######## mem_port_arbiter ########
--- src/rtl/cpu_mem_pkg.sv ---
// Shared widths and the arbiter state encoding for the CPU memory port.
package cpu_mem_pkg;

   localparam int ADDR_W = 16;
   localparam int DATA_W = 16;

   typedef enum logic [2:0] {
      IDLE   = 3'd0,
      D_ACC  = 3'd1,
      I_ACC  = 3'd2,
      DONE   = 3'd3,
      HALTED = 3'd4,
      ERR    = 3'd5
   } arb_state_t;

endpackage

--- src/rtl/mem_watchdog.sv ---
// Bus watchdog: counts cycles of an outstanding access and flags when the
// access is about to exceed TIMEOUT_CYC cycles measured from the grant cycle.
module mem_watchdog #(
   parameter int TIMEOUT_CYC = 64
) (
   input  logic clk,
   input  logic rst,
   input  logic clear,
   input  logic enable,
   output logic expired
);

   localparam int CNT_W = $clog2(TIMEOUT_CYC + 1);

   logic [CNT_W-1:0] count;

   // The grant cycle counts as cycle 1, so the first bus cycle sees 1 and the
   // limit is hit on the last bus cycle before TIMEOUT_CYC is reached.
   always_ff @(posedge clk or negedge rst) begin
      if (!rst) begin
         count <= '0;
      end else if (clear) begin
         count <= CNT_W'(1);
      end else if (enable) begin
         count <= count + CNT_W'(1);
      end
   end

   assign expired = enable && (count == CNT_W'(TIMEOUT_CYC - 1));

endmodule

--- src/rtl/mem_port_arbiter.sv ---
// Memory-side responder: shares one single-port bus between instruction fetch
// and load/store, drives the pipeline stall, drains on halt, flags bus timeout.
module mem_port_arbiter #(
   parameter int ADDR_W      = cpu_mem_pkg::ADDR_W,
   parameter int DATA_W      = cpu_mem_pkg::DATA_W,
   parameter int TIMEOUT_CYC = 64
) (
   input  logic              clk,
   input  logic              rst,
   input  logic              hlt,
   input  logic              i_req,
   input  logic [ADDR_W-1:0] i_addr,
   output logic [DATA_W-1:0] i_rdata,
   output logic              i_done,
   input  logic              d_req,
   input  logic              d_we,
   input  logic [ADDR_W-1:0] d_addr,
   input  logic [DATA_W-1:0] d_wdata,
   output logic [DATA_W-1:0] d_rdata,
   output logic              d_done,
   output logic              stall,
   output logic              halted,
   output logic              err,
   output logic              mem_req,
   output logic              mem_we,
   output logic [ADDR_W-1:0] mem_addr,
   output logic [DATA_W-1:0] mem_wdata,
   input  logic [DATA_W-1:0] mem_rdata,
   input  logic              mem_ack
);

   import cpu_mem_pkg::*;

   arb_state_t        state;
   arb_state_t        state_next;
   logic              grant_d;
   logic              grant_i;
   logic              in_acc;
   logic              wd_expired;
   logic              side_d;
   logic              hlt_q;
   logic              we_q;
   logic [ADDR_W-1:0] addr_q;
   logic [DATA_W-1:0] wdata_q;
   logic [DATA_W-1:0] i_rdata_q;
   logic [DATA_W-1:0] d_rdata_q;

   assign in_acc = (state == D_ACC) || (state == I_ACC);

   mem_watchdog #(
      .TIMEOUT_CYC(TIMEOUT_CYC)
   ) u_watchdog (
      .clk    (clk),
      .rst    (rst),
      .clear  (grant_d | grant_i),
      .enable (in_acc),
      .expired(wd_expired)
   );

   // Next-state and grant decode: D wins over I, halt only blocks new fetches.
   always_comb begin
      state_next = state;
      grant_d    = 1'b0;
      grant_i    = 1'b0;
      case (state)
         IDLE: begin
            if (d_req) begin
               grant_d    = 1'b1;
               state_next = D_ACC;
            end else if (i_req && !hlt_q) begin
               grant_i    = 1'b1;
               state_next = I_ACC;
            end else if (hlt_q) begin
               state_next = HALTED;
            end
         end
         D_ACC, I_ACC: begin
            if (mem_ack) begin
               state_next = DONE;
            end else if (wd_expired) begin
               state_next = ERR;
            end
         end
         DONE:    state_next = IDLE;
         HALTED:  state_next = HALTED;
         ERR:     state_next = ERR;
         default: state_next = IDLE;
      endcase
   end

   // State register.
   always_ff @(posedge clk or negedge rst) begin
      if (!rst) begin
         state <= IDLE;
      end else begin
         state <= state_next;
      end
   end

   // Capture the granted request so the bus sees stable values for the whole access.
   always_ff @(posedge clk or negedge rst) begin
      if (!rst) begin
         addr_q  <= '0;
         we_q    <= 1'b0;
         wdata_q <= '0;
         side_d  <= 1'b0;
      end else if (grant_d) begin
         addr_q  <= d_addr;
         we_q    <= d_we;
         wdata_q <= d_wdata;
         side_d  <= 1'b1;
      end else if (grant_i) begin
         addr_q  <= i_addr;
         we_q    <= 1'b0;
         side_d  <= 1'b0;
      end
   end

   // Read data lands in the owning side's register; stores leave d_rdata alone.
   always_ff @(posedge clk or negedge rst) begin
      if (!rst) begin
         i_rdata_q <= '0;
         d_rdata_q <= '0;
      end else if (mem_ack) begin
         if (state == I_ACC) begin
            i_rdata_q <= mem_rdata;
         end else if ((state == D_ACC) && !we_q) begin
            d_rdata_q <= mem_rdata;
         end
      end
   end

   // Halt request is sticky until reset.
   always_ff @(posedge clk or negedge rst) begin
      if (!rst) begin
         hlt_q <= 1'b0;
      end else if (hlt) begin
         hlt_q <= 1'b1;
      end
   end

   assign mem_req   = in_acc;
   assign mem_we    = we_q & in_acc;
   assign mem_addr  = addr_q;
   assign mem_wdata = wdata_q;
   assign i_rdata   = i_rdata_q;
   assign d_rdata   = d_rdata_q;
   assign i_done    = (state == DONE) && !side_d;
   assign d_done    = (state == DONE) && side_d;
   assign halted    = (state == HALTED);
   assign err       = (state == ERR);
   assign stall     = (i_req & ~i_done) | (d_req & ~d_done) | (state == ERR);

endmodule
--- config.mk ---
export PLATFORM = sky130hd
export DESIGN_NAME = mem_port_arbiter
export DESIGN_NICKNAME = d
export VERILOG_FILES = /design/src/rtl/cpu_mem_pkg.sv /design/src/rtl/mem_watchdog.sv /design/src/rtl/mem_port_arbiter.sv
export SDC_FILE = /design/constraint.sdc
export NUM_CORES = 1
export LEC_CHECK = 0
export ABC_AREA = 1
export CAP_MARGIN = 5
export CORE_UTILIZATION = 43
export CTS_CLUSTER_SIZE = 28
export DETAILED_ROUTE_END_ITERATION = 10
export PLACE_DENSITY = 0.9
export SLEW_MARGIN = 25
export SYNTH_ARGS = -nofsm -noshare
export SYNTH_HDL_FRONTEND = slang
export SYNTH_SLANG_ARGS = --single-unit
--- constraint.sdc ---
create_clock -name clk -period 2.1 [get_ports clk]
set_clock_uncertainty 0.2 [all_clocks]
set_input_delay 0.525 -clock clk [delete_from_list [all_inputs] [get_ports clk]]
set_output_delay 0.525 -clock clk [all_outputs]
set_load 0.1 [all_outputs]
######## dpram_port_a_arbiter_flat ########
`src/rtl/dpram_arb_pkg.sv`:
```
// Shared types and default widths for the port A arbiter of the 512x8 dual-port RAM.
package dpram_arb_pkg;

    localparam int ADDR_W = 9;
    localparam int DATA_W = 8;

    typedef enum logic [1:0] {
        IDLE  = 2'd0,
        ISSUE = 2'd1,
        RESP  = 2'd2
    } arb_state_e;

endpackage

```
`src/rtl/dpram_port_a_arbiter_if.sv`:
```
// Single-word command bus between one master and the port A arbiter.
interface dpram_port_a_arbiter_if #(
    parameter int ADDR_W = dpram_arb_pkg::ADDR_W,
    parameter int DATA_W = dpram_arb_pkg::DATA_W
);

    logic              req;
    logic              we;
    logic [ADDR_W-1:0] addr;
    logic [DATA_W-1:0] wdata;
    logic              gnt;
    logic              rvalid;
    logic [DATA_W-1:0] rdata;

    modport master (
        output req,
        output we,
        output addr,
        output wdata,
        input  gnt,
        input  rvalid,
        input  rdata
    );

    modport slave (
        input  req,
        input  we,
        input  addr,
        input  wdata,
        output gnt,
        output rvalid,
        output rdata
    );

endinterface

```
`src/rtl/dpram_port_a_arbiter_rr_arb2.sv`:
```
// Combinational two-way round-robin grant; the last-grant pointer lives in the caller.
module rr_arb2 (
    input  logic [1:0] req,
    input  logic       last_gnt,
    output logic [1:0] gnt
);

    // last_gnt = 1 means master 1 won last, so master 0 takes the tie.
    always_comb begin
        gnt = req;
        if (req == 2'b11) begin
            gnt = last_gnt ? 2'b01 : 2'b10;
        end
    end

endmodule

```
`src/rtl/dpram_port_a_arbiter.sv`:
```
// Serialises single-word commands from two masters onto RAM port A and keeps chip-select up for port B.
module dpram_port_a_arbiter #(
    parameter int ADDR_W = dpram_arb_pkg::ADDR_W,
    parameter int DATA_W = dpram_arb_pkg::DATA_W
) (
    input  logic                  clk,
    input  logic                  rst_n,
    dpram_port_a_arbiter_if.slave m0,
    dpram_port_a_arbiter_if.slave m1,
    output logic                  ram_cs,
    output logic                  ram_we_a,
    output logic [ADDR_W-1:0]     ram_addr_a,
    output logic [DATA_W-1:0]     ram_data_in_a,
    input  logic [DATA_W-1:0]     ram_data_out_a
);

    import dpram_arb_pkg::*;

    arb_state_e        state_q, state_d;
    logic              last_q, last_d;
    logic              owner_q, owner_d;
    logic              cs_q, cs_d;
    logic              we_q, we_d;
    logic [ADDR_W-1:0] addr_q, addr_d;
    logic [DATA_W-1:0] wdata_q, wdata_d;
    logic [1:0]        gnt_q, gnt_d;
    logic [1:0]        rvalid_q, rvalid_d;
    logic [1:0]        win;

    rr_arb2 u_rr_arb2 (
        .req      ({m1.req, m0.req}),
        .last_gnt (last_q),
        .gnt      (win)
    );

    always_comb begin
        state_d  = state_q;
        last_d   = last_q;
        owner_d  = owner_q;
        cs_d     = 1'b1;
        we_d     = 1'b0;
        addr_d   = addr_q;
        wdata_d  = wdata_q;
        gnt_d    = 2'b00;
        rvalid_d = 2'b00;

        case (state_q)
            IDLE: begin
                if (win != 2'b00) begin
                    owner_d = win[1];
                    last_d  = win[1];
                    gnt_d   = win;
                    we_d    = win[1] ? m1.we    : m0.we;
                    addr_d  = win[1] ? m1.addr  : m0.addr;
                    wdata_d = win[1] ? m1.wdata : m0.wdata;
                    state_d = ISSUE;
                end
            end
            ISSUE: begin
                // The RAM captures the command on this edge; reads owe a valid strobe next cycle.
                if (we_q) begin
                    state_d = IDLE;
                end else begin
                    rvalid_d = owner_q ? 2'b10 : 2'b01;
                    state_d  = RESP;
                end
            end
            RESP: begin
                state_d = IDLE;
            end
            default: begin
                state_d = IDLE;
            end
        endcase
    end

    always_ff @(posedge clk or negedge rst_n) begin
        if (!rst_n) begin
            state_q  <= IDLE;
            last_q   <= 1'b1;
            owner_q  <= 1'b0;
            cs_q     <= 1'b0;
            we_q     <= 1'b0;
            addr_q   <= '0;
            wdata_q  <= '0;
            gnt_q    <= 2'b00;
            rvalid_q <= 2'b00;
        end else begin
            state_q  <= state_d;
            last_q   <= last_d;
            owner_q  <= owner_d;
            cs_q     <= cs_d;
            we_q     <= we_d;
            addr_q   <= addr_d;
            wdata_q  <= wdata_d;
            gnt_q    <= gnt_d;
            rvalid_q <= rvalid_d;
        end
    end

    assign ram_cs        = cs_q;
    assign ram_we_a      = we_q;
    assign ram_addr_a    = addr_q;
    assign ram_data_in_a = wdata_q;

    assign m0.gnt    = gnt_q[0];
    assign m0.rvalid = rvalid_q[0];
    assign m0.rdata  = ram_data_out_a;
    assign m1.gnt    = gnt_q[1];
    assign m1.rvalid = rvalid_q[1];
    assign m1.rdata  = ram_data_out_a;

endmodule

```
`src/flat_wrapper.sv`:
```
// flat-port wrapper written by rule: the top's interface ports become plain ports
module dpram_port_a_arbiter_flat import dpram_arb_pkg::*;
#(
    parameter int ADDR_W = dpram_arb_pkg::ADDR_W,
    parameter int DATA_W = dpram_arb_pkg::DATA_W
)
  (clk, rst_n, ram_cs, ram_we_a, ram_addr_a, ram_data_in_a, ram_data_out_a, m0_req, m0_we, m0_addr, m0_wdata, m0_gnt, m0_rvalid, m0_rdata, m1_req, m1_we, m1_addr, m1_wdata, m1_gnt, m1_rvalid, m1_rdata);
  dpram_port_a_arbiter_if #(.ADDR_W(ADDR_W), .DATA_W(DATA_W)) m0_i ();
  dpram_port_a_arbiter_if #(.ADDR_W(ADDR_W), .DATA_W(DATA_W)) m1_i ();
  input  logic clk;
  input  logic rst_n;
  output logic ram_cs;
  output logic ram_we_a;
  output logic [ADDR_W-1:0] ram_addr_a;
  output logic [DATA_W-1:0] ram_data_in_a;
  input  logic [DATA_W-1:0] ram_data_out_a;
  input wire logic [$bits(m0_i.req)-1:0] m0_req;
  input wire logic [$bits(m0_i.we)-1:0] m0_we;
  input wire logic [$bits(m0_i.addr)-1:0] m0_addr;
  input wire logic [$bits(m0_i.wdata)-1:0] m0_wdata;
  output wire logic [$bits(m0_i.gnt)-1:0] m0_gnt;
  output wire logic [$bits(m0_i.rvalid)-1:0] m0_rvalid;
  output wire logic [$bits(m0_i.rdata)-1:0] m0_rdata;
  input wire logic [$bits(m1_i.req)-1:0] m1_req;
  input wire logic [$bits(m1_i.we)-1:0] m1_we;
  input wire logic [$bits(m1_i.addr)-1:0] m1_addr;
  input wire logic [$bits(m1_i.wdata)-1:0] m1_wdata;
  output wire logic [$bits(m1_i.gnt)-1:0] m1_gnt;
  output wire logic [$bits(m1_i.rvalid)-1:0] m1_rvalid;
  output wire logic [$bits(m1_i.rdata)-1:0] m1_rdata;
  assign m0_i.req = m0_req;
  assign m0_i.we = m0_we;
  assign m0_i.addr = m0_addr;
  assign m0_i.wdata = m0_wdata;
  assign m0_gnt = m0_i.gnt;
  assign m0_rvalid = m0_i.rvalid;
  assign m0_rdata = m0_i.rdata;
  assign m1_i.req = m1_req;
  assign m1_i.we = m1_we;
  assign m1_i.addr = m1_addr;
  assign m1_i.wdata = m1_wdata;
  assign m1_gnt = m1_i.gnt;
  assign m1_rvalid = m1_i.rvalid;
  assign m1_rdata = m1_i.rdata;
  dpram_port_a_arbiter #(.ADDR_W(ADDR_W), .DATA_W(DATA_W)) u_core (.clk(clk), .rst_n(rst_n), .m0(m0_i), .m1(m1_i), .ram_cs(ram_cs), .ram_we_a(ram_we_a), .ram_addr_a(ram_addr_a), .ram_data_in_a(ram_data_in_a), .ram_data_out_a(ram_data_out_a));
endmodule
```
`config.mk`:
```
export PLATFORM = sky130hd
export DESIGN_NAME = dpram_port_a_arbiter_flat
export DESIGN_NICKNAME = d
export VERILOG_FILES = /design/src/rtl/dpram_arb_pkg.sv /design/src/rtl/dpram_port_a_arbiter_if.sv /design/src/rtl/dpram_port_a_arbiter_rr_arb2.sv /design/src/rtl/dpram_port_a_arbiter.sv /design/src/flat_wrapper.sv
export SDC_FILE = /design/constraint.sdc
export NUM_CORES = 1
export LEC_CHECK = 0
export ABC_CLOCK_PERIOD_IN_PS = 3200
export CELL_PAD_IN_SITES_DETAIL_PLACEMENT = 1
export CELL_PAD_IN_SITES_GLOBAL_PLACEMENT = 2
export CORE_MARGIN = 10
export CORE_UTILIZATION = 24
export DETAILED_ROUTE_END_ITERATION = 12
export GPL_TIMING_DRIVEN = 1
export PLACE_DENSITY = 0.95
export SLEW_MARGIN = 20
export SYNTH_ARGS = -nofsm -noshare
export SYNTH_HDL_FRONTEND = slang
export SYNTH_HIERARCHICAL = 1
export SYNTH_SLANG_ARGS = --single-unit
```
`constraint.sdc`:
```
create_clock -name clk -period 3.2 [get_ports clk]
set_input_delay 0.64 -clock clk [delete_from_list [all_inputs] [get_ports clk]]
set_output_delay 0.64 -clock clk [all_outputs]
set_load 0.05 [all_outputs]
```

## Gallery

Clock distribution.
Bar = 20 µm.
Plate I
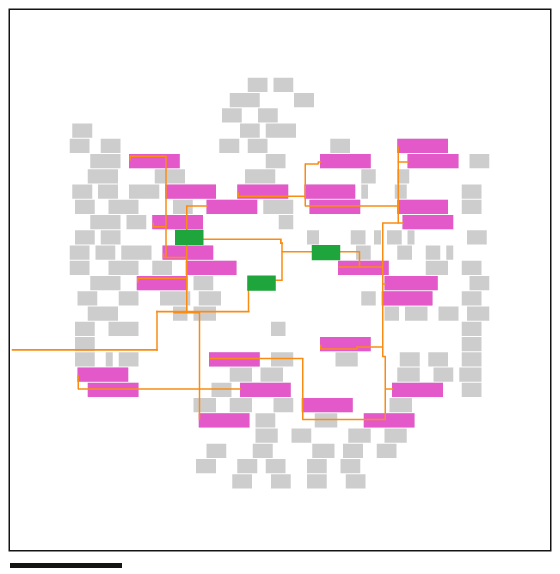
Plate II
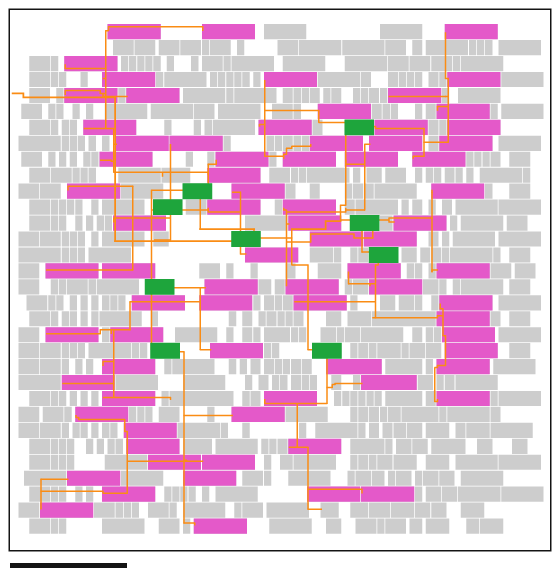
Of these, most sequential cells: Plate II
- Plate II = mem_port_arbiter
- Plate I = dpram_port_a_arbiter_flat

Key to Plate II:
Key: orange = clock wires [length 877 µm]; magenta = flip-flops [count 77]; green = cells driving clock nets [count 9]
There are 10 routed clock nets. Position of the flops: spread over the die.

Fig. 1: mem_port_arbiter, pin placement
Pins as bars across the die edge, other pins in gray.
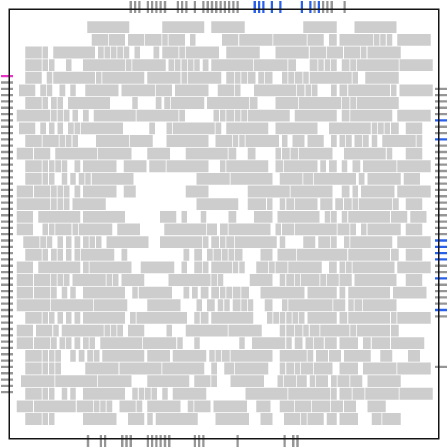
Key: blue = i_rdata [pins 16, direction output, edge 8 top, 8 right]; magenta = clk [pins 1, direction input, edge left]
All pins by edge: 51 left, 38 right, 34 top, 19 bottom.
count of buffers inserted at the top-level ports: 141
die span in y: 92.1 µm
horizontal extent of the die: 92.1 µm

==> notes.md, mem_port_arbiter <==
Flow results.

- The run finished, with violations left.
- The final reports fail on negative hold slack, negative setup slack.
- The count of mapped cells out of synthesis is approximately 430.
- STA on the placed design reports a worst setup slack of -103 ps.
- The number of standard cells reported by yosys is ~430.
- The worst reg2reg path startpoint is state[0]$_DFFE_PN0P_.
- The quantity of hold-fixing buffers added after cts is 0.
- The final hold violation count is 7.
- The number of setup violations in the final report is 7.
- The cell family with the largest share of critical-path delay is buffers and inverters.
- The dominant kind of cell by area is non-clock buffers.
- The maximum cell stage delay along the critical path is ~470 ps.
- After synthesis the cells add up to 3490 µm².
- For met1 alone, demand over resource in global routing was 0.287.
- For the finished layout, the period the worst path requires is around 2200 ps.
- Entering global routing, the biggest net connects just under 80 pins.
- The clock-cell share of area is 0.0373.
- The layer flagged by global routing as most heavily used is met2.
- There are slightly below 80 flip-flops and latches.
- Counting the fill cells in the layout gives 478.
- The first routing iteration left 208 violations.
- The most critical hold endpoint after final layout shows a slack of -11.9 ps.
- The endpoint required time on the critical path is roughly 1400 ps.
- The first TritonRoute pass finished after 4 iterations.
- By area the synthesized netlist is led by dfrtp_1, nand2_1, nand3_1.
- The report lists the number of standard-cell rows as 32.
- Buffers added to address setup during post-CTS repair amount to 11.
- The final setup slack of the worst path is -119 ps.
- The post-detailed-placement half-perimeter wirelength is 7240 µm.
- The logic share of the area is 0.234.
## mem_port_arbiter: cell usage after synthesis (all sizes together)
cell / count
a21oi: 5
inv: 17
ha: 1
buf: 14
nand3: 31
o21ai: 23
nand4: 1
clkinv: 1
clkbuf: 3
o21a: 1
nor3: 1
or2: 1
nand2: 232
dfrtp: 77
nor2: 25
## mem_port_arbiter: registers in the layout (all words and copies together), names as in the netlist
| name | count |
|---|---|
| hlt_q | 1 |
| mem_addr | 16 |
| we_q | 1 |
| d_rdata | 16 |
| mem_wdata | 16 |
| i_rdata | 16 |
| state | 3 |
| u_watchdog.count | 7 |
| side_d | 1 |
## mem_port_arbiter: metal layers
metal | routed length, µm | up-vias | part of all wire
met5 | 0 | - | 0
met4 | 229 | 0 | 0.023
met3 | 743 | 22 | 0.074
met2 | 5280 | 157 | 0.52
met1 | 3840 | 1642 | 0.38
li1 | - | 1674 | -
## mem_port_arbiter: kinds of logic after synthesis
group	after synthesis	share of synthesized area
AOI/OAI and AO/OA	29	0.0455
and+or+nand+nor	291	0.346
DFF	77	0.552
buffers and inverters	35	0.0534
adders and majority gates	1	0.00358
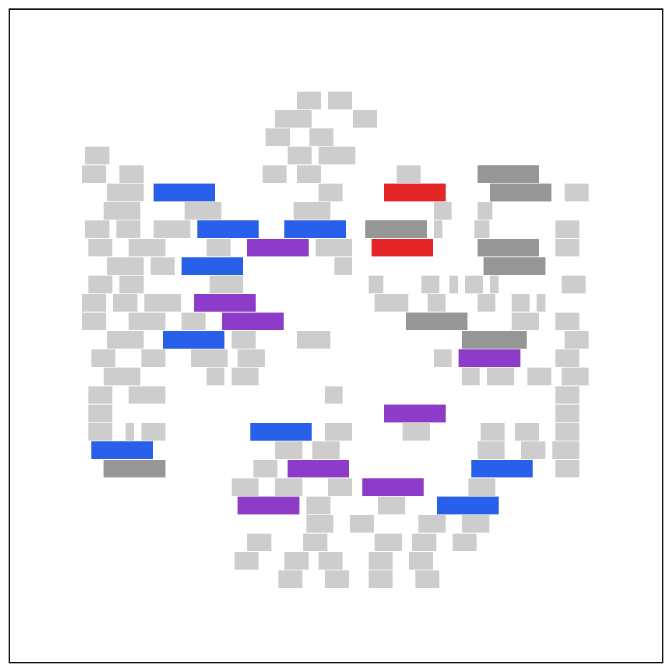
Fig. 2. Register map, names as in the netlist (dpram_port_a_arbiter_flat).
Other sequential cells in the stronger gray, the rest of the logic in the fainter gray.
Key: red = u_core/state_q [sequential cells 2]; purple = u_core/ram_data_in_a [sequential cells 8, where center]; blue = u_core/ram_addr_a [sequential cells 9]
Another 8 sequential cells are not colored.
Final Util: 0.361
flop share of the area: 0.336
sequential cell area: 677 µm²

==> notes.md, dpram_port_a_arbiter_flat <==
Flow results.

- After layout, the inverter instance count without clock inverters stands at 2.
- After synthesis, the design contains between 90 and 100 cells according to Yosys.
- The global routing report lists met2 layer usage as 0.127.
- The endpoint required time on the critical path is approximately 2600 ps.
- The number of setup buffers added after CTS is 0.
- The origin of the worst setup path is u_core/ram_data_in_a[0]$_DFFE_PN0P_.
- The post-synthesis instance area is between 1000 and 1500 µm².
- The met1 track demand over resource in global routing is 0.0772.
- Summing all multiplexer cells gives an area fraction of 0.324.
- The routability-driven placement congestion ratio is between 0.6 and 0.7.
- For met3 alone, demand over resource in global routing was 0.0529.
- The net count after synthesis is 145.
- The run finished with clean final reports.
-- dpram_port_a_arbiter_flat: cell families after synthesis --
| kind of cell | count (synthesis) |
|---|---|
| buffers and inverters | 22 |
| multiplexers | 35 |
| AND/OR/NAND/NOR | 7 |
| other | 1 |
| AND-OR/OR-AND | 5 |
| flip-flops | 27 |
-- dpram_port_a_arbiter_flat: cell usage after synthesis --
master | instances | area, µm²
nor2_1 | 1 | 3.75
buf_12 | 1 | 20.0
mux2i_1 | 1 | 10.0
buf_6 | 2 | 22.5
nor3b_1 | 1 | 7.51
mux2_4 | 16 | 240
inv_1 | 2 | 7.51
a21boi_1 | 1 | 7.51
dfrtp_1 | 26 | 651
nand2_1 | 1 | 3.75
nor2b_1 | 2 | 12.5
conb_1 | 1 | 3.75
dfstp_2 | 1 | 26.3
mux2_2 | 18 | 203
and2_1 | 1 | 6.26
a21boi_0 | 1 | 7.51
buf_8 | 1 | 15.0
and2_2 | 1 | 7.51
buf_4 | 16 | 120
o21a_1 | 1 | 7.51
a21o_1 | 2 | 15.0

######## ay_bus_responder ########
Fig. 3: ay_bus_responder, pin placement
Pins as bars across the die edge, other pins in gray.
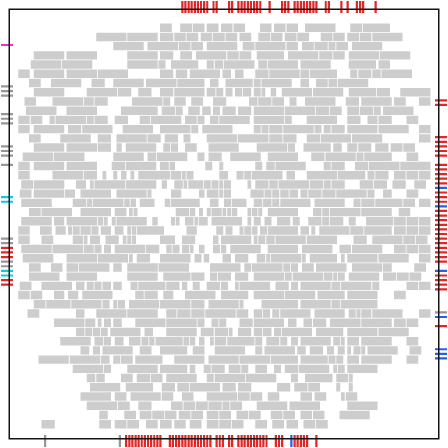

### src/rtl/ay_bus_pkg.sv
// Shared types and constants for the AY-3-8910 bus responder.
// Optional build macro: AY_REGMASK_EN. When it is defined, unused register bits
// are forced to 0 on commit (AY-3-8910). When it is undefined, all 8 bits are
// stored (YM2149).
package ay_bus_pkg;

    localparam int unsigned DATA_W   = 8;
    localparam int unsigned ADDR_W   = 4;
    localparam int unsigned NUM_REGS = 16;
    localparam int unsigned REGS_W   = NUM_REGS * DATA_W;

    localparam logic [ADDR_W-1:0] R_ENV_SHAPE = 4'd13;

    typedef enum logic [1:0] {
        FN_IDLE,
        FN_LATCH,
        FN_WRITE,
        FN_READ
    } ay_bus_fn_t;

`ifdef AY_REGMASK_EN
    localparam logic [DATA_W-1:0] REG_MASK [NUM_REGS] = '{
        8'hFF, 8'h0F, 8'hFF, 8'h0F, 8'hFF, 8'h0F, 8'h1F, 8'hFF,
        8'h1F, 8'h1F, 8'h1F, 8'hFF, 8'hFF, 8'h0F, 8'hFF, 8'hFF
    };
`else
    localparam logic [DATA_W-1:0] REG_MASK [NUM_REGS] = '{
        8'hFF, 8'hFF, 8'hFF, 8'hFF, 8'hFF, 8'hFF, 8'hFF, 8'hFF,
        8'hFF, 8'hFF, 8'hFF, 8'hFF, 8'hFF, 8'hFF, 8'hFF, 8'hFF
    };
`endif

    // Map the BDIR/BC2/BC1 code to a bus function.
    function automatic ay_bus_fn_t decode_fn(input logic bdir, input logic bc2, input logic bc1);
        case ({bdir, bc2, bc1})
            3'b001, 3'b100, 3'b111: decode_fn = FN_LATCH;
            3'b110:                 decode_fn = FN_WRITE;
            3'b011:                 decode_fn = FN_READ;
            default:                decode_fn = FN_IDLE;
        endcase
    endfunction

endpackage

### src/rtl/ay_bus_sync.sv
// Bus synchroniser plus function stability filter.
// Ports: clk, rst_n (async active-low); bdir/bc2/bc1/a8/a9_n/da_in are the
// asynchronous bus lines. fn_c is the accepted function. stable_c means the
// current synchronised code matches the previous sample. a8_s/a9_n_s/da_s
// are the synchronised chip selects and data.
module ay_bus_sync
    import ay_bus_pkg::*;
#(
    parameter int unsigned SYNC_STAGES = 2
) (
    input  logic              clk,
    input  logic              rst_n,
    input  logic              bdir,
    input  logic              bc2,
    input  logic              bc1,
    input  logic              a8,
    input  logic              a9_n,
    input  logic [DATA_W-1:0] da_in,
    output ay_bus_fn_t        fn_c,
    output logic              stable_c,
    output logic              a8_s,
    output logic              a9_n_s,
    output logic [DATA_W-1:0] da_s
);

    localparam int unsigned BUS_W = DATA_W + 5;

    logic [BUS_W-1:0] sync_q [SYNC_STAGES];
    logic [2:0]       code_s;
    logic [2:0]       code_prev_q;
    ay_bus_fn_t       fn_q;

    assign {code_s, a8_s, a9_n_s, da_s} = sync_q[SYNC_STAGES-1];

    // Synchroniser chain and previous-sample register.
    always_ff @(posedge clk or negedge rst_n) begin
        if (!rst_n) begin
            for (int unsigned i = 0; i < SYNC_STAGES; i++) begin
                sync_q[i] <= '0;
            end
            code_prev_q <= '0;
            fn_q        <= FN_IDLE;
        end else begin
            sync_q[0] <= {bdir, bc2, bc1, a8, a9_n, da_in};
            for (int unsigned i = 1; i < SYNC_STAGES; i++) begin
                sync_q[i] <= sync_q[i-1];
            end
            code_prev_q <= code_s;
            fn_q        <= fn_c;
        end
    end

    // Accept a new function only when two consecutive samples agree. This
    // rejects transient codes caused by skew between the bus lines.
    always_comb begin
        stable_c = (code_s == code_prev_q);
        fn_c     = fn_q;
        if (stable_c) begin
            fn_c = decode_fn(code_s[2], code_s[1], code_s[0]);
        end
    end

endmodule

### src/rtl/ay_bus_responder.sv
// Chip-side AY-3-8910 bus responder: decodes the bus function, latches the
// register address under chip select, commits writes into a 16x8 register
// file, and drives read data.
// Ports: clk, rst_n (async active-low); bdir/bc2/bc1/a8/a9_n/da_in are the
// bus inputs; da_out/da_oe are the read data and output enable; regs is the
// flat register file (reg n at [8n+7:8n]); wr_stb/wr_addr/env_restart carry
// the commit events.
// Optional build macro: AY_REGMASK_EN (see ay_bus_pkg).
module ay_bus_responder
    import ay_bus_pkg::*;
#(
    parameter logic [3:0]  CHIP_ADDR   = 4'h3,
    parameter int unsigned SYNC_STAGES = 2
) (
    input  logic              clk,
    input  logic              rst_n,
    input  logic              bdir,
    input  logic              bc2,
    input  logic              bc1,
    input  logic              a8,
    input  logic              a9_n,
    input  logic [DATA_W-1:0] da_in,
    output logic [DATA_W-1:0] da_out,
    output logic              da_oe,
    output logic [REGS_W-1:0] regs,
    output logic              wr_stb,
    output logic [ADDR_W-1:0] wr_addr,
    output logic              env_restart
);

    ay_bus_fn_t        fn_c;
    logic              stable_c;
    logic              a8_s;
    logic              a9_n_s;
    logic [DATA_W-1:0] da_s;

    ay_bus_sync #(
        .SYNC_STAGES (SYNC_STAGES)
    ) u_sync (
        .clk      (clk),
        .rst_n    (rst_n),
        .bdir     (bdir),
        .bc2      (bc2),
        .bc1      (bc1),
        .a8       (a8),
        .a9_n     (a9_n),
        .da_in    (da_in),
        .fn_c     (fn_c),
        .stable_c (stable_c),
        .a8_s     (a8_s),
        .a9_n_s   (a9_n_s),
        .da_s     (da_s)
    );

    ay_bus_fn_t        state_q, state_d;
    logic [ADDR_W-1:0] addr_q, addr_d;
    logic              selected_q, selected_d;
    logic [DATA_W-1:0] hold_q, hold_d;
    logic [REGS_W-1:0] regs_d;
    logic [DATA_W-1:0] da_out_d;
    logic              da_oe_d;
    logic              wr_stb_d;
    logic [ADDR_W-1:0] wr_addr_d;
    logic              env_restart_d;

    // State and datapath registers.
    always_ff @(posedge clk or negedge rst_n) begin
        if (!rst_n) begin
            state_q     <= FN_IDLE;
            addr_q      <= '0;
            selected_q  <= 1'b0;
            hold_q      <= '0;
            regs        <= '0;
            da_out      <= '0;
            da_oe       <= 1'b0;
            wr_stb      <= 1'b0;
            wr_addr     <= '0;
            env_restart <= 1'b0;
        end else begin
            state_q     <= state_d;
            addr_q      <= addr_d;
            selected_q  <= selected_d;
            hold_q      <= hold_d;
            regs        <= regs_d;
            da_out      <= da_out_d;
            da_oe       <= da_oe_d;
            wr_stb      <= wr_stb_d;
            wr_addr     <= wr_addr_d;
            env_restart <= env_restart_d;
        end
    end

    // Next state and datapath updates.
    always_comb begin
        state_d       = fn_c;
        addr_d        = addr_q;
        selected_d    = selected_q;
        hold_d        = hold_q;
        regs_d        = regs;
        da_out_d      = '0;
        da_oe_d       = 1'b0;
        wr_stb_d      = 1'b0;
        wr_addr_d     = wr_addr;
        env_restart_d = 1'b0;

        // Address and data are captured only on stable samples, so the data
        // seen during a skew transient never reaches addr or hold.
        if (stable_c && (fn_c == FN_LATCH)) begin
            addr_d     = da_s[3:0];
            selected_d = (da_s[7:4] == CHIP_ADDR) && a8_s && !a9_n_s;
        end
        if (stable_c && (fn_c == FN_WRITE)) begin
            hold_d = da_s;
        end

        // Commit on the edge where the accepted function leaves WRITE.
        if ((state_q == FN_WRITE) && (fn_c != FN_WRITE) && selected_q) begin
            regs_d[{addr_q, 3'b000} +: DATA_W] = hold_q & REG_MASK[addr_q];
            wr_stb_d      = 1'b1;
            wr_addr_d     = addr_q;
            env_restart_d = (addr_q == R_ENV_SHAPE);
        end

        if ((fn_c == FN_READ) && selected_q) begin
            da_oe_d  = 1'b1;
            da_out_d = regs[{addr_q, 3'b000} +: DATA_W];
        end
    end

endmodule

### config.mk
export PLATFORM = sky130hd
export DESIGN_NAME = ay_bus_responder
export DESIGN_NICKNAME = d
export VERILOG_FILES = /design/src/rtl/ay_bus_pkg.sv /design/src/rtl/ay_bus_sync.sv /design/src/rtl/ay_bus_responder.sv
export SDC_FILE = /design/constraint.sdc
export NUM_CORES = 1
export LEC_CHECK = 0
export CAP_MARGIN = 20
export CORE_MARGIN = 2
export CORE_UTILIZATION = 56
export CTS_CLUSTER_SIZE = 10
export DETAILED_ROUTE_END_ITERATION = 16
export PLACE_DENSITY = 0.91
export SLEW_MARGIN = 20
export SYNTH_ARGS = -nofsm -noshare
export SYNTH_HDL_FRONTEND = slang
export SYNTH_SLANG_ARGS = --single-unit
export TNS_END_PERCENT = 30
### constraint.sdc
create_clock -name clk -period 4.6 [get_ports clk]
set_input_delay 0.46 -clock clk [delete_from_list [all_inputs] [get_ports clk]]
set_output_delay 0.46 -clock clk [all_outputs]
set_load 0.05 [all_outputs]
######## two_port_mem_fifo ########
--- config.mk ---
export PLATFORM = sky130hd
export DESIGN_NAME = two_port_mem_fifo
export DESIGN_NICKNAME = d
export VERILOG_FILES = /design/src/rtl/two_port_mem_fifo_pkg.sv /design/src/rtl/twoPortMem.sv /design/src/rtl/two_port_mem_fifo_wrap_ptr.sv /design/src/rtl/two_port_mem_fifo.sv
export SDC_FILE = /design/constraint.sdc
export NUM_CORES = 1
export LEC_CHECK = 0
export CAP_MARGIN = 20
export CORE_MARGIN = 1.5
export CORE_UTILIZATION = 50
export DETAILED_ROUTE_END_ITERATION = 6
export MAX_ROUTING_LAYER = met4
export PLACE_DENSITY = 0.67
export SKIP_CTS_REPAIR_TIMING = 1
export SLEW_MARGIN = 40
export SYNTH_ARGS = -nofsm -noshare
export SYNTH_HDL_FRONTEND = slang
export SYNTH_HIERARCHICAL = 1
export SYNTH_SLANG_ARGS = --single-unit
--- constraint.sdc ---
create_clock -name clk -period 5.35 [get_ports clk]
set_input_delay 1.07 -clock clk [delete_from_list [all_inputs] [get_ports clk]]
set_output_delay 1.07 -clock clk [all_outputs]
set_load 0.005 [all_outputs]
--- src/rtl/two_port_mem_fifo_pkg.sv ---
// rtl/two_port_mem_fifo_pkg.sv - shared sizing helper for the two-port-memory FIFO
// Provides clogb2(n): the number of bits needed to encode n distinct values (minimum 1).
package two_port_mem_fifo_pkg;

  function automatic int clogb2(input int n);
    for (int b = 1; b < 31; b++) begin
      if ((1 << b) >= n) return b;
    end
    return 31;
  endfunction

endpackage

--- src/rtl/twoPortMem.sv ---
// rtl/twoPortMem.sv - one-write/one-read port word memory with registered read data
// Ports:
//   writeClk, writeEnable, writeAddress, writeData : write port, captured at posedge writeClk
//   readClk, readEnable, readAddress               : read request, sampled at posedge readClk
//   readData                                       : word read by the last sampled request; holds otherwise
module twoPortMem #(
  parameter int addresses    = 32,
  parameter int width        = 8,
  parameter int muxFactor    = 0,
  parameter int addressWidth = 5
) (
  input  logic                    writeClk,
  input  logic                    writeEnable,
  input  logic [addressWidth-1:0] writeAddress,
  input  logic [width-1:0]        writeData,
  input  logic                    readClk,
  input  logic                    readEnable,
  input  logic [addressWidth-1:0] readAddress,
  output logic [width-1:0]        readData
);

  logic [width-1:0] mem_q [addresses];
  logic [width-1:0] read_data_q;

  // Column muxing only changes the physical macro layout, not the behaviour.
  if (muxFactor < 0) begin : g_mux_factor_unused
  end

  always_ff @(posedge writeClk) begin
    if (writeEnable) mem_q[writeAddress] <= writeData;
  end

  always_ff @(posedge readClk) begin
    if (readEnable) read_data_q <= mem_q[readAddress];
  end

  assign readData = read_data_q;

endmodule

--- src/rtl/two_port_mem_fifo_wrap_ptr.sv ---
// rtl/two_port_mem_fifo_wrap_ptr.sv - address pointer that counts 0..addresses-1 and wraps
// Ports:
//   clk, rstN : clock, asynchronous active-low reset (pointer returns to 0)
//   inc_i     : advance the pointer at the next posedge
//   ptr_o     : current pointer value
module wrap_ptr #(
  parameter int addresses    = 32,
  parameter int addressWidth = 5
) (
  input  logic                    clk,
  input  logic                    rstN,
  input  logic                    inc_i,
  output logic [addressWidth-1:0] ptr_o
);

  localparam logic [addressWidth-1:0] LastAddr = addressWidth'(addresses - 1);

  logic [addressWidth-1:0] ptr_q, ptr_d;

  // Explicit wrap so non-power-of-two depths never index past the last word.
  always_comb begin
    ptr_d = ptr_q;
    if (inc_i) ptr_d = (ptr_q == LastAddr) ? '0 : ptr_q + 1'b1;
  end

  always_ff @(posedge clk or negedge rstN) begin
    if (!rstN) ptr_q <= '0;
    else       ptr_q <= ptr_d;
  end

  assign ptr_o = ptr_q;

endmodule

--- src/rtl/two_port_mem_fifo.sv ---
// rtl/two_port_mem_fifo.sv - first-word-fall-through FIFO built on one twoPortMem
// Optional feature macro: TWO_PORT_MEM_FIFO_HIGHWATER_EN adds the highWater output.
// Ports:
//   clk, rstN                      : single clock, asynchronous active-low reset
//   pushValid, pushReady, pushData : producer handshake; a word is taken when both are high
//   popValid, popReady, popData    : consumer handshake; popData is the head word while popValid
//   count                          : words held in memory plus the head word (max addresses+1)
//   highWater (optional)           : largest count seen since reset
module two_port_mem_fifo
  import two_port_mem_fifo_pkg::*;
#(
  parameter  int addresses    = 32,
  parameter  int width        = 8,
  parameter  int muxFactor    = 0,
  localparam int addressWidth = clogb2(addresses),
  localparam int countWidth   = clogb2(addresses + 2)
) (
  input  logic                  clk,
  input  logic                  rstN,
  input  logic                  pushValid,
  output logic                  pushReady,
  input  logic [width-1:0]      pushData,
  output logic                  popValid,
  input  logic                  popReady,
  output logic [width-1:0]      popData,
  output logic [countWidth-1:0] count
`ifdef TWO_PORT_MEM_FIFO_HIGHWATER_EN
  ,
  output logic [countWidth-1:0] highWater
`endif
);

  localparam logic [countWidth-1:0] Depth = countWidth'(addresses);

  logic [addressWidth-1:0] wr_ptr, rd_ptr;
  logic [countWidth-1:0]   mem_count_q, mem_count_d;
  logic                    head_valid_q, head_valid_d;
  logic                    push, read_en;

  // Only registered state feeds pushReady, so it never waits on popReady.
  assign pushReady = (mem_count_q < Depth);
  assign push      = pushValid && pushReady;

  // Refill the head whenever it is empty or being consumed this cycle.
  assign read_en = (mem_count_q != '0) && (!head_valid_q || popReady);

  always_comb begin
    mem_count_d  = mem_count_q + countWidth'(push) - countWidth'(read_en);
    head_valid_d = read_en ? 1'b1 : (popReady ? 1'b0 : head_valid_q);
  end

  always_ff @(posedge clk or negedge rstN) begin
    if (!rstN) begin
      mem_count_q  <= '0;
      head_valid_q <= 1'b0;
    end else begin
      mem_count_q  <= mem_count_d;
      head_valid_q <= head_valid_d;
    end
  end

  assign popValid = head_valid_q;
  assign count    = mem_count_q + countWidth'(head_valid_q);

`ifdef TWO_PORT_MEM_FIFO_HIGHWATER_EN
  logic [countWidth-1:0] high_water_q, count_d;

  assign count_d = mem_count_d + countWidth'(head_valid_d);

  always_ff @(posedge clk or negedge rstN) begin
    if (!rstN)                       high_water_q <= '0;
    else if (count_d > high_water_q) high_water_q <= count_d;
  end

  assign highWater = high_water_q;
`endif

  wrap_ptr #(
    .addresses   (addresses),
    .addressWidth(addressWidth)
  ) u_wr_ptr (
    .clk  (clk),
    .rstN (rstN),
    .inc_i(push),
    .ptr_o(wr_ptr)
  );

  wrap_ptr #(
    .addresses   (addresses),
    .addressWidth(addressWidth)
  ) u_rd_ptr (
    .clk  (clk),
    .rstN (rstN),
    .inc_i(read_en),
    .ptr_o(rd_ptr)
  );

  // Read data stays valid while readEnable is low, which is what holds popData during a stall.
  twoPortMem #(
    .addresses   (addresses),
    .width       (width),
    .muxFactor   (muxFactor),
    .addressWidth(addressWidth)
  ) u_mem (
    .writeClk    (clk),
    .writeEnable (push),
    .writeAddress(wr_ptr),
    .writeData   (pushData),
    .readClk     (clk),
    .readEnable  (read_en),
    .readAddress (rd_ptr),
    .readData    (popData)
  );

endmodule

######## code_check_multi ########
## config.mk

```make
export PLATFORM = sky130hd
export DESIGN_NAME = code_check_multi
export DESIGN_NICKNAME = d
export VERILOG_FILES = /design/src/rtl/code_check_multi.sv
export SDC_FILE = /design/constraint.sdc
export NUM_CORES = 1
export LEC_CHECK = 0
export ABC_AREA = 1
export CORE_UTILIZATION = 52
export DETAILED_ROUTE_END_ITERATION = 8
export PLACE_DENSITY = 0.85
export SLEW_MARGIN = 15
export SYNTH_ARGS = -nofsm -noshare
export SYNTH_HDL_FRONTEND = slang
export SYNTH_SLANG_ARGS = --single-unit
```

## constraint.sdc

```tcl
create_clock -name CLK -period 2.2 [get_ports CLK]
set_clock_uncertainty 0.05 [all_clocks]
set_input_delay 0.44 -clock CLK [delete_from_list [all_inputs] [get_ports CLK]]
set_output_delay 0.44 -clock CLK [all_outputs]
set_load 0.02 [all_outputs]
```

## src/rtl/code_check_multi.sv

```systemverilog
// Keypad code checker: latches a reference code on GO, checks keyed digits
// with sticky mismatch, counts consecutive failures and enforces a timed lockout.
module code_check_multi #(
    parameter int KEY_W       = 4,
    parameter int MAX_LEN     = 6,
    parameter int MAX_TRIES   = 3,
    parameter int LOCK_CYCLES = 1000
) (
    input  logic                     CLK,
    input  logic                     RST,
    input  logic                     GO,
    input  logic [KEY_W-1:0]         BUTTON,
    input  logic                     BPRESS,
    input  logic [KEY_W*MAX_LEN-1:0] CORRECT_CODE,
    input  logic [3:0]               LENGTH,
    input  logic [KEY_W-1:0]         ENTER_BUTTON,
    input  logic [KEY_W-1:0]         CLEAR_BUTTON,
    output logic                     DONE,
    output logic                     SUCCESS,
    output logic                     LOCKED,
    output logic [3:0]               FAILS
);

    // state    | meaning
    // S_IDLE   | waiting for GO
    // S_ARM    | one dead cycle after GO, key presses ignored
    // S_ENTER  | collecting digits until the enter key
    // S_PASS   | DONE+SUCCESS pulse, failure count cleared
    // S_FAIL   | DONE pulse, failure count bumped
    // S_LOCKOUT| timed lockout, all input ignored
    localparam int TW = (LOCK_CYCLES > 1) ? $clog2(LOCK_CYCLES) : 1;

    typedef enum logic [2:0] {
        S_IDLE, S_ARM, S_ENTER, S_PASS, S_FAIL, S_LOCKOUT
    } state_t;

    state_t                   state_q, state_d;
    logic [KEY_W*MAX_LEN-1:0] code_q, code_d;
    logic [3:0]               len_q, len_d;
    logic [3:0]               idx_q, idx_d;
    logic [3:0]               fails_q, fails_d;
    logic                     mis_q, mis_d;
    logic [TW-1:0]            tmr_q, tmr_d;

    logic [KEY_W-1:0]         cur_digit;
    logic [3:0]               fails_inc;
    logic                     len_ok;

    always_comb begin
        cur_digit = '0;
        for (int i = 0; i < MAX_LEN; i++) begin
            if (idx_q == 4'(i)) cur_digit = code_q[i*KEY_W +: KEY_W];
        end
    end

    assign fails_inc = (fails_q == 4'hF) ? 4'hF : fails_q + 4'd1;
    assign len_ok    = (len_q != 4'd0) && (len_q <= 4'(MAX_LEN));

    always_comb begin
        state_d = state_q;
        code_d  = code_q;
        len_d   = len_q;
        idx_d   = idx_q;
        fails_d = fails_q;
        mis_d   = mis_q;
        tmr_d   = tmr_q;
        case (state_q)
            S_IDLE: begin
                if (GO) begin
                    code_d  = CORRECT_CODE;
                    len_d   = LENGTH;
                    idx_d   = 4'd0;
                    mis_d   = 1'b0;
                    state_d = S_ARM;
                end
            end
            S_ARM: state_d = S_ENTER;
            S_ENTER: begin
                if (BPRESS) begin
                    if (BUTTON == ENTER_BUTTON) begin
                        state_d = (!mis_q && idx_q == len_q && len_ok) ? S_PASS : S_FAIL;
                    end else if (BUTTON == CLEAR_BUTTON) begin
                        idx_d = 4'd0;
                        mis_d = 1'b0;
                    end else if (idx_q < 4'(MAX_LEN)) begin
                        if (BUTTON != cur_digit) mis_d = 1'b1;
                        idx_d = idx_q + 4'd1;
                    end else begin
                        // too many digits: index saturates, attempt is doomed
                        mis_d = 1'b1;
                    end
                end
            end
            S_PASS: begin
                fails_d = 4'd0;
                state_d = S_IDLE;
            end
            S_FAIL: begin
                fails_d = fails_inc;
                if (fails_inc >= 4'(MAX_TRIES)) begin
                    tmr_d   = TW'(LOCK_CYCLES - 1);
                    state_d = S_LOCKOUT;
                end else begin
                    state_d = S_IDLE;
                end
            end
            S_LOCKOUT: begin
                if (tmr_q == '0) begin
                    fails_d = 4'd0;
                    state_d = S_IDLE;
                end else begin
                    tmr_d = tmr_q - TW'(1);
                end
            end
            default: state_d = S_IDLE;
        endcase
    end

    always_ff @(posedge CLK) begin
        if (RST) begin
            state_q <= S_IDLE;
            code_q  <= '0;
            len_q   <= 4'd0;
            idx_q   <= 4'd0;
            fails_q <= 4'd0;
            mis_q   <= 1'b0;
            tmr_q   <= '0;
        end else begin
            state_q <= state_d;
            code_q  <= code_d;
            len_q   <= len_d;
            idx_q   <= idx_d;
            fails_q <= fails_d;
            mis_q   <= mis_d;
            tmr_q   <= tmr_d;
        end
    end

    assign DONE    = (state_q == S_PASS) || (state_q == S_FAIL);
    assign SUCCESS = (state_q == S_PASS);
    assign LOCKED  = (state_q == S_LOCKOUT);
    assign FAILS   = fails_q;

endmodule

```

######## controlador_vga ########
--- src/rtl/vga_pkg.sv ---
// ----------------------------------------------------------------------------
// vga_pkg: default VGA 640x480 timing constants and the axis phase type
// Rev 1.0
// ----------------------------------------------------------------------------
`default_nettype none

package vga_pkg;

  localparam int H_VISIBLE_DEF   = 640;
  localparam int H_FRENTE_DEF    = 16;
  localparam int H_SINC_DEF      = 96;
  localparam int H_POSTERIOR_DEF = 48;

  localparam int V_VISIBLE_DEF   = 480;
  localparam int V_FRENTE_DEF    = 10;
  localparam int V_SINC_DEF      = 2;
  localparam int V_POSTERIOR_DEF = 33;

  localparam int H_TOTAL = H_VISIBLE_DEF + H_FRENTE_DEF + H_SINC_DEF + H_POSTERIOR_DEF;
  localparam int V_TOTAL = V_VISIBLE_DEF + V_FRENTE_DEF + V_SINC_DEF + V_POSTERIOR_DEF;

  localparam int ANCHO_CONT = 10;

  typedef enum logic [1:0] {
    F_ACTIVO    = 2'd0,
    F_FRENTE    = 2'd1,
    F_SINC      = 2'd2,
    F_POSTERIOR = 2'd3
  } fase_e;

endpackage

`default_nettype wire

--- src/rtl/generador_sinc.sv ---
// ----------------------------------------------------------------------------
// generador_sinc: one VGA axis -- position counter plus porch/sync phase FSM
// Rev 1.0
// ----------------------------------------------------------------------------
`default_nettype none

module generador_sinc
  import vga_pkg::*;
#(
  parameter int ANCHO_VISIBLE   = 640,
  parameter int ANCHO_FRENTE    = 16,
  parameter int ANCHO_SINC      = 96,
  parameter int ANCHO_POSTERIOR = 48,
  parameter int W               = 10
) (
  input  logic         reloj_i,
  input  logic         reset_i,
  input  logic         limpiar_i,
  input  logic         paso_i,
  output logic [W-1:0] cuenta_o,
  output logic         vuelta_o,
  output logic         sinc_n_o,
  output logic         activo_o
);

  localparam int TOTAL = ANCHO_VISIBLE + ANCHO_FRENTE + ANCHO_SINC + ANCHO_POSTERIOR;

  localparam logic [W-1:0] FIN_ACTIVO = W'(ANCHO_VISIBLE);
  localparam logic [W-1:0] FIN_FRENTE = W'(ANCHO_VISIBLE + ANCHO_FRENTE);
  localparam logic [W-1:0] FIN_SINC   = W'(ANCHO_VISIBLE + ANCHO_FRENTE + ANCHO_SINC);
  localparam logic [W-1:0] ULTIMO     = W'(TOTAL - 1);

  fase_e          fase_q, fase_d;
  logic [W-1:0]   cuenta_q, cuenta_d;
  logic           sinc_n_q, sinc_n_d;
  logic           activo_q, activo_d;
  logic           w_vuelta;

  assign w_vuelta = paso_i && (cuenta_q == ULTIMO);

  // Phase decisions look at the post-step count so outputs never lag the counter.
  always_comb begin
    cuenta_d = cuenta_q;
    fase_d   = fase_q;
    if (limpiar_i) begin
      cuenta_d = '0;
      fase_d   = F_ACTIVO;
    end else if (paso_i) begin
      cuenta_d = w_vuelta ? '0 : cuenta_q + W'(1);
      case (fase_q)
        F_ACTIVO:    if (cuenta_d == FIN_ACTIVO) fase_d = F_FRENTE;
        F_FRENTE:    if (cuenta_d == FIN_FRENTE) fase_d = F_SINC;
        F_SINC:      if (cuenta_d == FIN_SINC)   fase_d = F_POSTERIOR;
        F_POSTERIOR: if (w_vuelta)               fase_d = F_ACTIVO;
        default:                                 fase_d = F_ACTIVO;
      endcase
    end
    sinc_n_d = (fase_d != F_SINC);
    activo_d = (fase_d == F_ACTIVO);
  end

  always_ff @(posedge reloj_i) begin
    if (reset_i) begin
      cuenta_q <= '0;
      fase_q   <= F_ACTIVO;
      sinc_n_q <= 1'b1;
      activo_q <= 1'b1;
    end else begin
      cuenta_q <= cuenta_d;
      fase_q   <= fase_d;
      sinc_n_q <= sinc_n_d;
      activo_q <= activo_d;
    end
  end

  assign cuenta_o = cuenta_q;
  assign vuelta_o = w_vuelta;
  assign sinc_n_o = sinc_n_q;
  assign activo_o = activo_q;

endmodule

`default_nettype wire

--- src/rtl/controlador_vga.sv ---
// ----------------------------------------------------------------------------
// controlador_vga: VGA timing engine, 25 MHz pixel slots from a 50 MHz clock
// Rev 1.0
// ----------------------------------------------------------------------------
`default_nettype none

module controlador_vga
  import vga_pkg::*;
#(
  parameter int H_VISIBLE   = H_VISIBLE_DEF,
  parameter int H_FRENTE    = H_FRENTE_DEF,
  parameter int H_SINC      = H_SINC_DEF,
  parameter int H_POSTERIOR = H_POSTERIOR_DEF,
  parameter int V_VISIBLE   = V_VISIBLE_DEF,
  parameter int V_FRENTE    = V_FRENTE_DEF,
  parameter int V_SINC      = V_SINC_DEF,
  parameter int V_POSTERIOR = V_POSTERIOR_DEF
) (
  input  logic                  reloj,
  input  logic                  reset,
  input  logic                  habilitar,
  output logic                  tick_pixel,
  output logic                  hsync,
  output logic                  vsync,
  output logic                  video_on,
  output logic [ANCHO_CONT-1:0] x,
  output logic [ANCHO_CONT-1:0] y,
  output logic                  inicio_cuadro
);

  logic toggle_q, toggle_d;
  logic w_limpiar;
  logic w_vuelta_h;
  logic w_vuelta_v_unused;
  logic w_h_activo, w_v_activo;

  // Dropping habilitar parks everything at (0,0) so a restart is frame-aligned.
  assign w_limpiar = ~habilitar;

  always_comb begin
    toggle_d = 1'b0;
    if (habilitar) toggle_d = ~toggle_q;
  end

  always_ff @(posedge reloj) begin
    if (reset) toggle_q <= 1'b0;
    else       toggle_q <= toggle_d;
  end

  generador_sinc #(
    .ANCHO_VISIBLE   (H_VISIBLE),
    .ANCHO_FRENTE    (H_FRENTE),
    .ANCHO_SINC      (H_SINC),
    .ANCHO_POSTERIOR (H_POSTERIOR),
    .W               (ANCHO_CONT)
  ) u_horizontal (
    .reloj_i   (reloj),
    .reset_i   (reset),
    .limpiar_i (w_limpiar),
    .paso_i    (toggle_q),
    .cuenta_o  (x),
    .vuelta_o  (w_vuelta_h),
    .sinc_n_o  (hsync),
    .activo_o  (w_h_activo)
  );

  generador_sinc #(
    .ANCHO_VISIBLE   (V_VISIBLE),
    .ANCHO_FRENTE    (V_FRENTE),
    .ANCHO_SINC      (V_SINC),
    .ANCHO_POSTERIOR (V_POSTERIOR),
    .W               (ANCHO_CONT)
  ) u_vertical (
    .reloj_i   (reloj),
    .reset_i   (reset),
    .limpiar_i (w_limpiar),
    .paso_i    (w_vuelta_h),
    .cuenta_o  (y),
    .vuelta_o  (w_vuelta_v_unused),
    .sinc_n_o  (vsync),
    .activo_o  (w_v_activo)
  );

  assign tick_pixel    = toggle_q;
  assign video_on      = w_h_activo & w_v_activo & habilitar & ~reset;
  assign inicio_cuadro = (x == '0) && (y == '0) && habilitar && !reset;

endmodule

`default_nettype wire

--- config.mk ---
export PLATFORM = sky130hd
export DESIGN_NAME = controlador_vga
export DESIGN_NICKNAME = d
export VERILOG_FILES = /design/src/rtl/vga_pkg.sv /design/src/rtl/generador_sinc.sv /design/src/rtl/controlador_vga.sv
export SDC_FILE = /design/constraint.sdc
export NUM_CORES = 1
export LEC_CHECK = 0
export ABC_CLOCK_PERIOD_IN_PS = 2820
export CAP_MARGIN = 20
export CELL_PAD_IN_SITES_DETAIL_PLACEMENT = 1
export CELL_PAD_IN_SITES_GLOBAL_PLACEMENT = 1
export CORE_MARGIN = 3
export CORE_UTILIZATION = 39
export CTS_CLUSTER_SIZE = 24
export DETAILED_ROUTE_END_ITERATION = 8
export PLACE_DENSITY_LB_ADDON = 0.3
export SETUP_SLACK_MARGIN = 0.2
export SYNTH_ARGS = -nofsm -noshare
export SYNTH_HDL_FRONTEND = slang
export SYNTH_SLANG_ARGS = --single-unit
--- constraint.sdc ---
create_clock -name reloj -period 2.82 [get_ports reloj]
set_input_delay 0.705 -clock reloj [delete_from_list [all_inputs] [get_ports reloj]]
set_output_delay 0.705 -clock reloj [all_outputs]
set_load 0.1 [all_outputs]
Fig. 4: ay_bus_responder, register map, names as in the netlist
Other sequential cells in the stronger gray, the rest of the logic in the fainter gray.
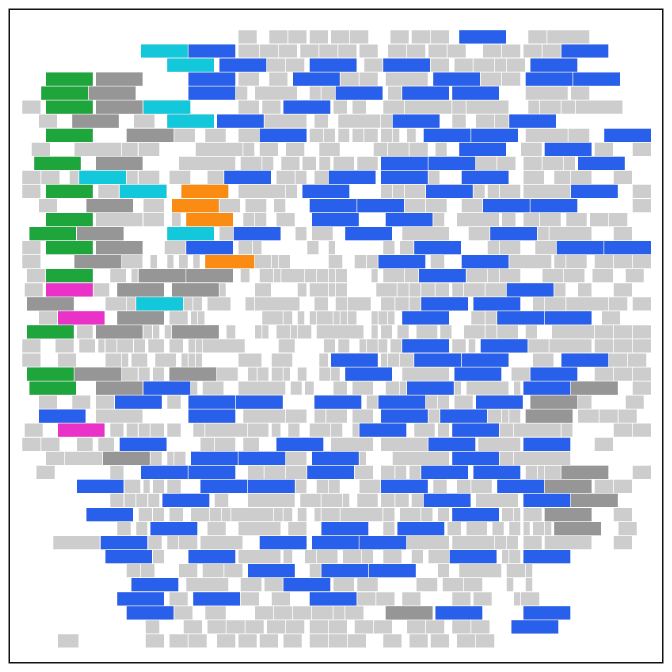
Key: magenta = u_sync.code_s [sequential cells 3]; blue = regs [sequential cells 128]; cyan = hold_q [sequential cells 8, where upper left]; orange = addr_q [sequential cells 4]; green = u_sync.sync_q [sequential cells 13]
power dissipated in sequential cells: 0.00188 W
Final Util: 0.734
sequential cell area: 4680 µm²

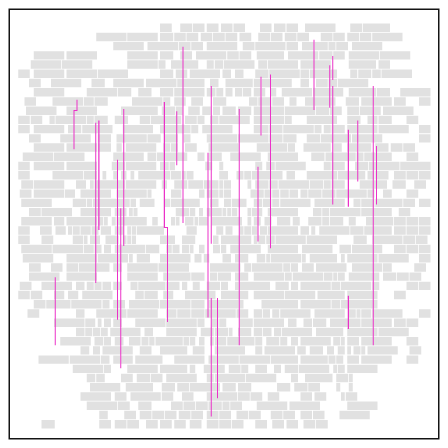
Fig. 5. Signal wires on met4 (ay_bus_responder).
Cells faint in the background.
22 nets have wire on it. The layer holds 3.8% of the routed length. The wires run mostly vertical. The layer carries 915 µm of wire. The longest straight run is 76.2 µm.
vias post-DR: 6226
drt total wl: 24100 µm

About Fig. 3:
Key: magenta = clk [pins 1, direction input, edge left]; blue = da_out [pins 8, direction output, edge 7 right, 1 bottom]; red = regs [pins 128, direction output, edge 50 bottom, 41 top, 32 right, 5 left]; cyan = wr_addr [pins 4, direction output, edge left]
All pins by edge: 53 bottom, 41 top, 40 right, 24 left.
die span in y: 126 µm
count of buffers inserted at the top-level ports: 157

==> notes.md, ay_bus_responder <==
Flow results.

- The flow ran to the end, and the final reports show no timing, DRC or antenna violations.
- TritonCTS created 17 clock buffers.
- The per-cell via count in the routed design is 6.37.
- The synthesized net count is about 650.
- The H-tree depth is 4.
- Setup repair after global routing left no endpoint under its margin.
- The non-clock buffer count in the final layout is roughly 160.
- Of the total synthesized cell area, the portion taken by AND-OR and OR-AND cells is 0.0598.
- The area share of the largest cell type after synthesis is 0.559.
- In the floorplan report the effective utilization is 0.574.
- The count of mapped cells out of synthesis is 633.
- Per the timing report, the biggest fanout along the worst path comes to 24.
- TritonRoute reported its final design rule violation total as 0.
- The power share of the combinational group is 0.186.
- The worst setup slack for register-to-register paths is around 1200 ps.
- The critical path ends at regs[91]$_DFFE_PN0P_.
- The total length of routed met2 wires is 12200 µm.
- Per the final layout report, the fraction of cells sized above drive strength 1 comes to 0.213.
- In this build the clock could be raised as far as just under 300 MHz.
- The most common logic cells in the final layout are dfrtp_1, clkdlybuf4s50_1, mux2_2.
- In the placement report, post-DP HPWL is listed as approximately 17000 µm.
ay_bus_responder: critical path, delay by kind of cell (launching register included):
| kind | cells | cell delay, ps |
|---|---|---|
| buf+inv | 1 | 510 |
| mux | 1 | 430 |
| simple gates | 3 | 1250 |
| flops | 1 | 810 |
| fa+ha+maj | 1 | 290 |
ay_bus_responder: Yosys cell counts (4+ instances only):
cell type,count
nor3_1,7
nand2b_1,12
mux4_2,30
and2_1,33
clkbuf_1,29
nor2_1,14
mux2_2,90
mux2_1,4
inv_1,12
nand4_1,5
and3_1,48
xnor2_1,5
a31oi_1,7
mux2i_1,12
nand3_1,10
a22oi_1,7
o21ai_0,6
dfrtp_1,187
nand2_1,31
a21o_1,40
ay_bus_responder: flip-flops by register name, indices dropped and copies added (netlist names), 4 cells and up:
signal         count
hold_q             8
da_out             8
u_sync.da_s        8
regs             128
u_sync.sync_q     13
addr_q             4
wr_addr            4
ay_bus_responder: kinds of logic (layout without fill, tap and decap cells):
family / Yosys count / after routing
adder cells (fa/ha/maj): 3 / 3
buffers and inverters: 49 / 209
AND-OR/OR-AND: 70 / 70
AND/OR/NAND/NOR: 180 / 180
flip-flops: 187 / 187
multiplexers: 136 / 136
XOR/XNOR: 8 / 8
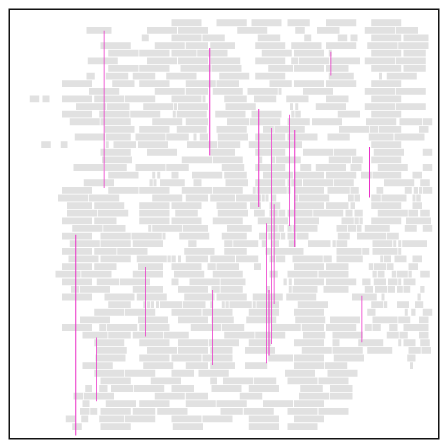
Fig. 6. Signal wires on met4 (two_port_mem_fifo).
Cells faint in the background.
The layer holds 2.6% of the routed length. 9 nets have wire on it.
drt total wl: 22800 µm
vias post-DR: 5242

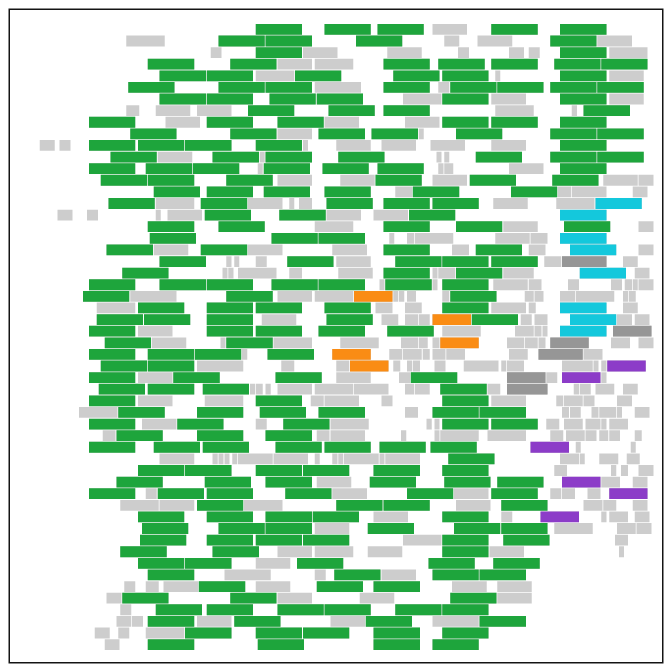
Fig. 7. Register map, names as in the netlist (two_port_mem_fifo).
Other sequential cells in the stronger gray, the rest of the logic in the fainter gray.
Key: purple = mem_count_q [sequential cells 6]; orange = u_wr_ptr/ptr_o [sequential cells 5, where center]; green = u_mem/mem_q [sequential cells 256]; cyan = u_mem/readData [sequential cells 8, where middle right]
Another 6 sequential cells are not colored.
sequential cell area: 8360 µm²
Final Util: 0.588
flop share of the area: 0.650

==> notes.md, two_port_mem_fifo <==
Flow results.

- The flow ran to the end, and the final reports show no timing, DRC or antenna violations.
- Checking max transition, the worst relative margin is 0.454.
- Wire segments on met3 add up to approximately 1400 µm in the final route.
- The parity-gate share of the synthesized area counting xor and xnor cells is 0.00547.
- The iteration count recorded for the first detailed-route pass is 5.
- For this run, the post-layout net count is between 500 and 600.
- The count of library flops with an enable pin is between 200 and 300.
- The H-tree depth is 1.
- The layer with the highest usage is met2.
- The routability-driven placement congestion ratio is a little over 0.8.
- The post-route clock skew is between 20 and 25 ps.
- The total die size is roughly 23000 µm².
- The chip area line of the yosys report is about 11000 µm².
- In the Yosys report the total cell count is a little over 500.
- Dividing the synthesized area by the synthesized cell count gives 21.7 µm².
- The count of nets left with antenna violations after detail routing is 0.
-- two_port_mem_fifo: worst max-delay path by stage --
stage / start / endpoint / slack [ps] / cells past startpoint
finish: popValid$_DFFE_PN0P_ / count[4] / 2120 / 5
global placement: pushValid / u_mem/mem_q[20][7]$_DFFE_PP_ / 1910 / 5
detailed placement: pushValid / u_mem/mem_q[3][0]$_DFFE_PP_ / 1820 / 5
global route: popValid$_DFFE_PN0P_ / count[4] / 1960 / 5
floorplan: popReady / mem_count_q[5]$_DFF_PN0_ / 2070 / 8
CTS: popValid$_DFFE_PN0P_ / count[4] / 2070 / 5
-- two_port_mem_fifo: final cells by class --
class / instances / area, µm²
Clock buffer: 29 / 726
Clock inverter: 24 / 285
Fill cell: 1549 / 9020
Inverter: 12 / 45.0
Multi-Input combinational cell: 203 / 2720
Sequential cell: 281 / 8360
Tap cell: 280 / 350
Timing Repair Buffer: 41 / 383
-- two_port_mem_fifo: state kept, by name (all words and copies together), names as in the netlist --
name / cells
u_mem/readData: 8
mem_count_q: 6
u_wr_ptr/ptr_o: 5
popValid: 1
u_mem/mem_q: 256
u_rd_ptr/ptr_o: 5
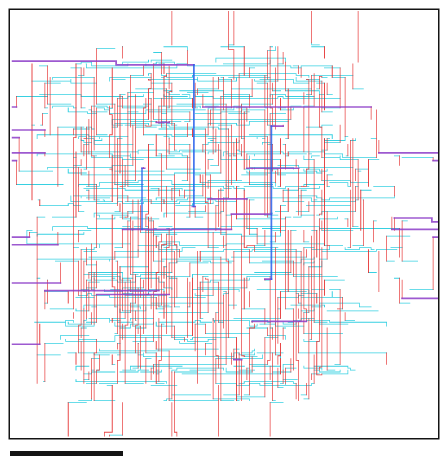
Fig. 8. Wiring by layer (controlador_vga).
Bar = 20 µm.
Key: purple = met3 [wire length 228 µm]; red = met2 [wire length 2620 µm]; blue = met4 [wire length 63.2 µm]; cyan = met1 [wire length 2830 µm]
vias post-DR: 1973
overall routing resource usage: 0.210
drt total wl: 5740 µm

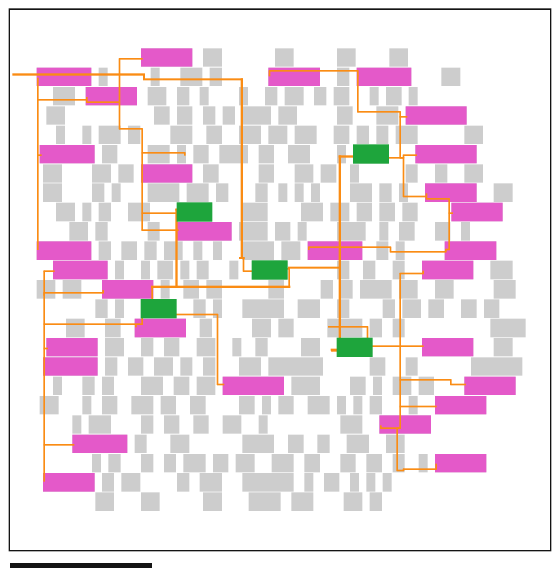
Fig. 9. Clock distribution (controlador_vga).
Bar = 20 µm.
Key: green = cells driving clock nets [count 5]; magenta = flip-flops [count 29]; orange = clock wires [length 460 µm]
Position of the flops: spread over the die. There are 6 routed clock nets.
worst clock skew: 3.11 ps
Clock power frac: 0.430
clock insertion delay at the later pin of the skew report: 280 ps
power attributed to the clock group: 0.000353 W

==> notes.md, controlador_vga <==
Flow results.

- The run finished with clean final reports.
- The final layout contains around 280 nets.
- The top logic cell by instance count in the layout is buf_4.
- The worst reg2reg path startpoint is u_horizontal.cuenta_o[1]$_SDFFE_PP0P_.
- For flop-to-flop paths, the worst setup slack is ~370 ps.
- The pin count of the biggest net entering global routing is 21.
- Buffers placed on the I/O ports in this run total 27.
- The post-layout total power is slightly above 0.0008 W.
- The parity-gate share of the synthesized area counting xor and xnor cells is 0.0549.
- The length in cells of the worst reg-to-reg path is 7.
- After synthesis, the share of cell area in mux cells is 0.00588.
- Walking the critical path from launch to capture passes 4 cell instances.
- Per the detail_route log, the uppermost layer with routed signals is met4.
- For reference, the critical path is captured by inicio_cuadro.
- The per-cell via count in the routed design is approximately 5.8.
- The number of antenna violations at the first check in global routing is 0.
- The endpoint identified for the worst register-to-register timing path is u_horizontal.sinc_n_o$_SDFF_PP1_.
- The antenna cell count is 0.
- The chip area line of the yosys report is about 1900 µm².
- The number of storage elements in the synthesis netlist is 29.
- The final report lists a non-filler cell total of approximately 340.
- TritonCTS built the clock tree.
- The met2 track utilization from global routing is 0.332.
- Summed over all nets, wire length on met3 after detailed routing comes to 228 µm.
- After clock tree synthesis, the clock-pin slew on the worst setup and hold paths is roughly 60 ps.
- For this run, the slowest stage of the critical path takes roughly 440 ps.
- The worst-case IR drop observed on VDD is between 0.15 and 0.2 mV.
controlador_vga: power breakdown:
part / leakage, nW / internal [W] / switching, W
logic: 0.511 / 0.0000180 / 0.0000407
clock network: 0.0443 / 0.000193 / 0.000159
registers: 0.241 / 0.000408 / 0.00000130
total: 0.797 / 0.000619 / 0.000201
controlador_vga: registers in the layout, indices dropped and copies added (netlist names):
name / cells
tick_pixel: 1
u_vertical.sinc_n_o: 1
u_horizontal.fase_q: 2
u_vertical.activo_o: 1
u_vertical.fase_q: 2
u_horizontal.activo_o: 1
u_vertical.cuenta_o: 10
u_horizontal.cuenta_o: 10
u_horizontal.sinc_n_o: 1
controlador_vga: cells in the mapped netlist, types with 7 or more instances:
cell type	n
nand4_1	8
xor2_1	7
o21ai_0	15
dfxtp_1	29
nand2_1	18
a21oi_1	15
nor3_1	9
clkbuf_1	18
and3_1	10
nor2_1	21
nand3_1	15
controlador_vga: layout make-up:
class                           count  share of cell area
Sequential cell                    29               0.259
Clock buffer                        7              0.0371
Timing Repair Buffer               35               0.125
Multi-Input combinational cell    197               0.534
Inverter                            6             0.00968
Tap cell                           65              0.0349
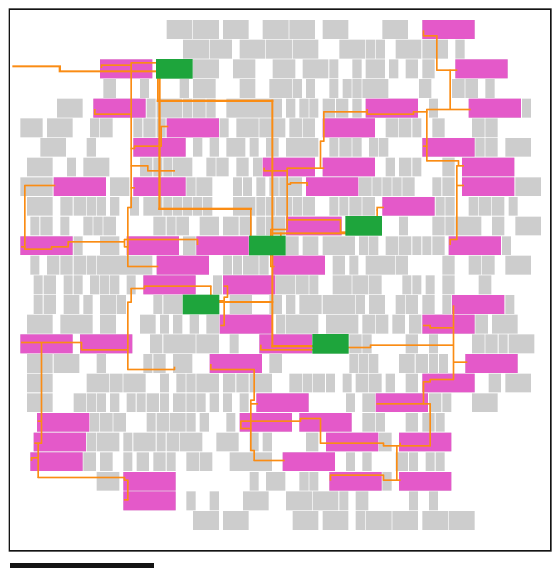
Fig. 10. Clock distribution (code_check_multi).
Bar = 20 µm.
Key: orange = clock wires [length 601 µm]; magenta = flip-flops [count 50]; green = cells driving clock nets [count 5]
Position of the flops: spread over the die. There are 6 routed clock nets.
clock insertion delay at the later pin of the skew report: 310 ps
Clock power frac: 0.182

==> notes.md, code_check_multi <==
Flow results.

- The run finished with clean final reports.
- The initial core utilization is 0.539.
- The height of the die is roughly 75 µm.
- Of all the cell area in the finished design, the clock network holds 0.0246.
- The synth_stat.txt file lists the number of cells as 401.
- The via count of the first global-routing pass is 2607.
- The fraction of registers with async set/reset is 0.
- The registers of the reported paths see a clock transition of around 90 ps.
- Sorting the synthesized cells by area gives the leading types as dfxtp_1, nand2_1, a21oi_1.
- The multi-input combinational cell area is between 1000 and 1500 µm².
- Per the layout area report, the combinational fraction of cell area is 0.436.
- By instance count after routing, the leading logic cell types are nand2_1, inv_1, dfxtp_1.
- The sum of overflow across all layers after global routing is 0.
- The type of the tightest min-delay check is register to register.
- The met1 wire length is approximately 2900 µm.
- The number of antenna violations at the first check in global routing is 0.
- Per STA, the worst path is made up of nand2_1, nor2_1, clkdlybuf4s50_1.
- As logged by OpenROAD, the buffers inserted on ports number about 50.
- The first global-routing pass estimated 10800 µm of wire.
- The chip area line of the yosys report is 2760 µm².
- The violation count after the first detailed-route iteration is 133.
- The internal power is ~0.0018 W.
- In this run the tightest slew margin relative to its limit is 0.644.
- The data arrival at the endpoint of the critical path is about 1600 ps.
- For the sequential group, total power comes out at around 0.0012 W.
- The type of origin of the critical path is a register.
- STA on the placed design reports a worst setup slack of roughly 67 ps.
- The highest metal layer carrying signal wires in the routed design is met4.
- The analysis attributes to cell leakage a power of between 1 and 1.5 nW.
- The worst-margin pin slew is 534 ps.
- The layout contains a multi-input combinational cell count of approximately 290.
- The number of max-slew violations in the final report is 0.
- Across all hold checks on the routed design, the worst slack comes to about 420 ps.
- Yosys instantiated no cell more often than nand2_1.
[code_check_multi: cells by family after synthesis]
logic type | after synthesis | synth area share
and+or+nand+nor | 168 | 0.263
AOI/OAI and AO/OA | 93 | 0.191
buffers and inverters | 66 | 0.0976
DFF | 50 | 0.363
xor gates and xnor gates | 18 | 0.0572
adders and majority gates | 6 | 0.0272
[code_check_multi: repair_timing]
item	CTS	global route
setup endpoints to repair	1	2
setup buffers	0	0
gates resized	1	2
pin swaps	0	0
[code_check_multi: path summary, 6_finish.rpt]
| kind | from | end | slack (ps) | cells past startpoint |
|---|---|---|---|---|
| hold reg to reg | code_q[18]$_SDFFE_PP0P_ | code_q[18]$_SDFFE_PP0P_ | 420 | 2 |
| hold / removal | code_q[18]$_SDFFE_PP0P_ | code_q[18]$_SDFFE_PP0P_ | 420 | 2 |
| setup / recovery | state_q[1]$_SDFFE_PP0P_ | SUCCESS | 150 | 3 |
| setup reg to reg | idx_q[1]$_SDFFE_PP0P_ | mis_q$_SDFFE_PP0P_ | 230 | 14 |
[code_check_multi: flip-flops by register name, summed over array words and instances (netlist names)]
name	flops
code_q	24
tmr_q	10
FAILS	4
idx_q	4
len_q	4
state_q	3
mis_q	1

==> layout pictures side by side <==
Routing congestion.
panel A
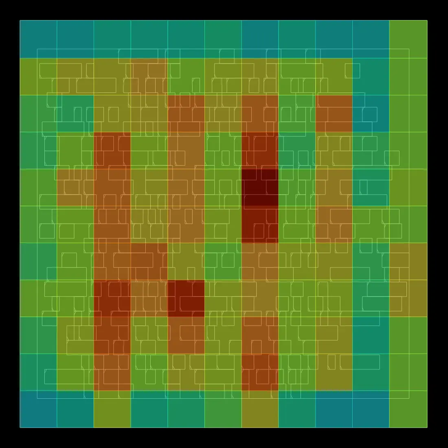
panel B
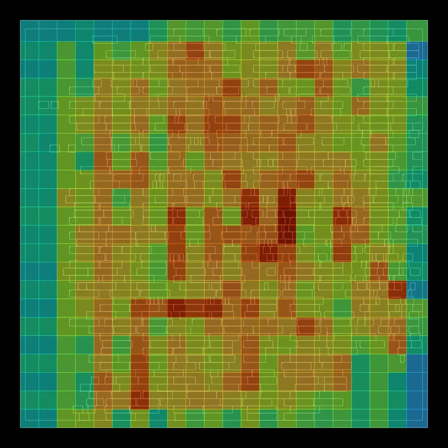
panel C
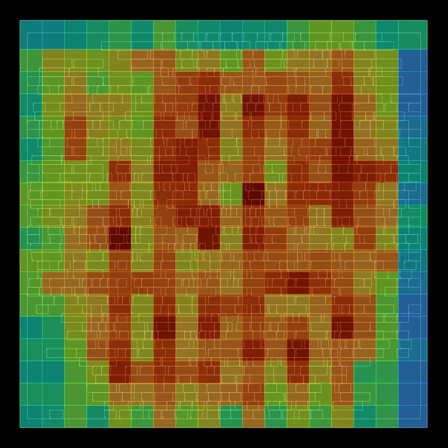
panel D
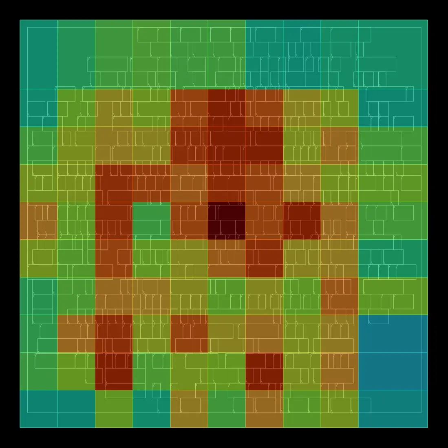
panel A: controlador_vga
panel D: code_check_multi
panel C: ay_bus_responder
panel B: two_port_mem_fifo
Of these, highest track usage: panel C
Of these, least wire per cell: panel D



==> layout pictures side by side <==
Register map, names as in the netlist.
Other sequential cells in the stronger gray, the rest of the logic in the fainter gray.
image #1
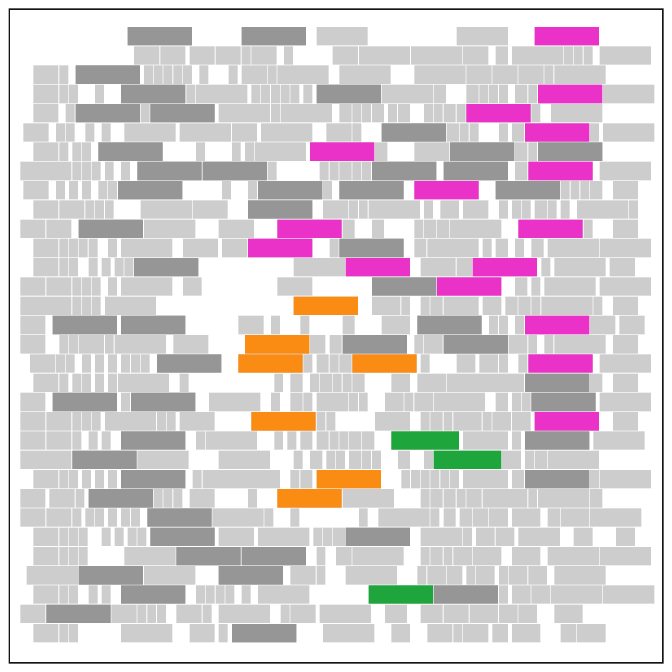
image #2
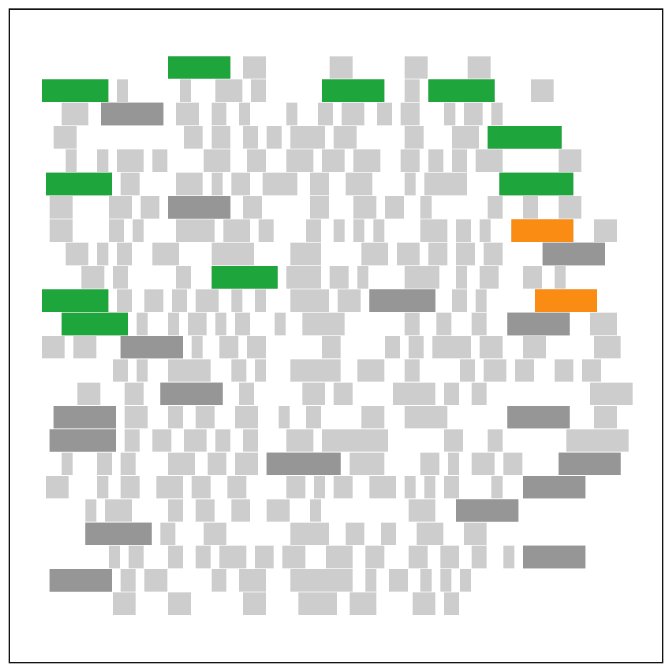
image #3
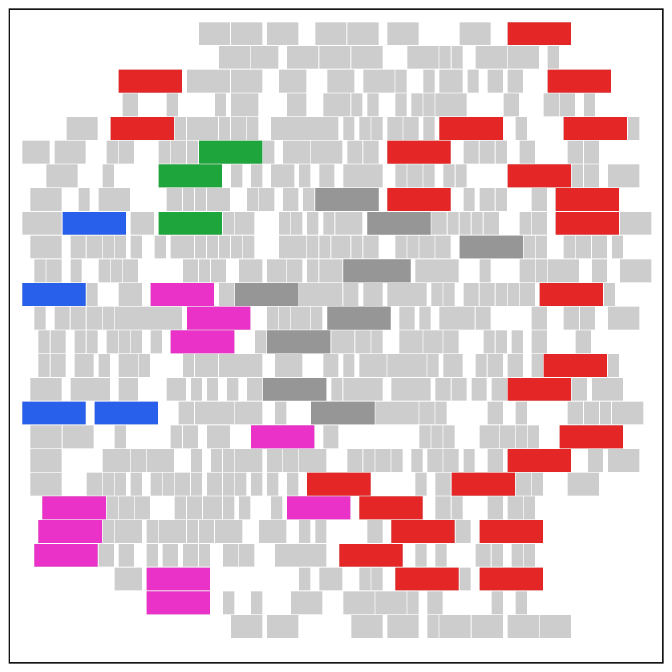
- fewest sequential cells: image #2
| picture | from |
|---|---|
| image #1 | mem_port_arbiter |
| image #2 | controlador_vga |
| image #3 | code_check_multi |

Key to image #1:
Key: orange = u_watchdog.count [sequential cells 7, where center]; green = state [sequential cells 3]; magenta = d_rdata [sequential cells 16]


==> layout pictures side by side <==
Pin placement.
Pins as bars across the die edge, other pins in gray.
(a)
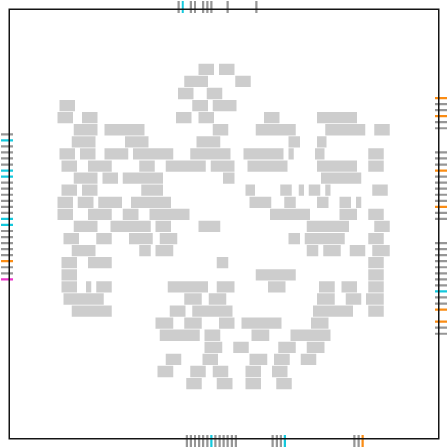
(b)
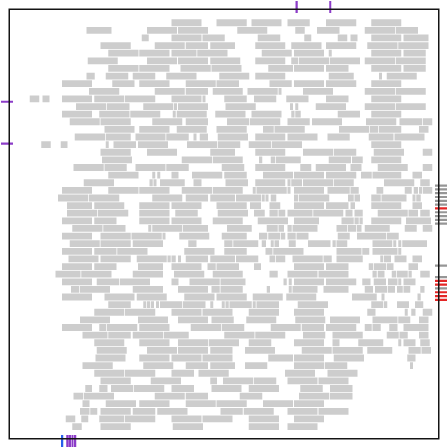
(c)
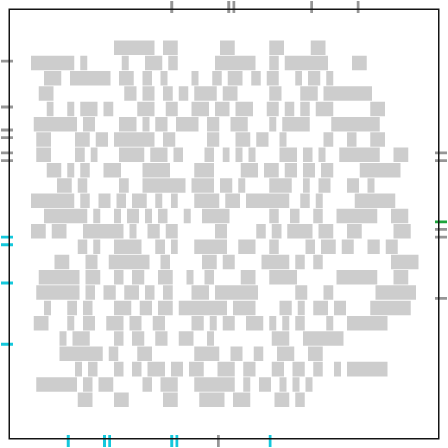
(d)
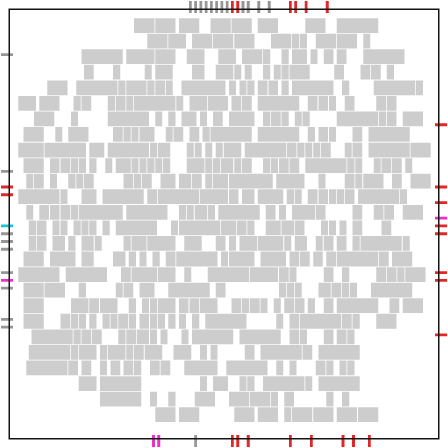
(d): code_check_multi
(b): two_port_mem_fifo
(a): dpram_port_a_arbiter_flat
(c): controlador_vga
Of these, most pins: (a)

Key to (c):
Key: cyan = y [pins 10, direction output, edge 6 bottom, 4 left]; green = reset [pins 1, direction input, edge right]
All pins by edge: 10 left, 7 bottom, 6 right, 5 top.

No activity file was given, so power comes from the tool's default toggle rates.
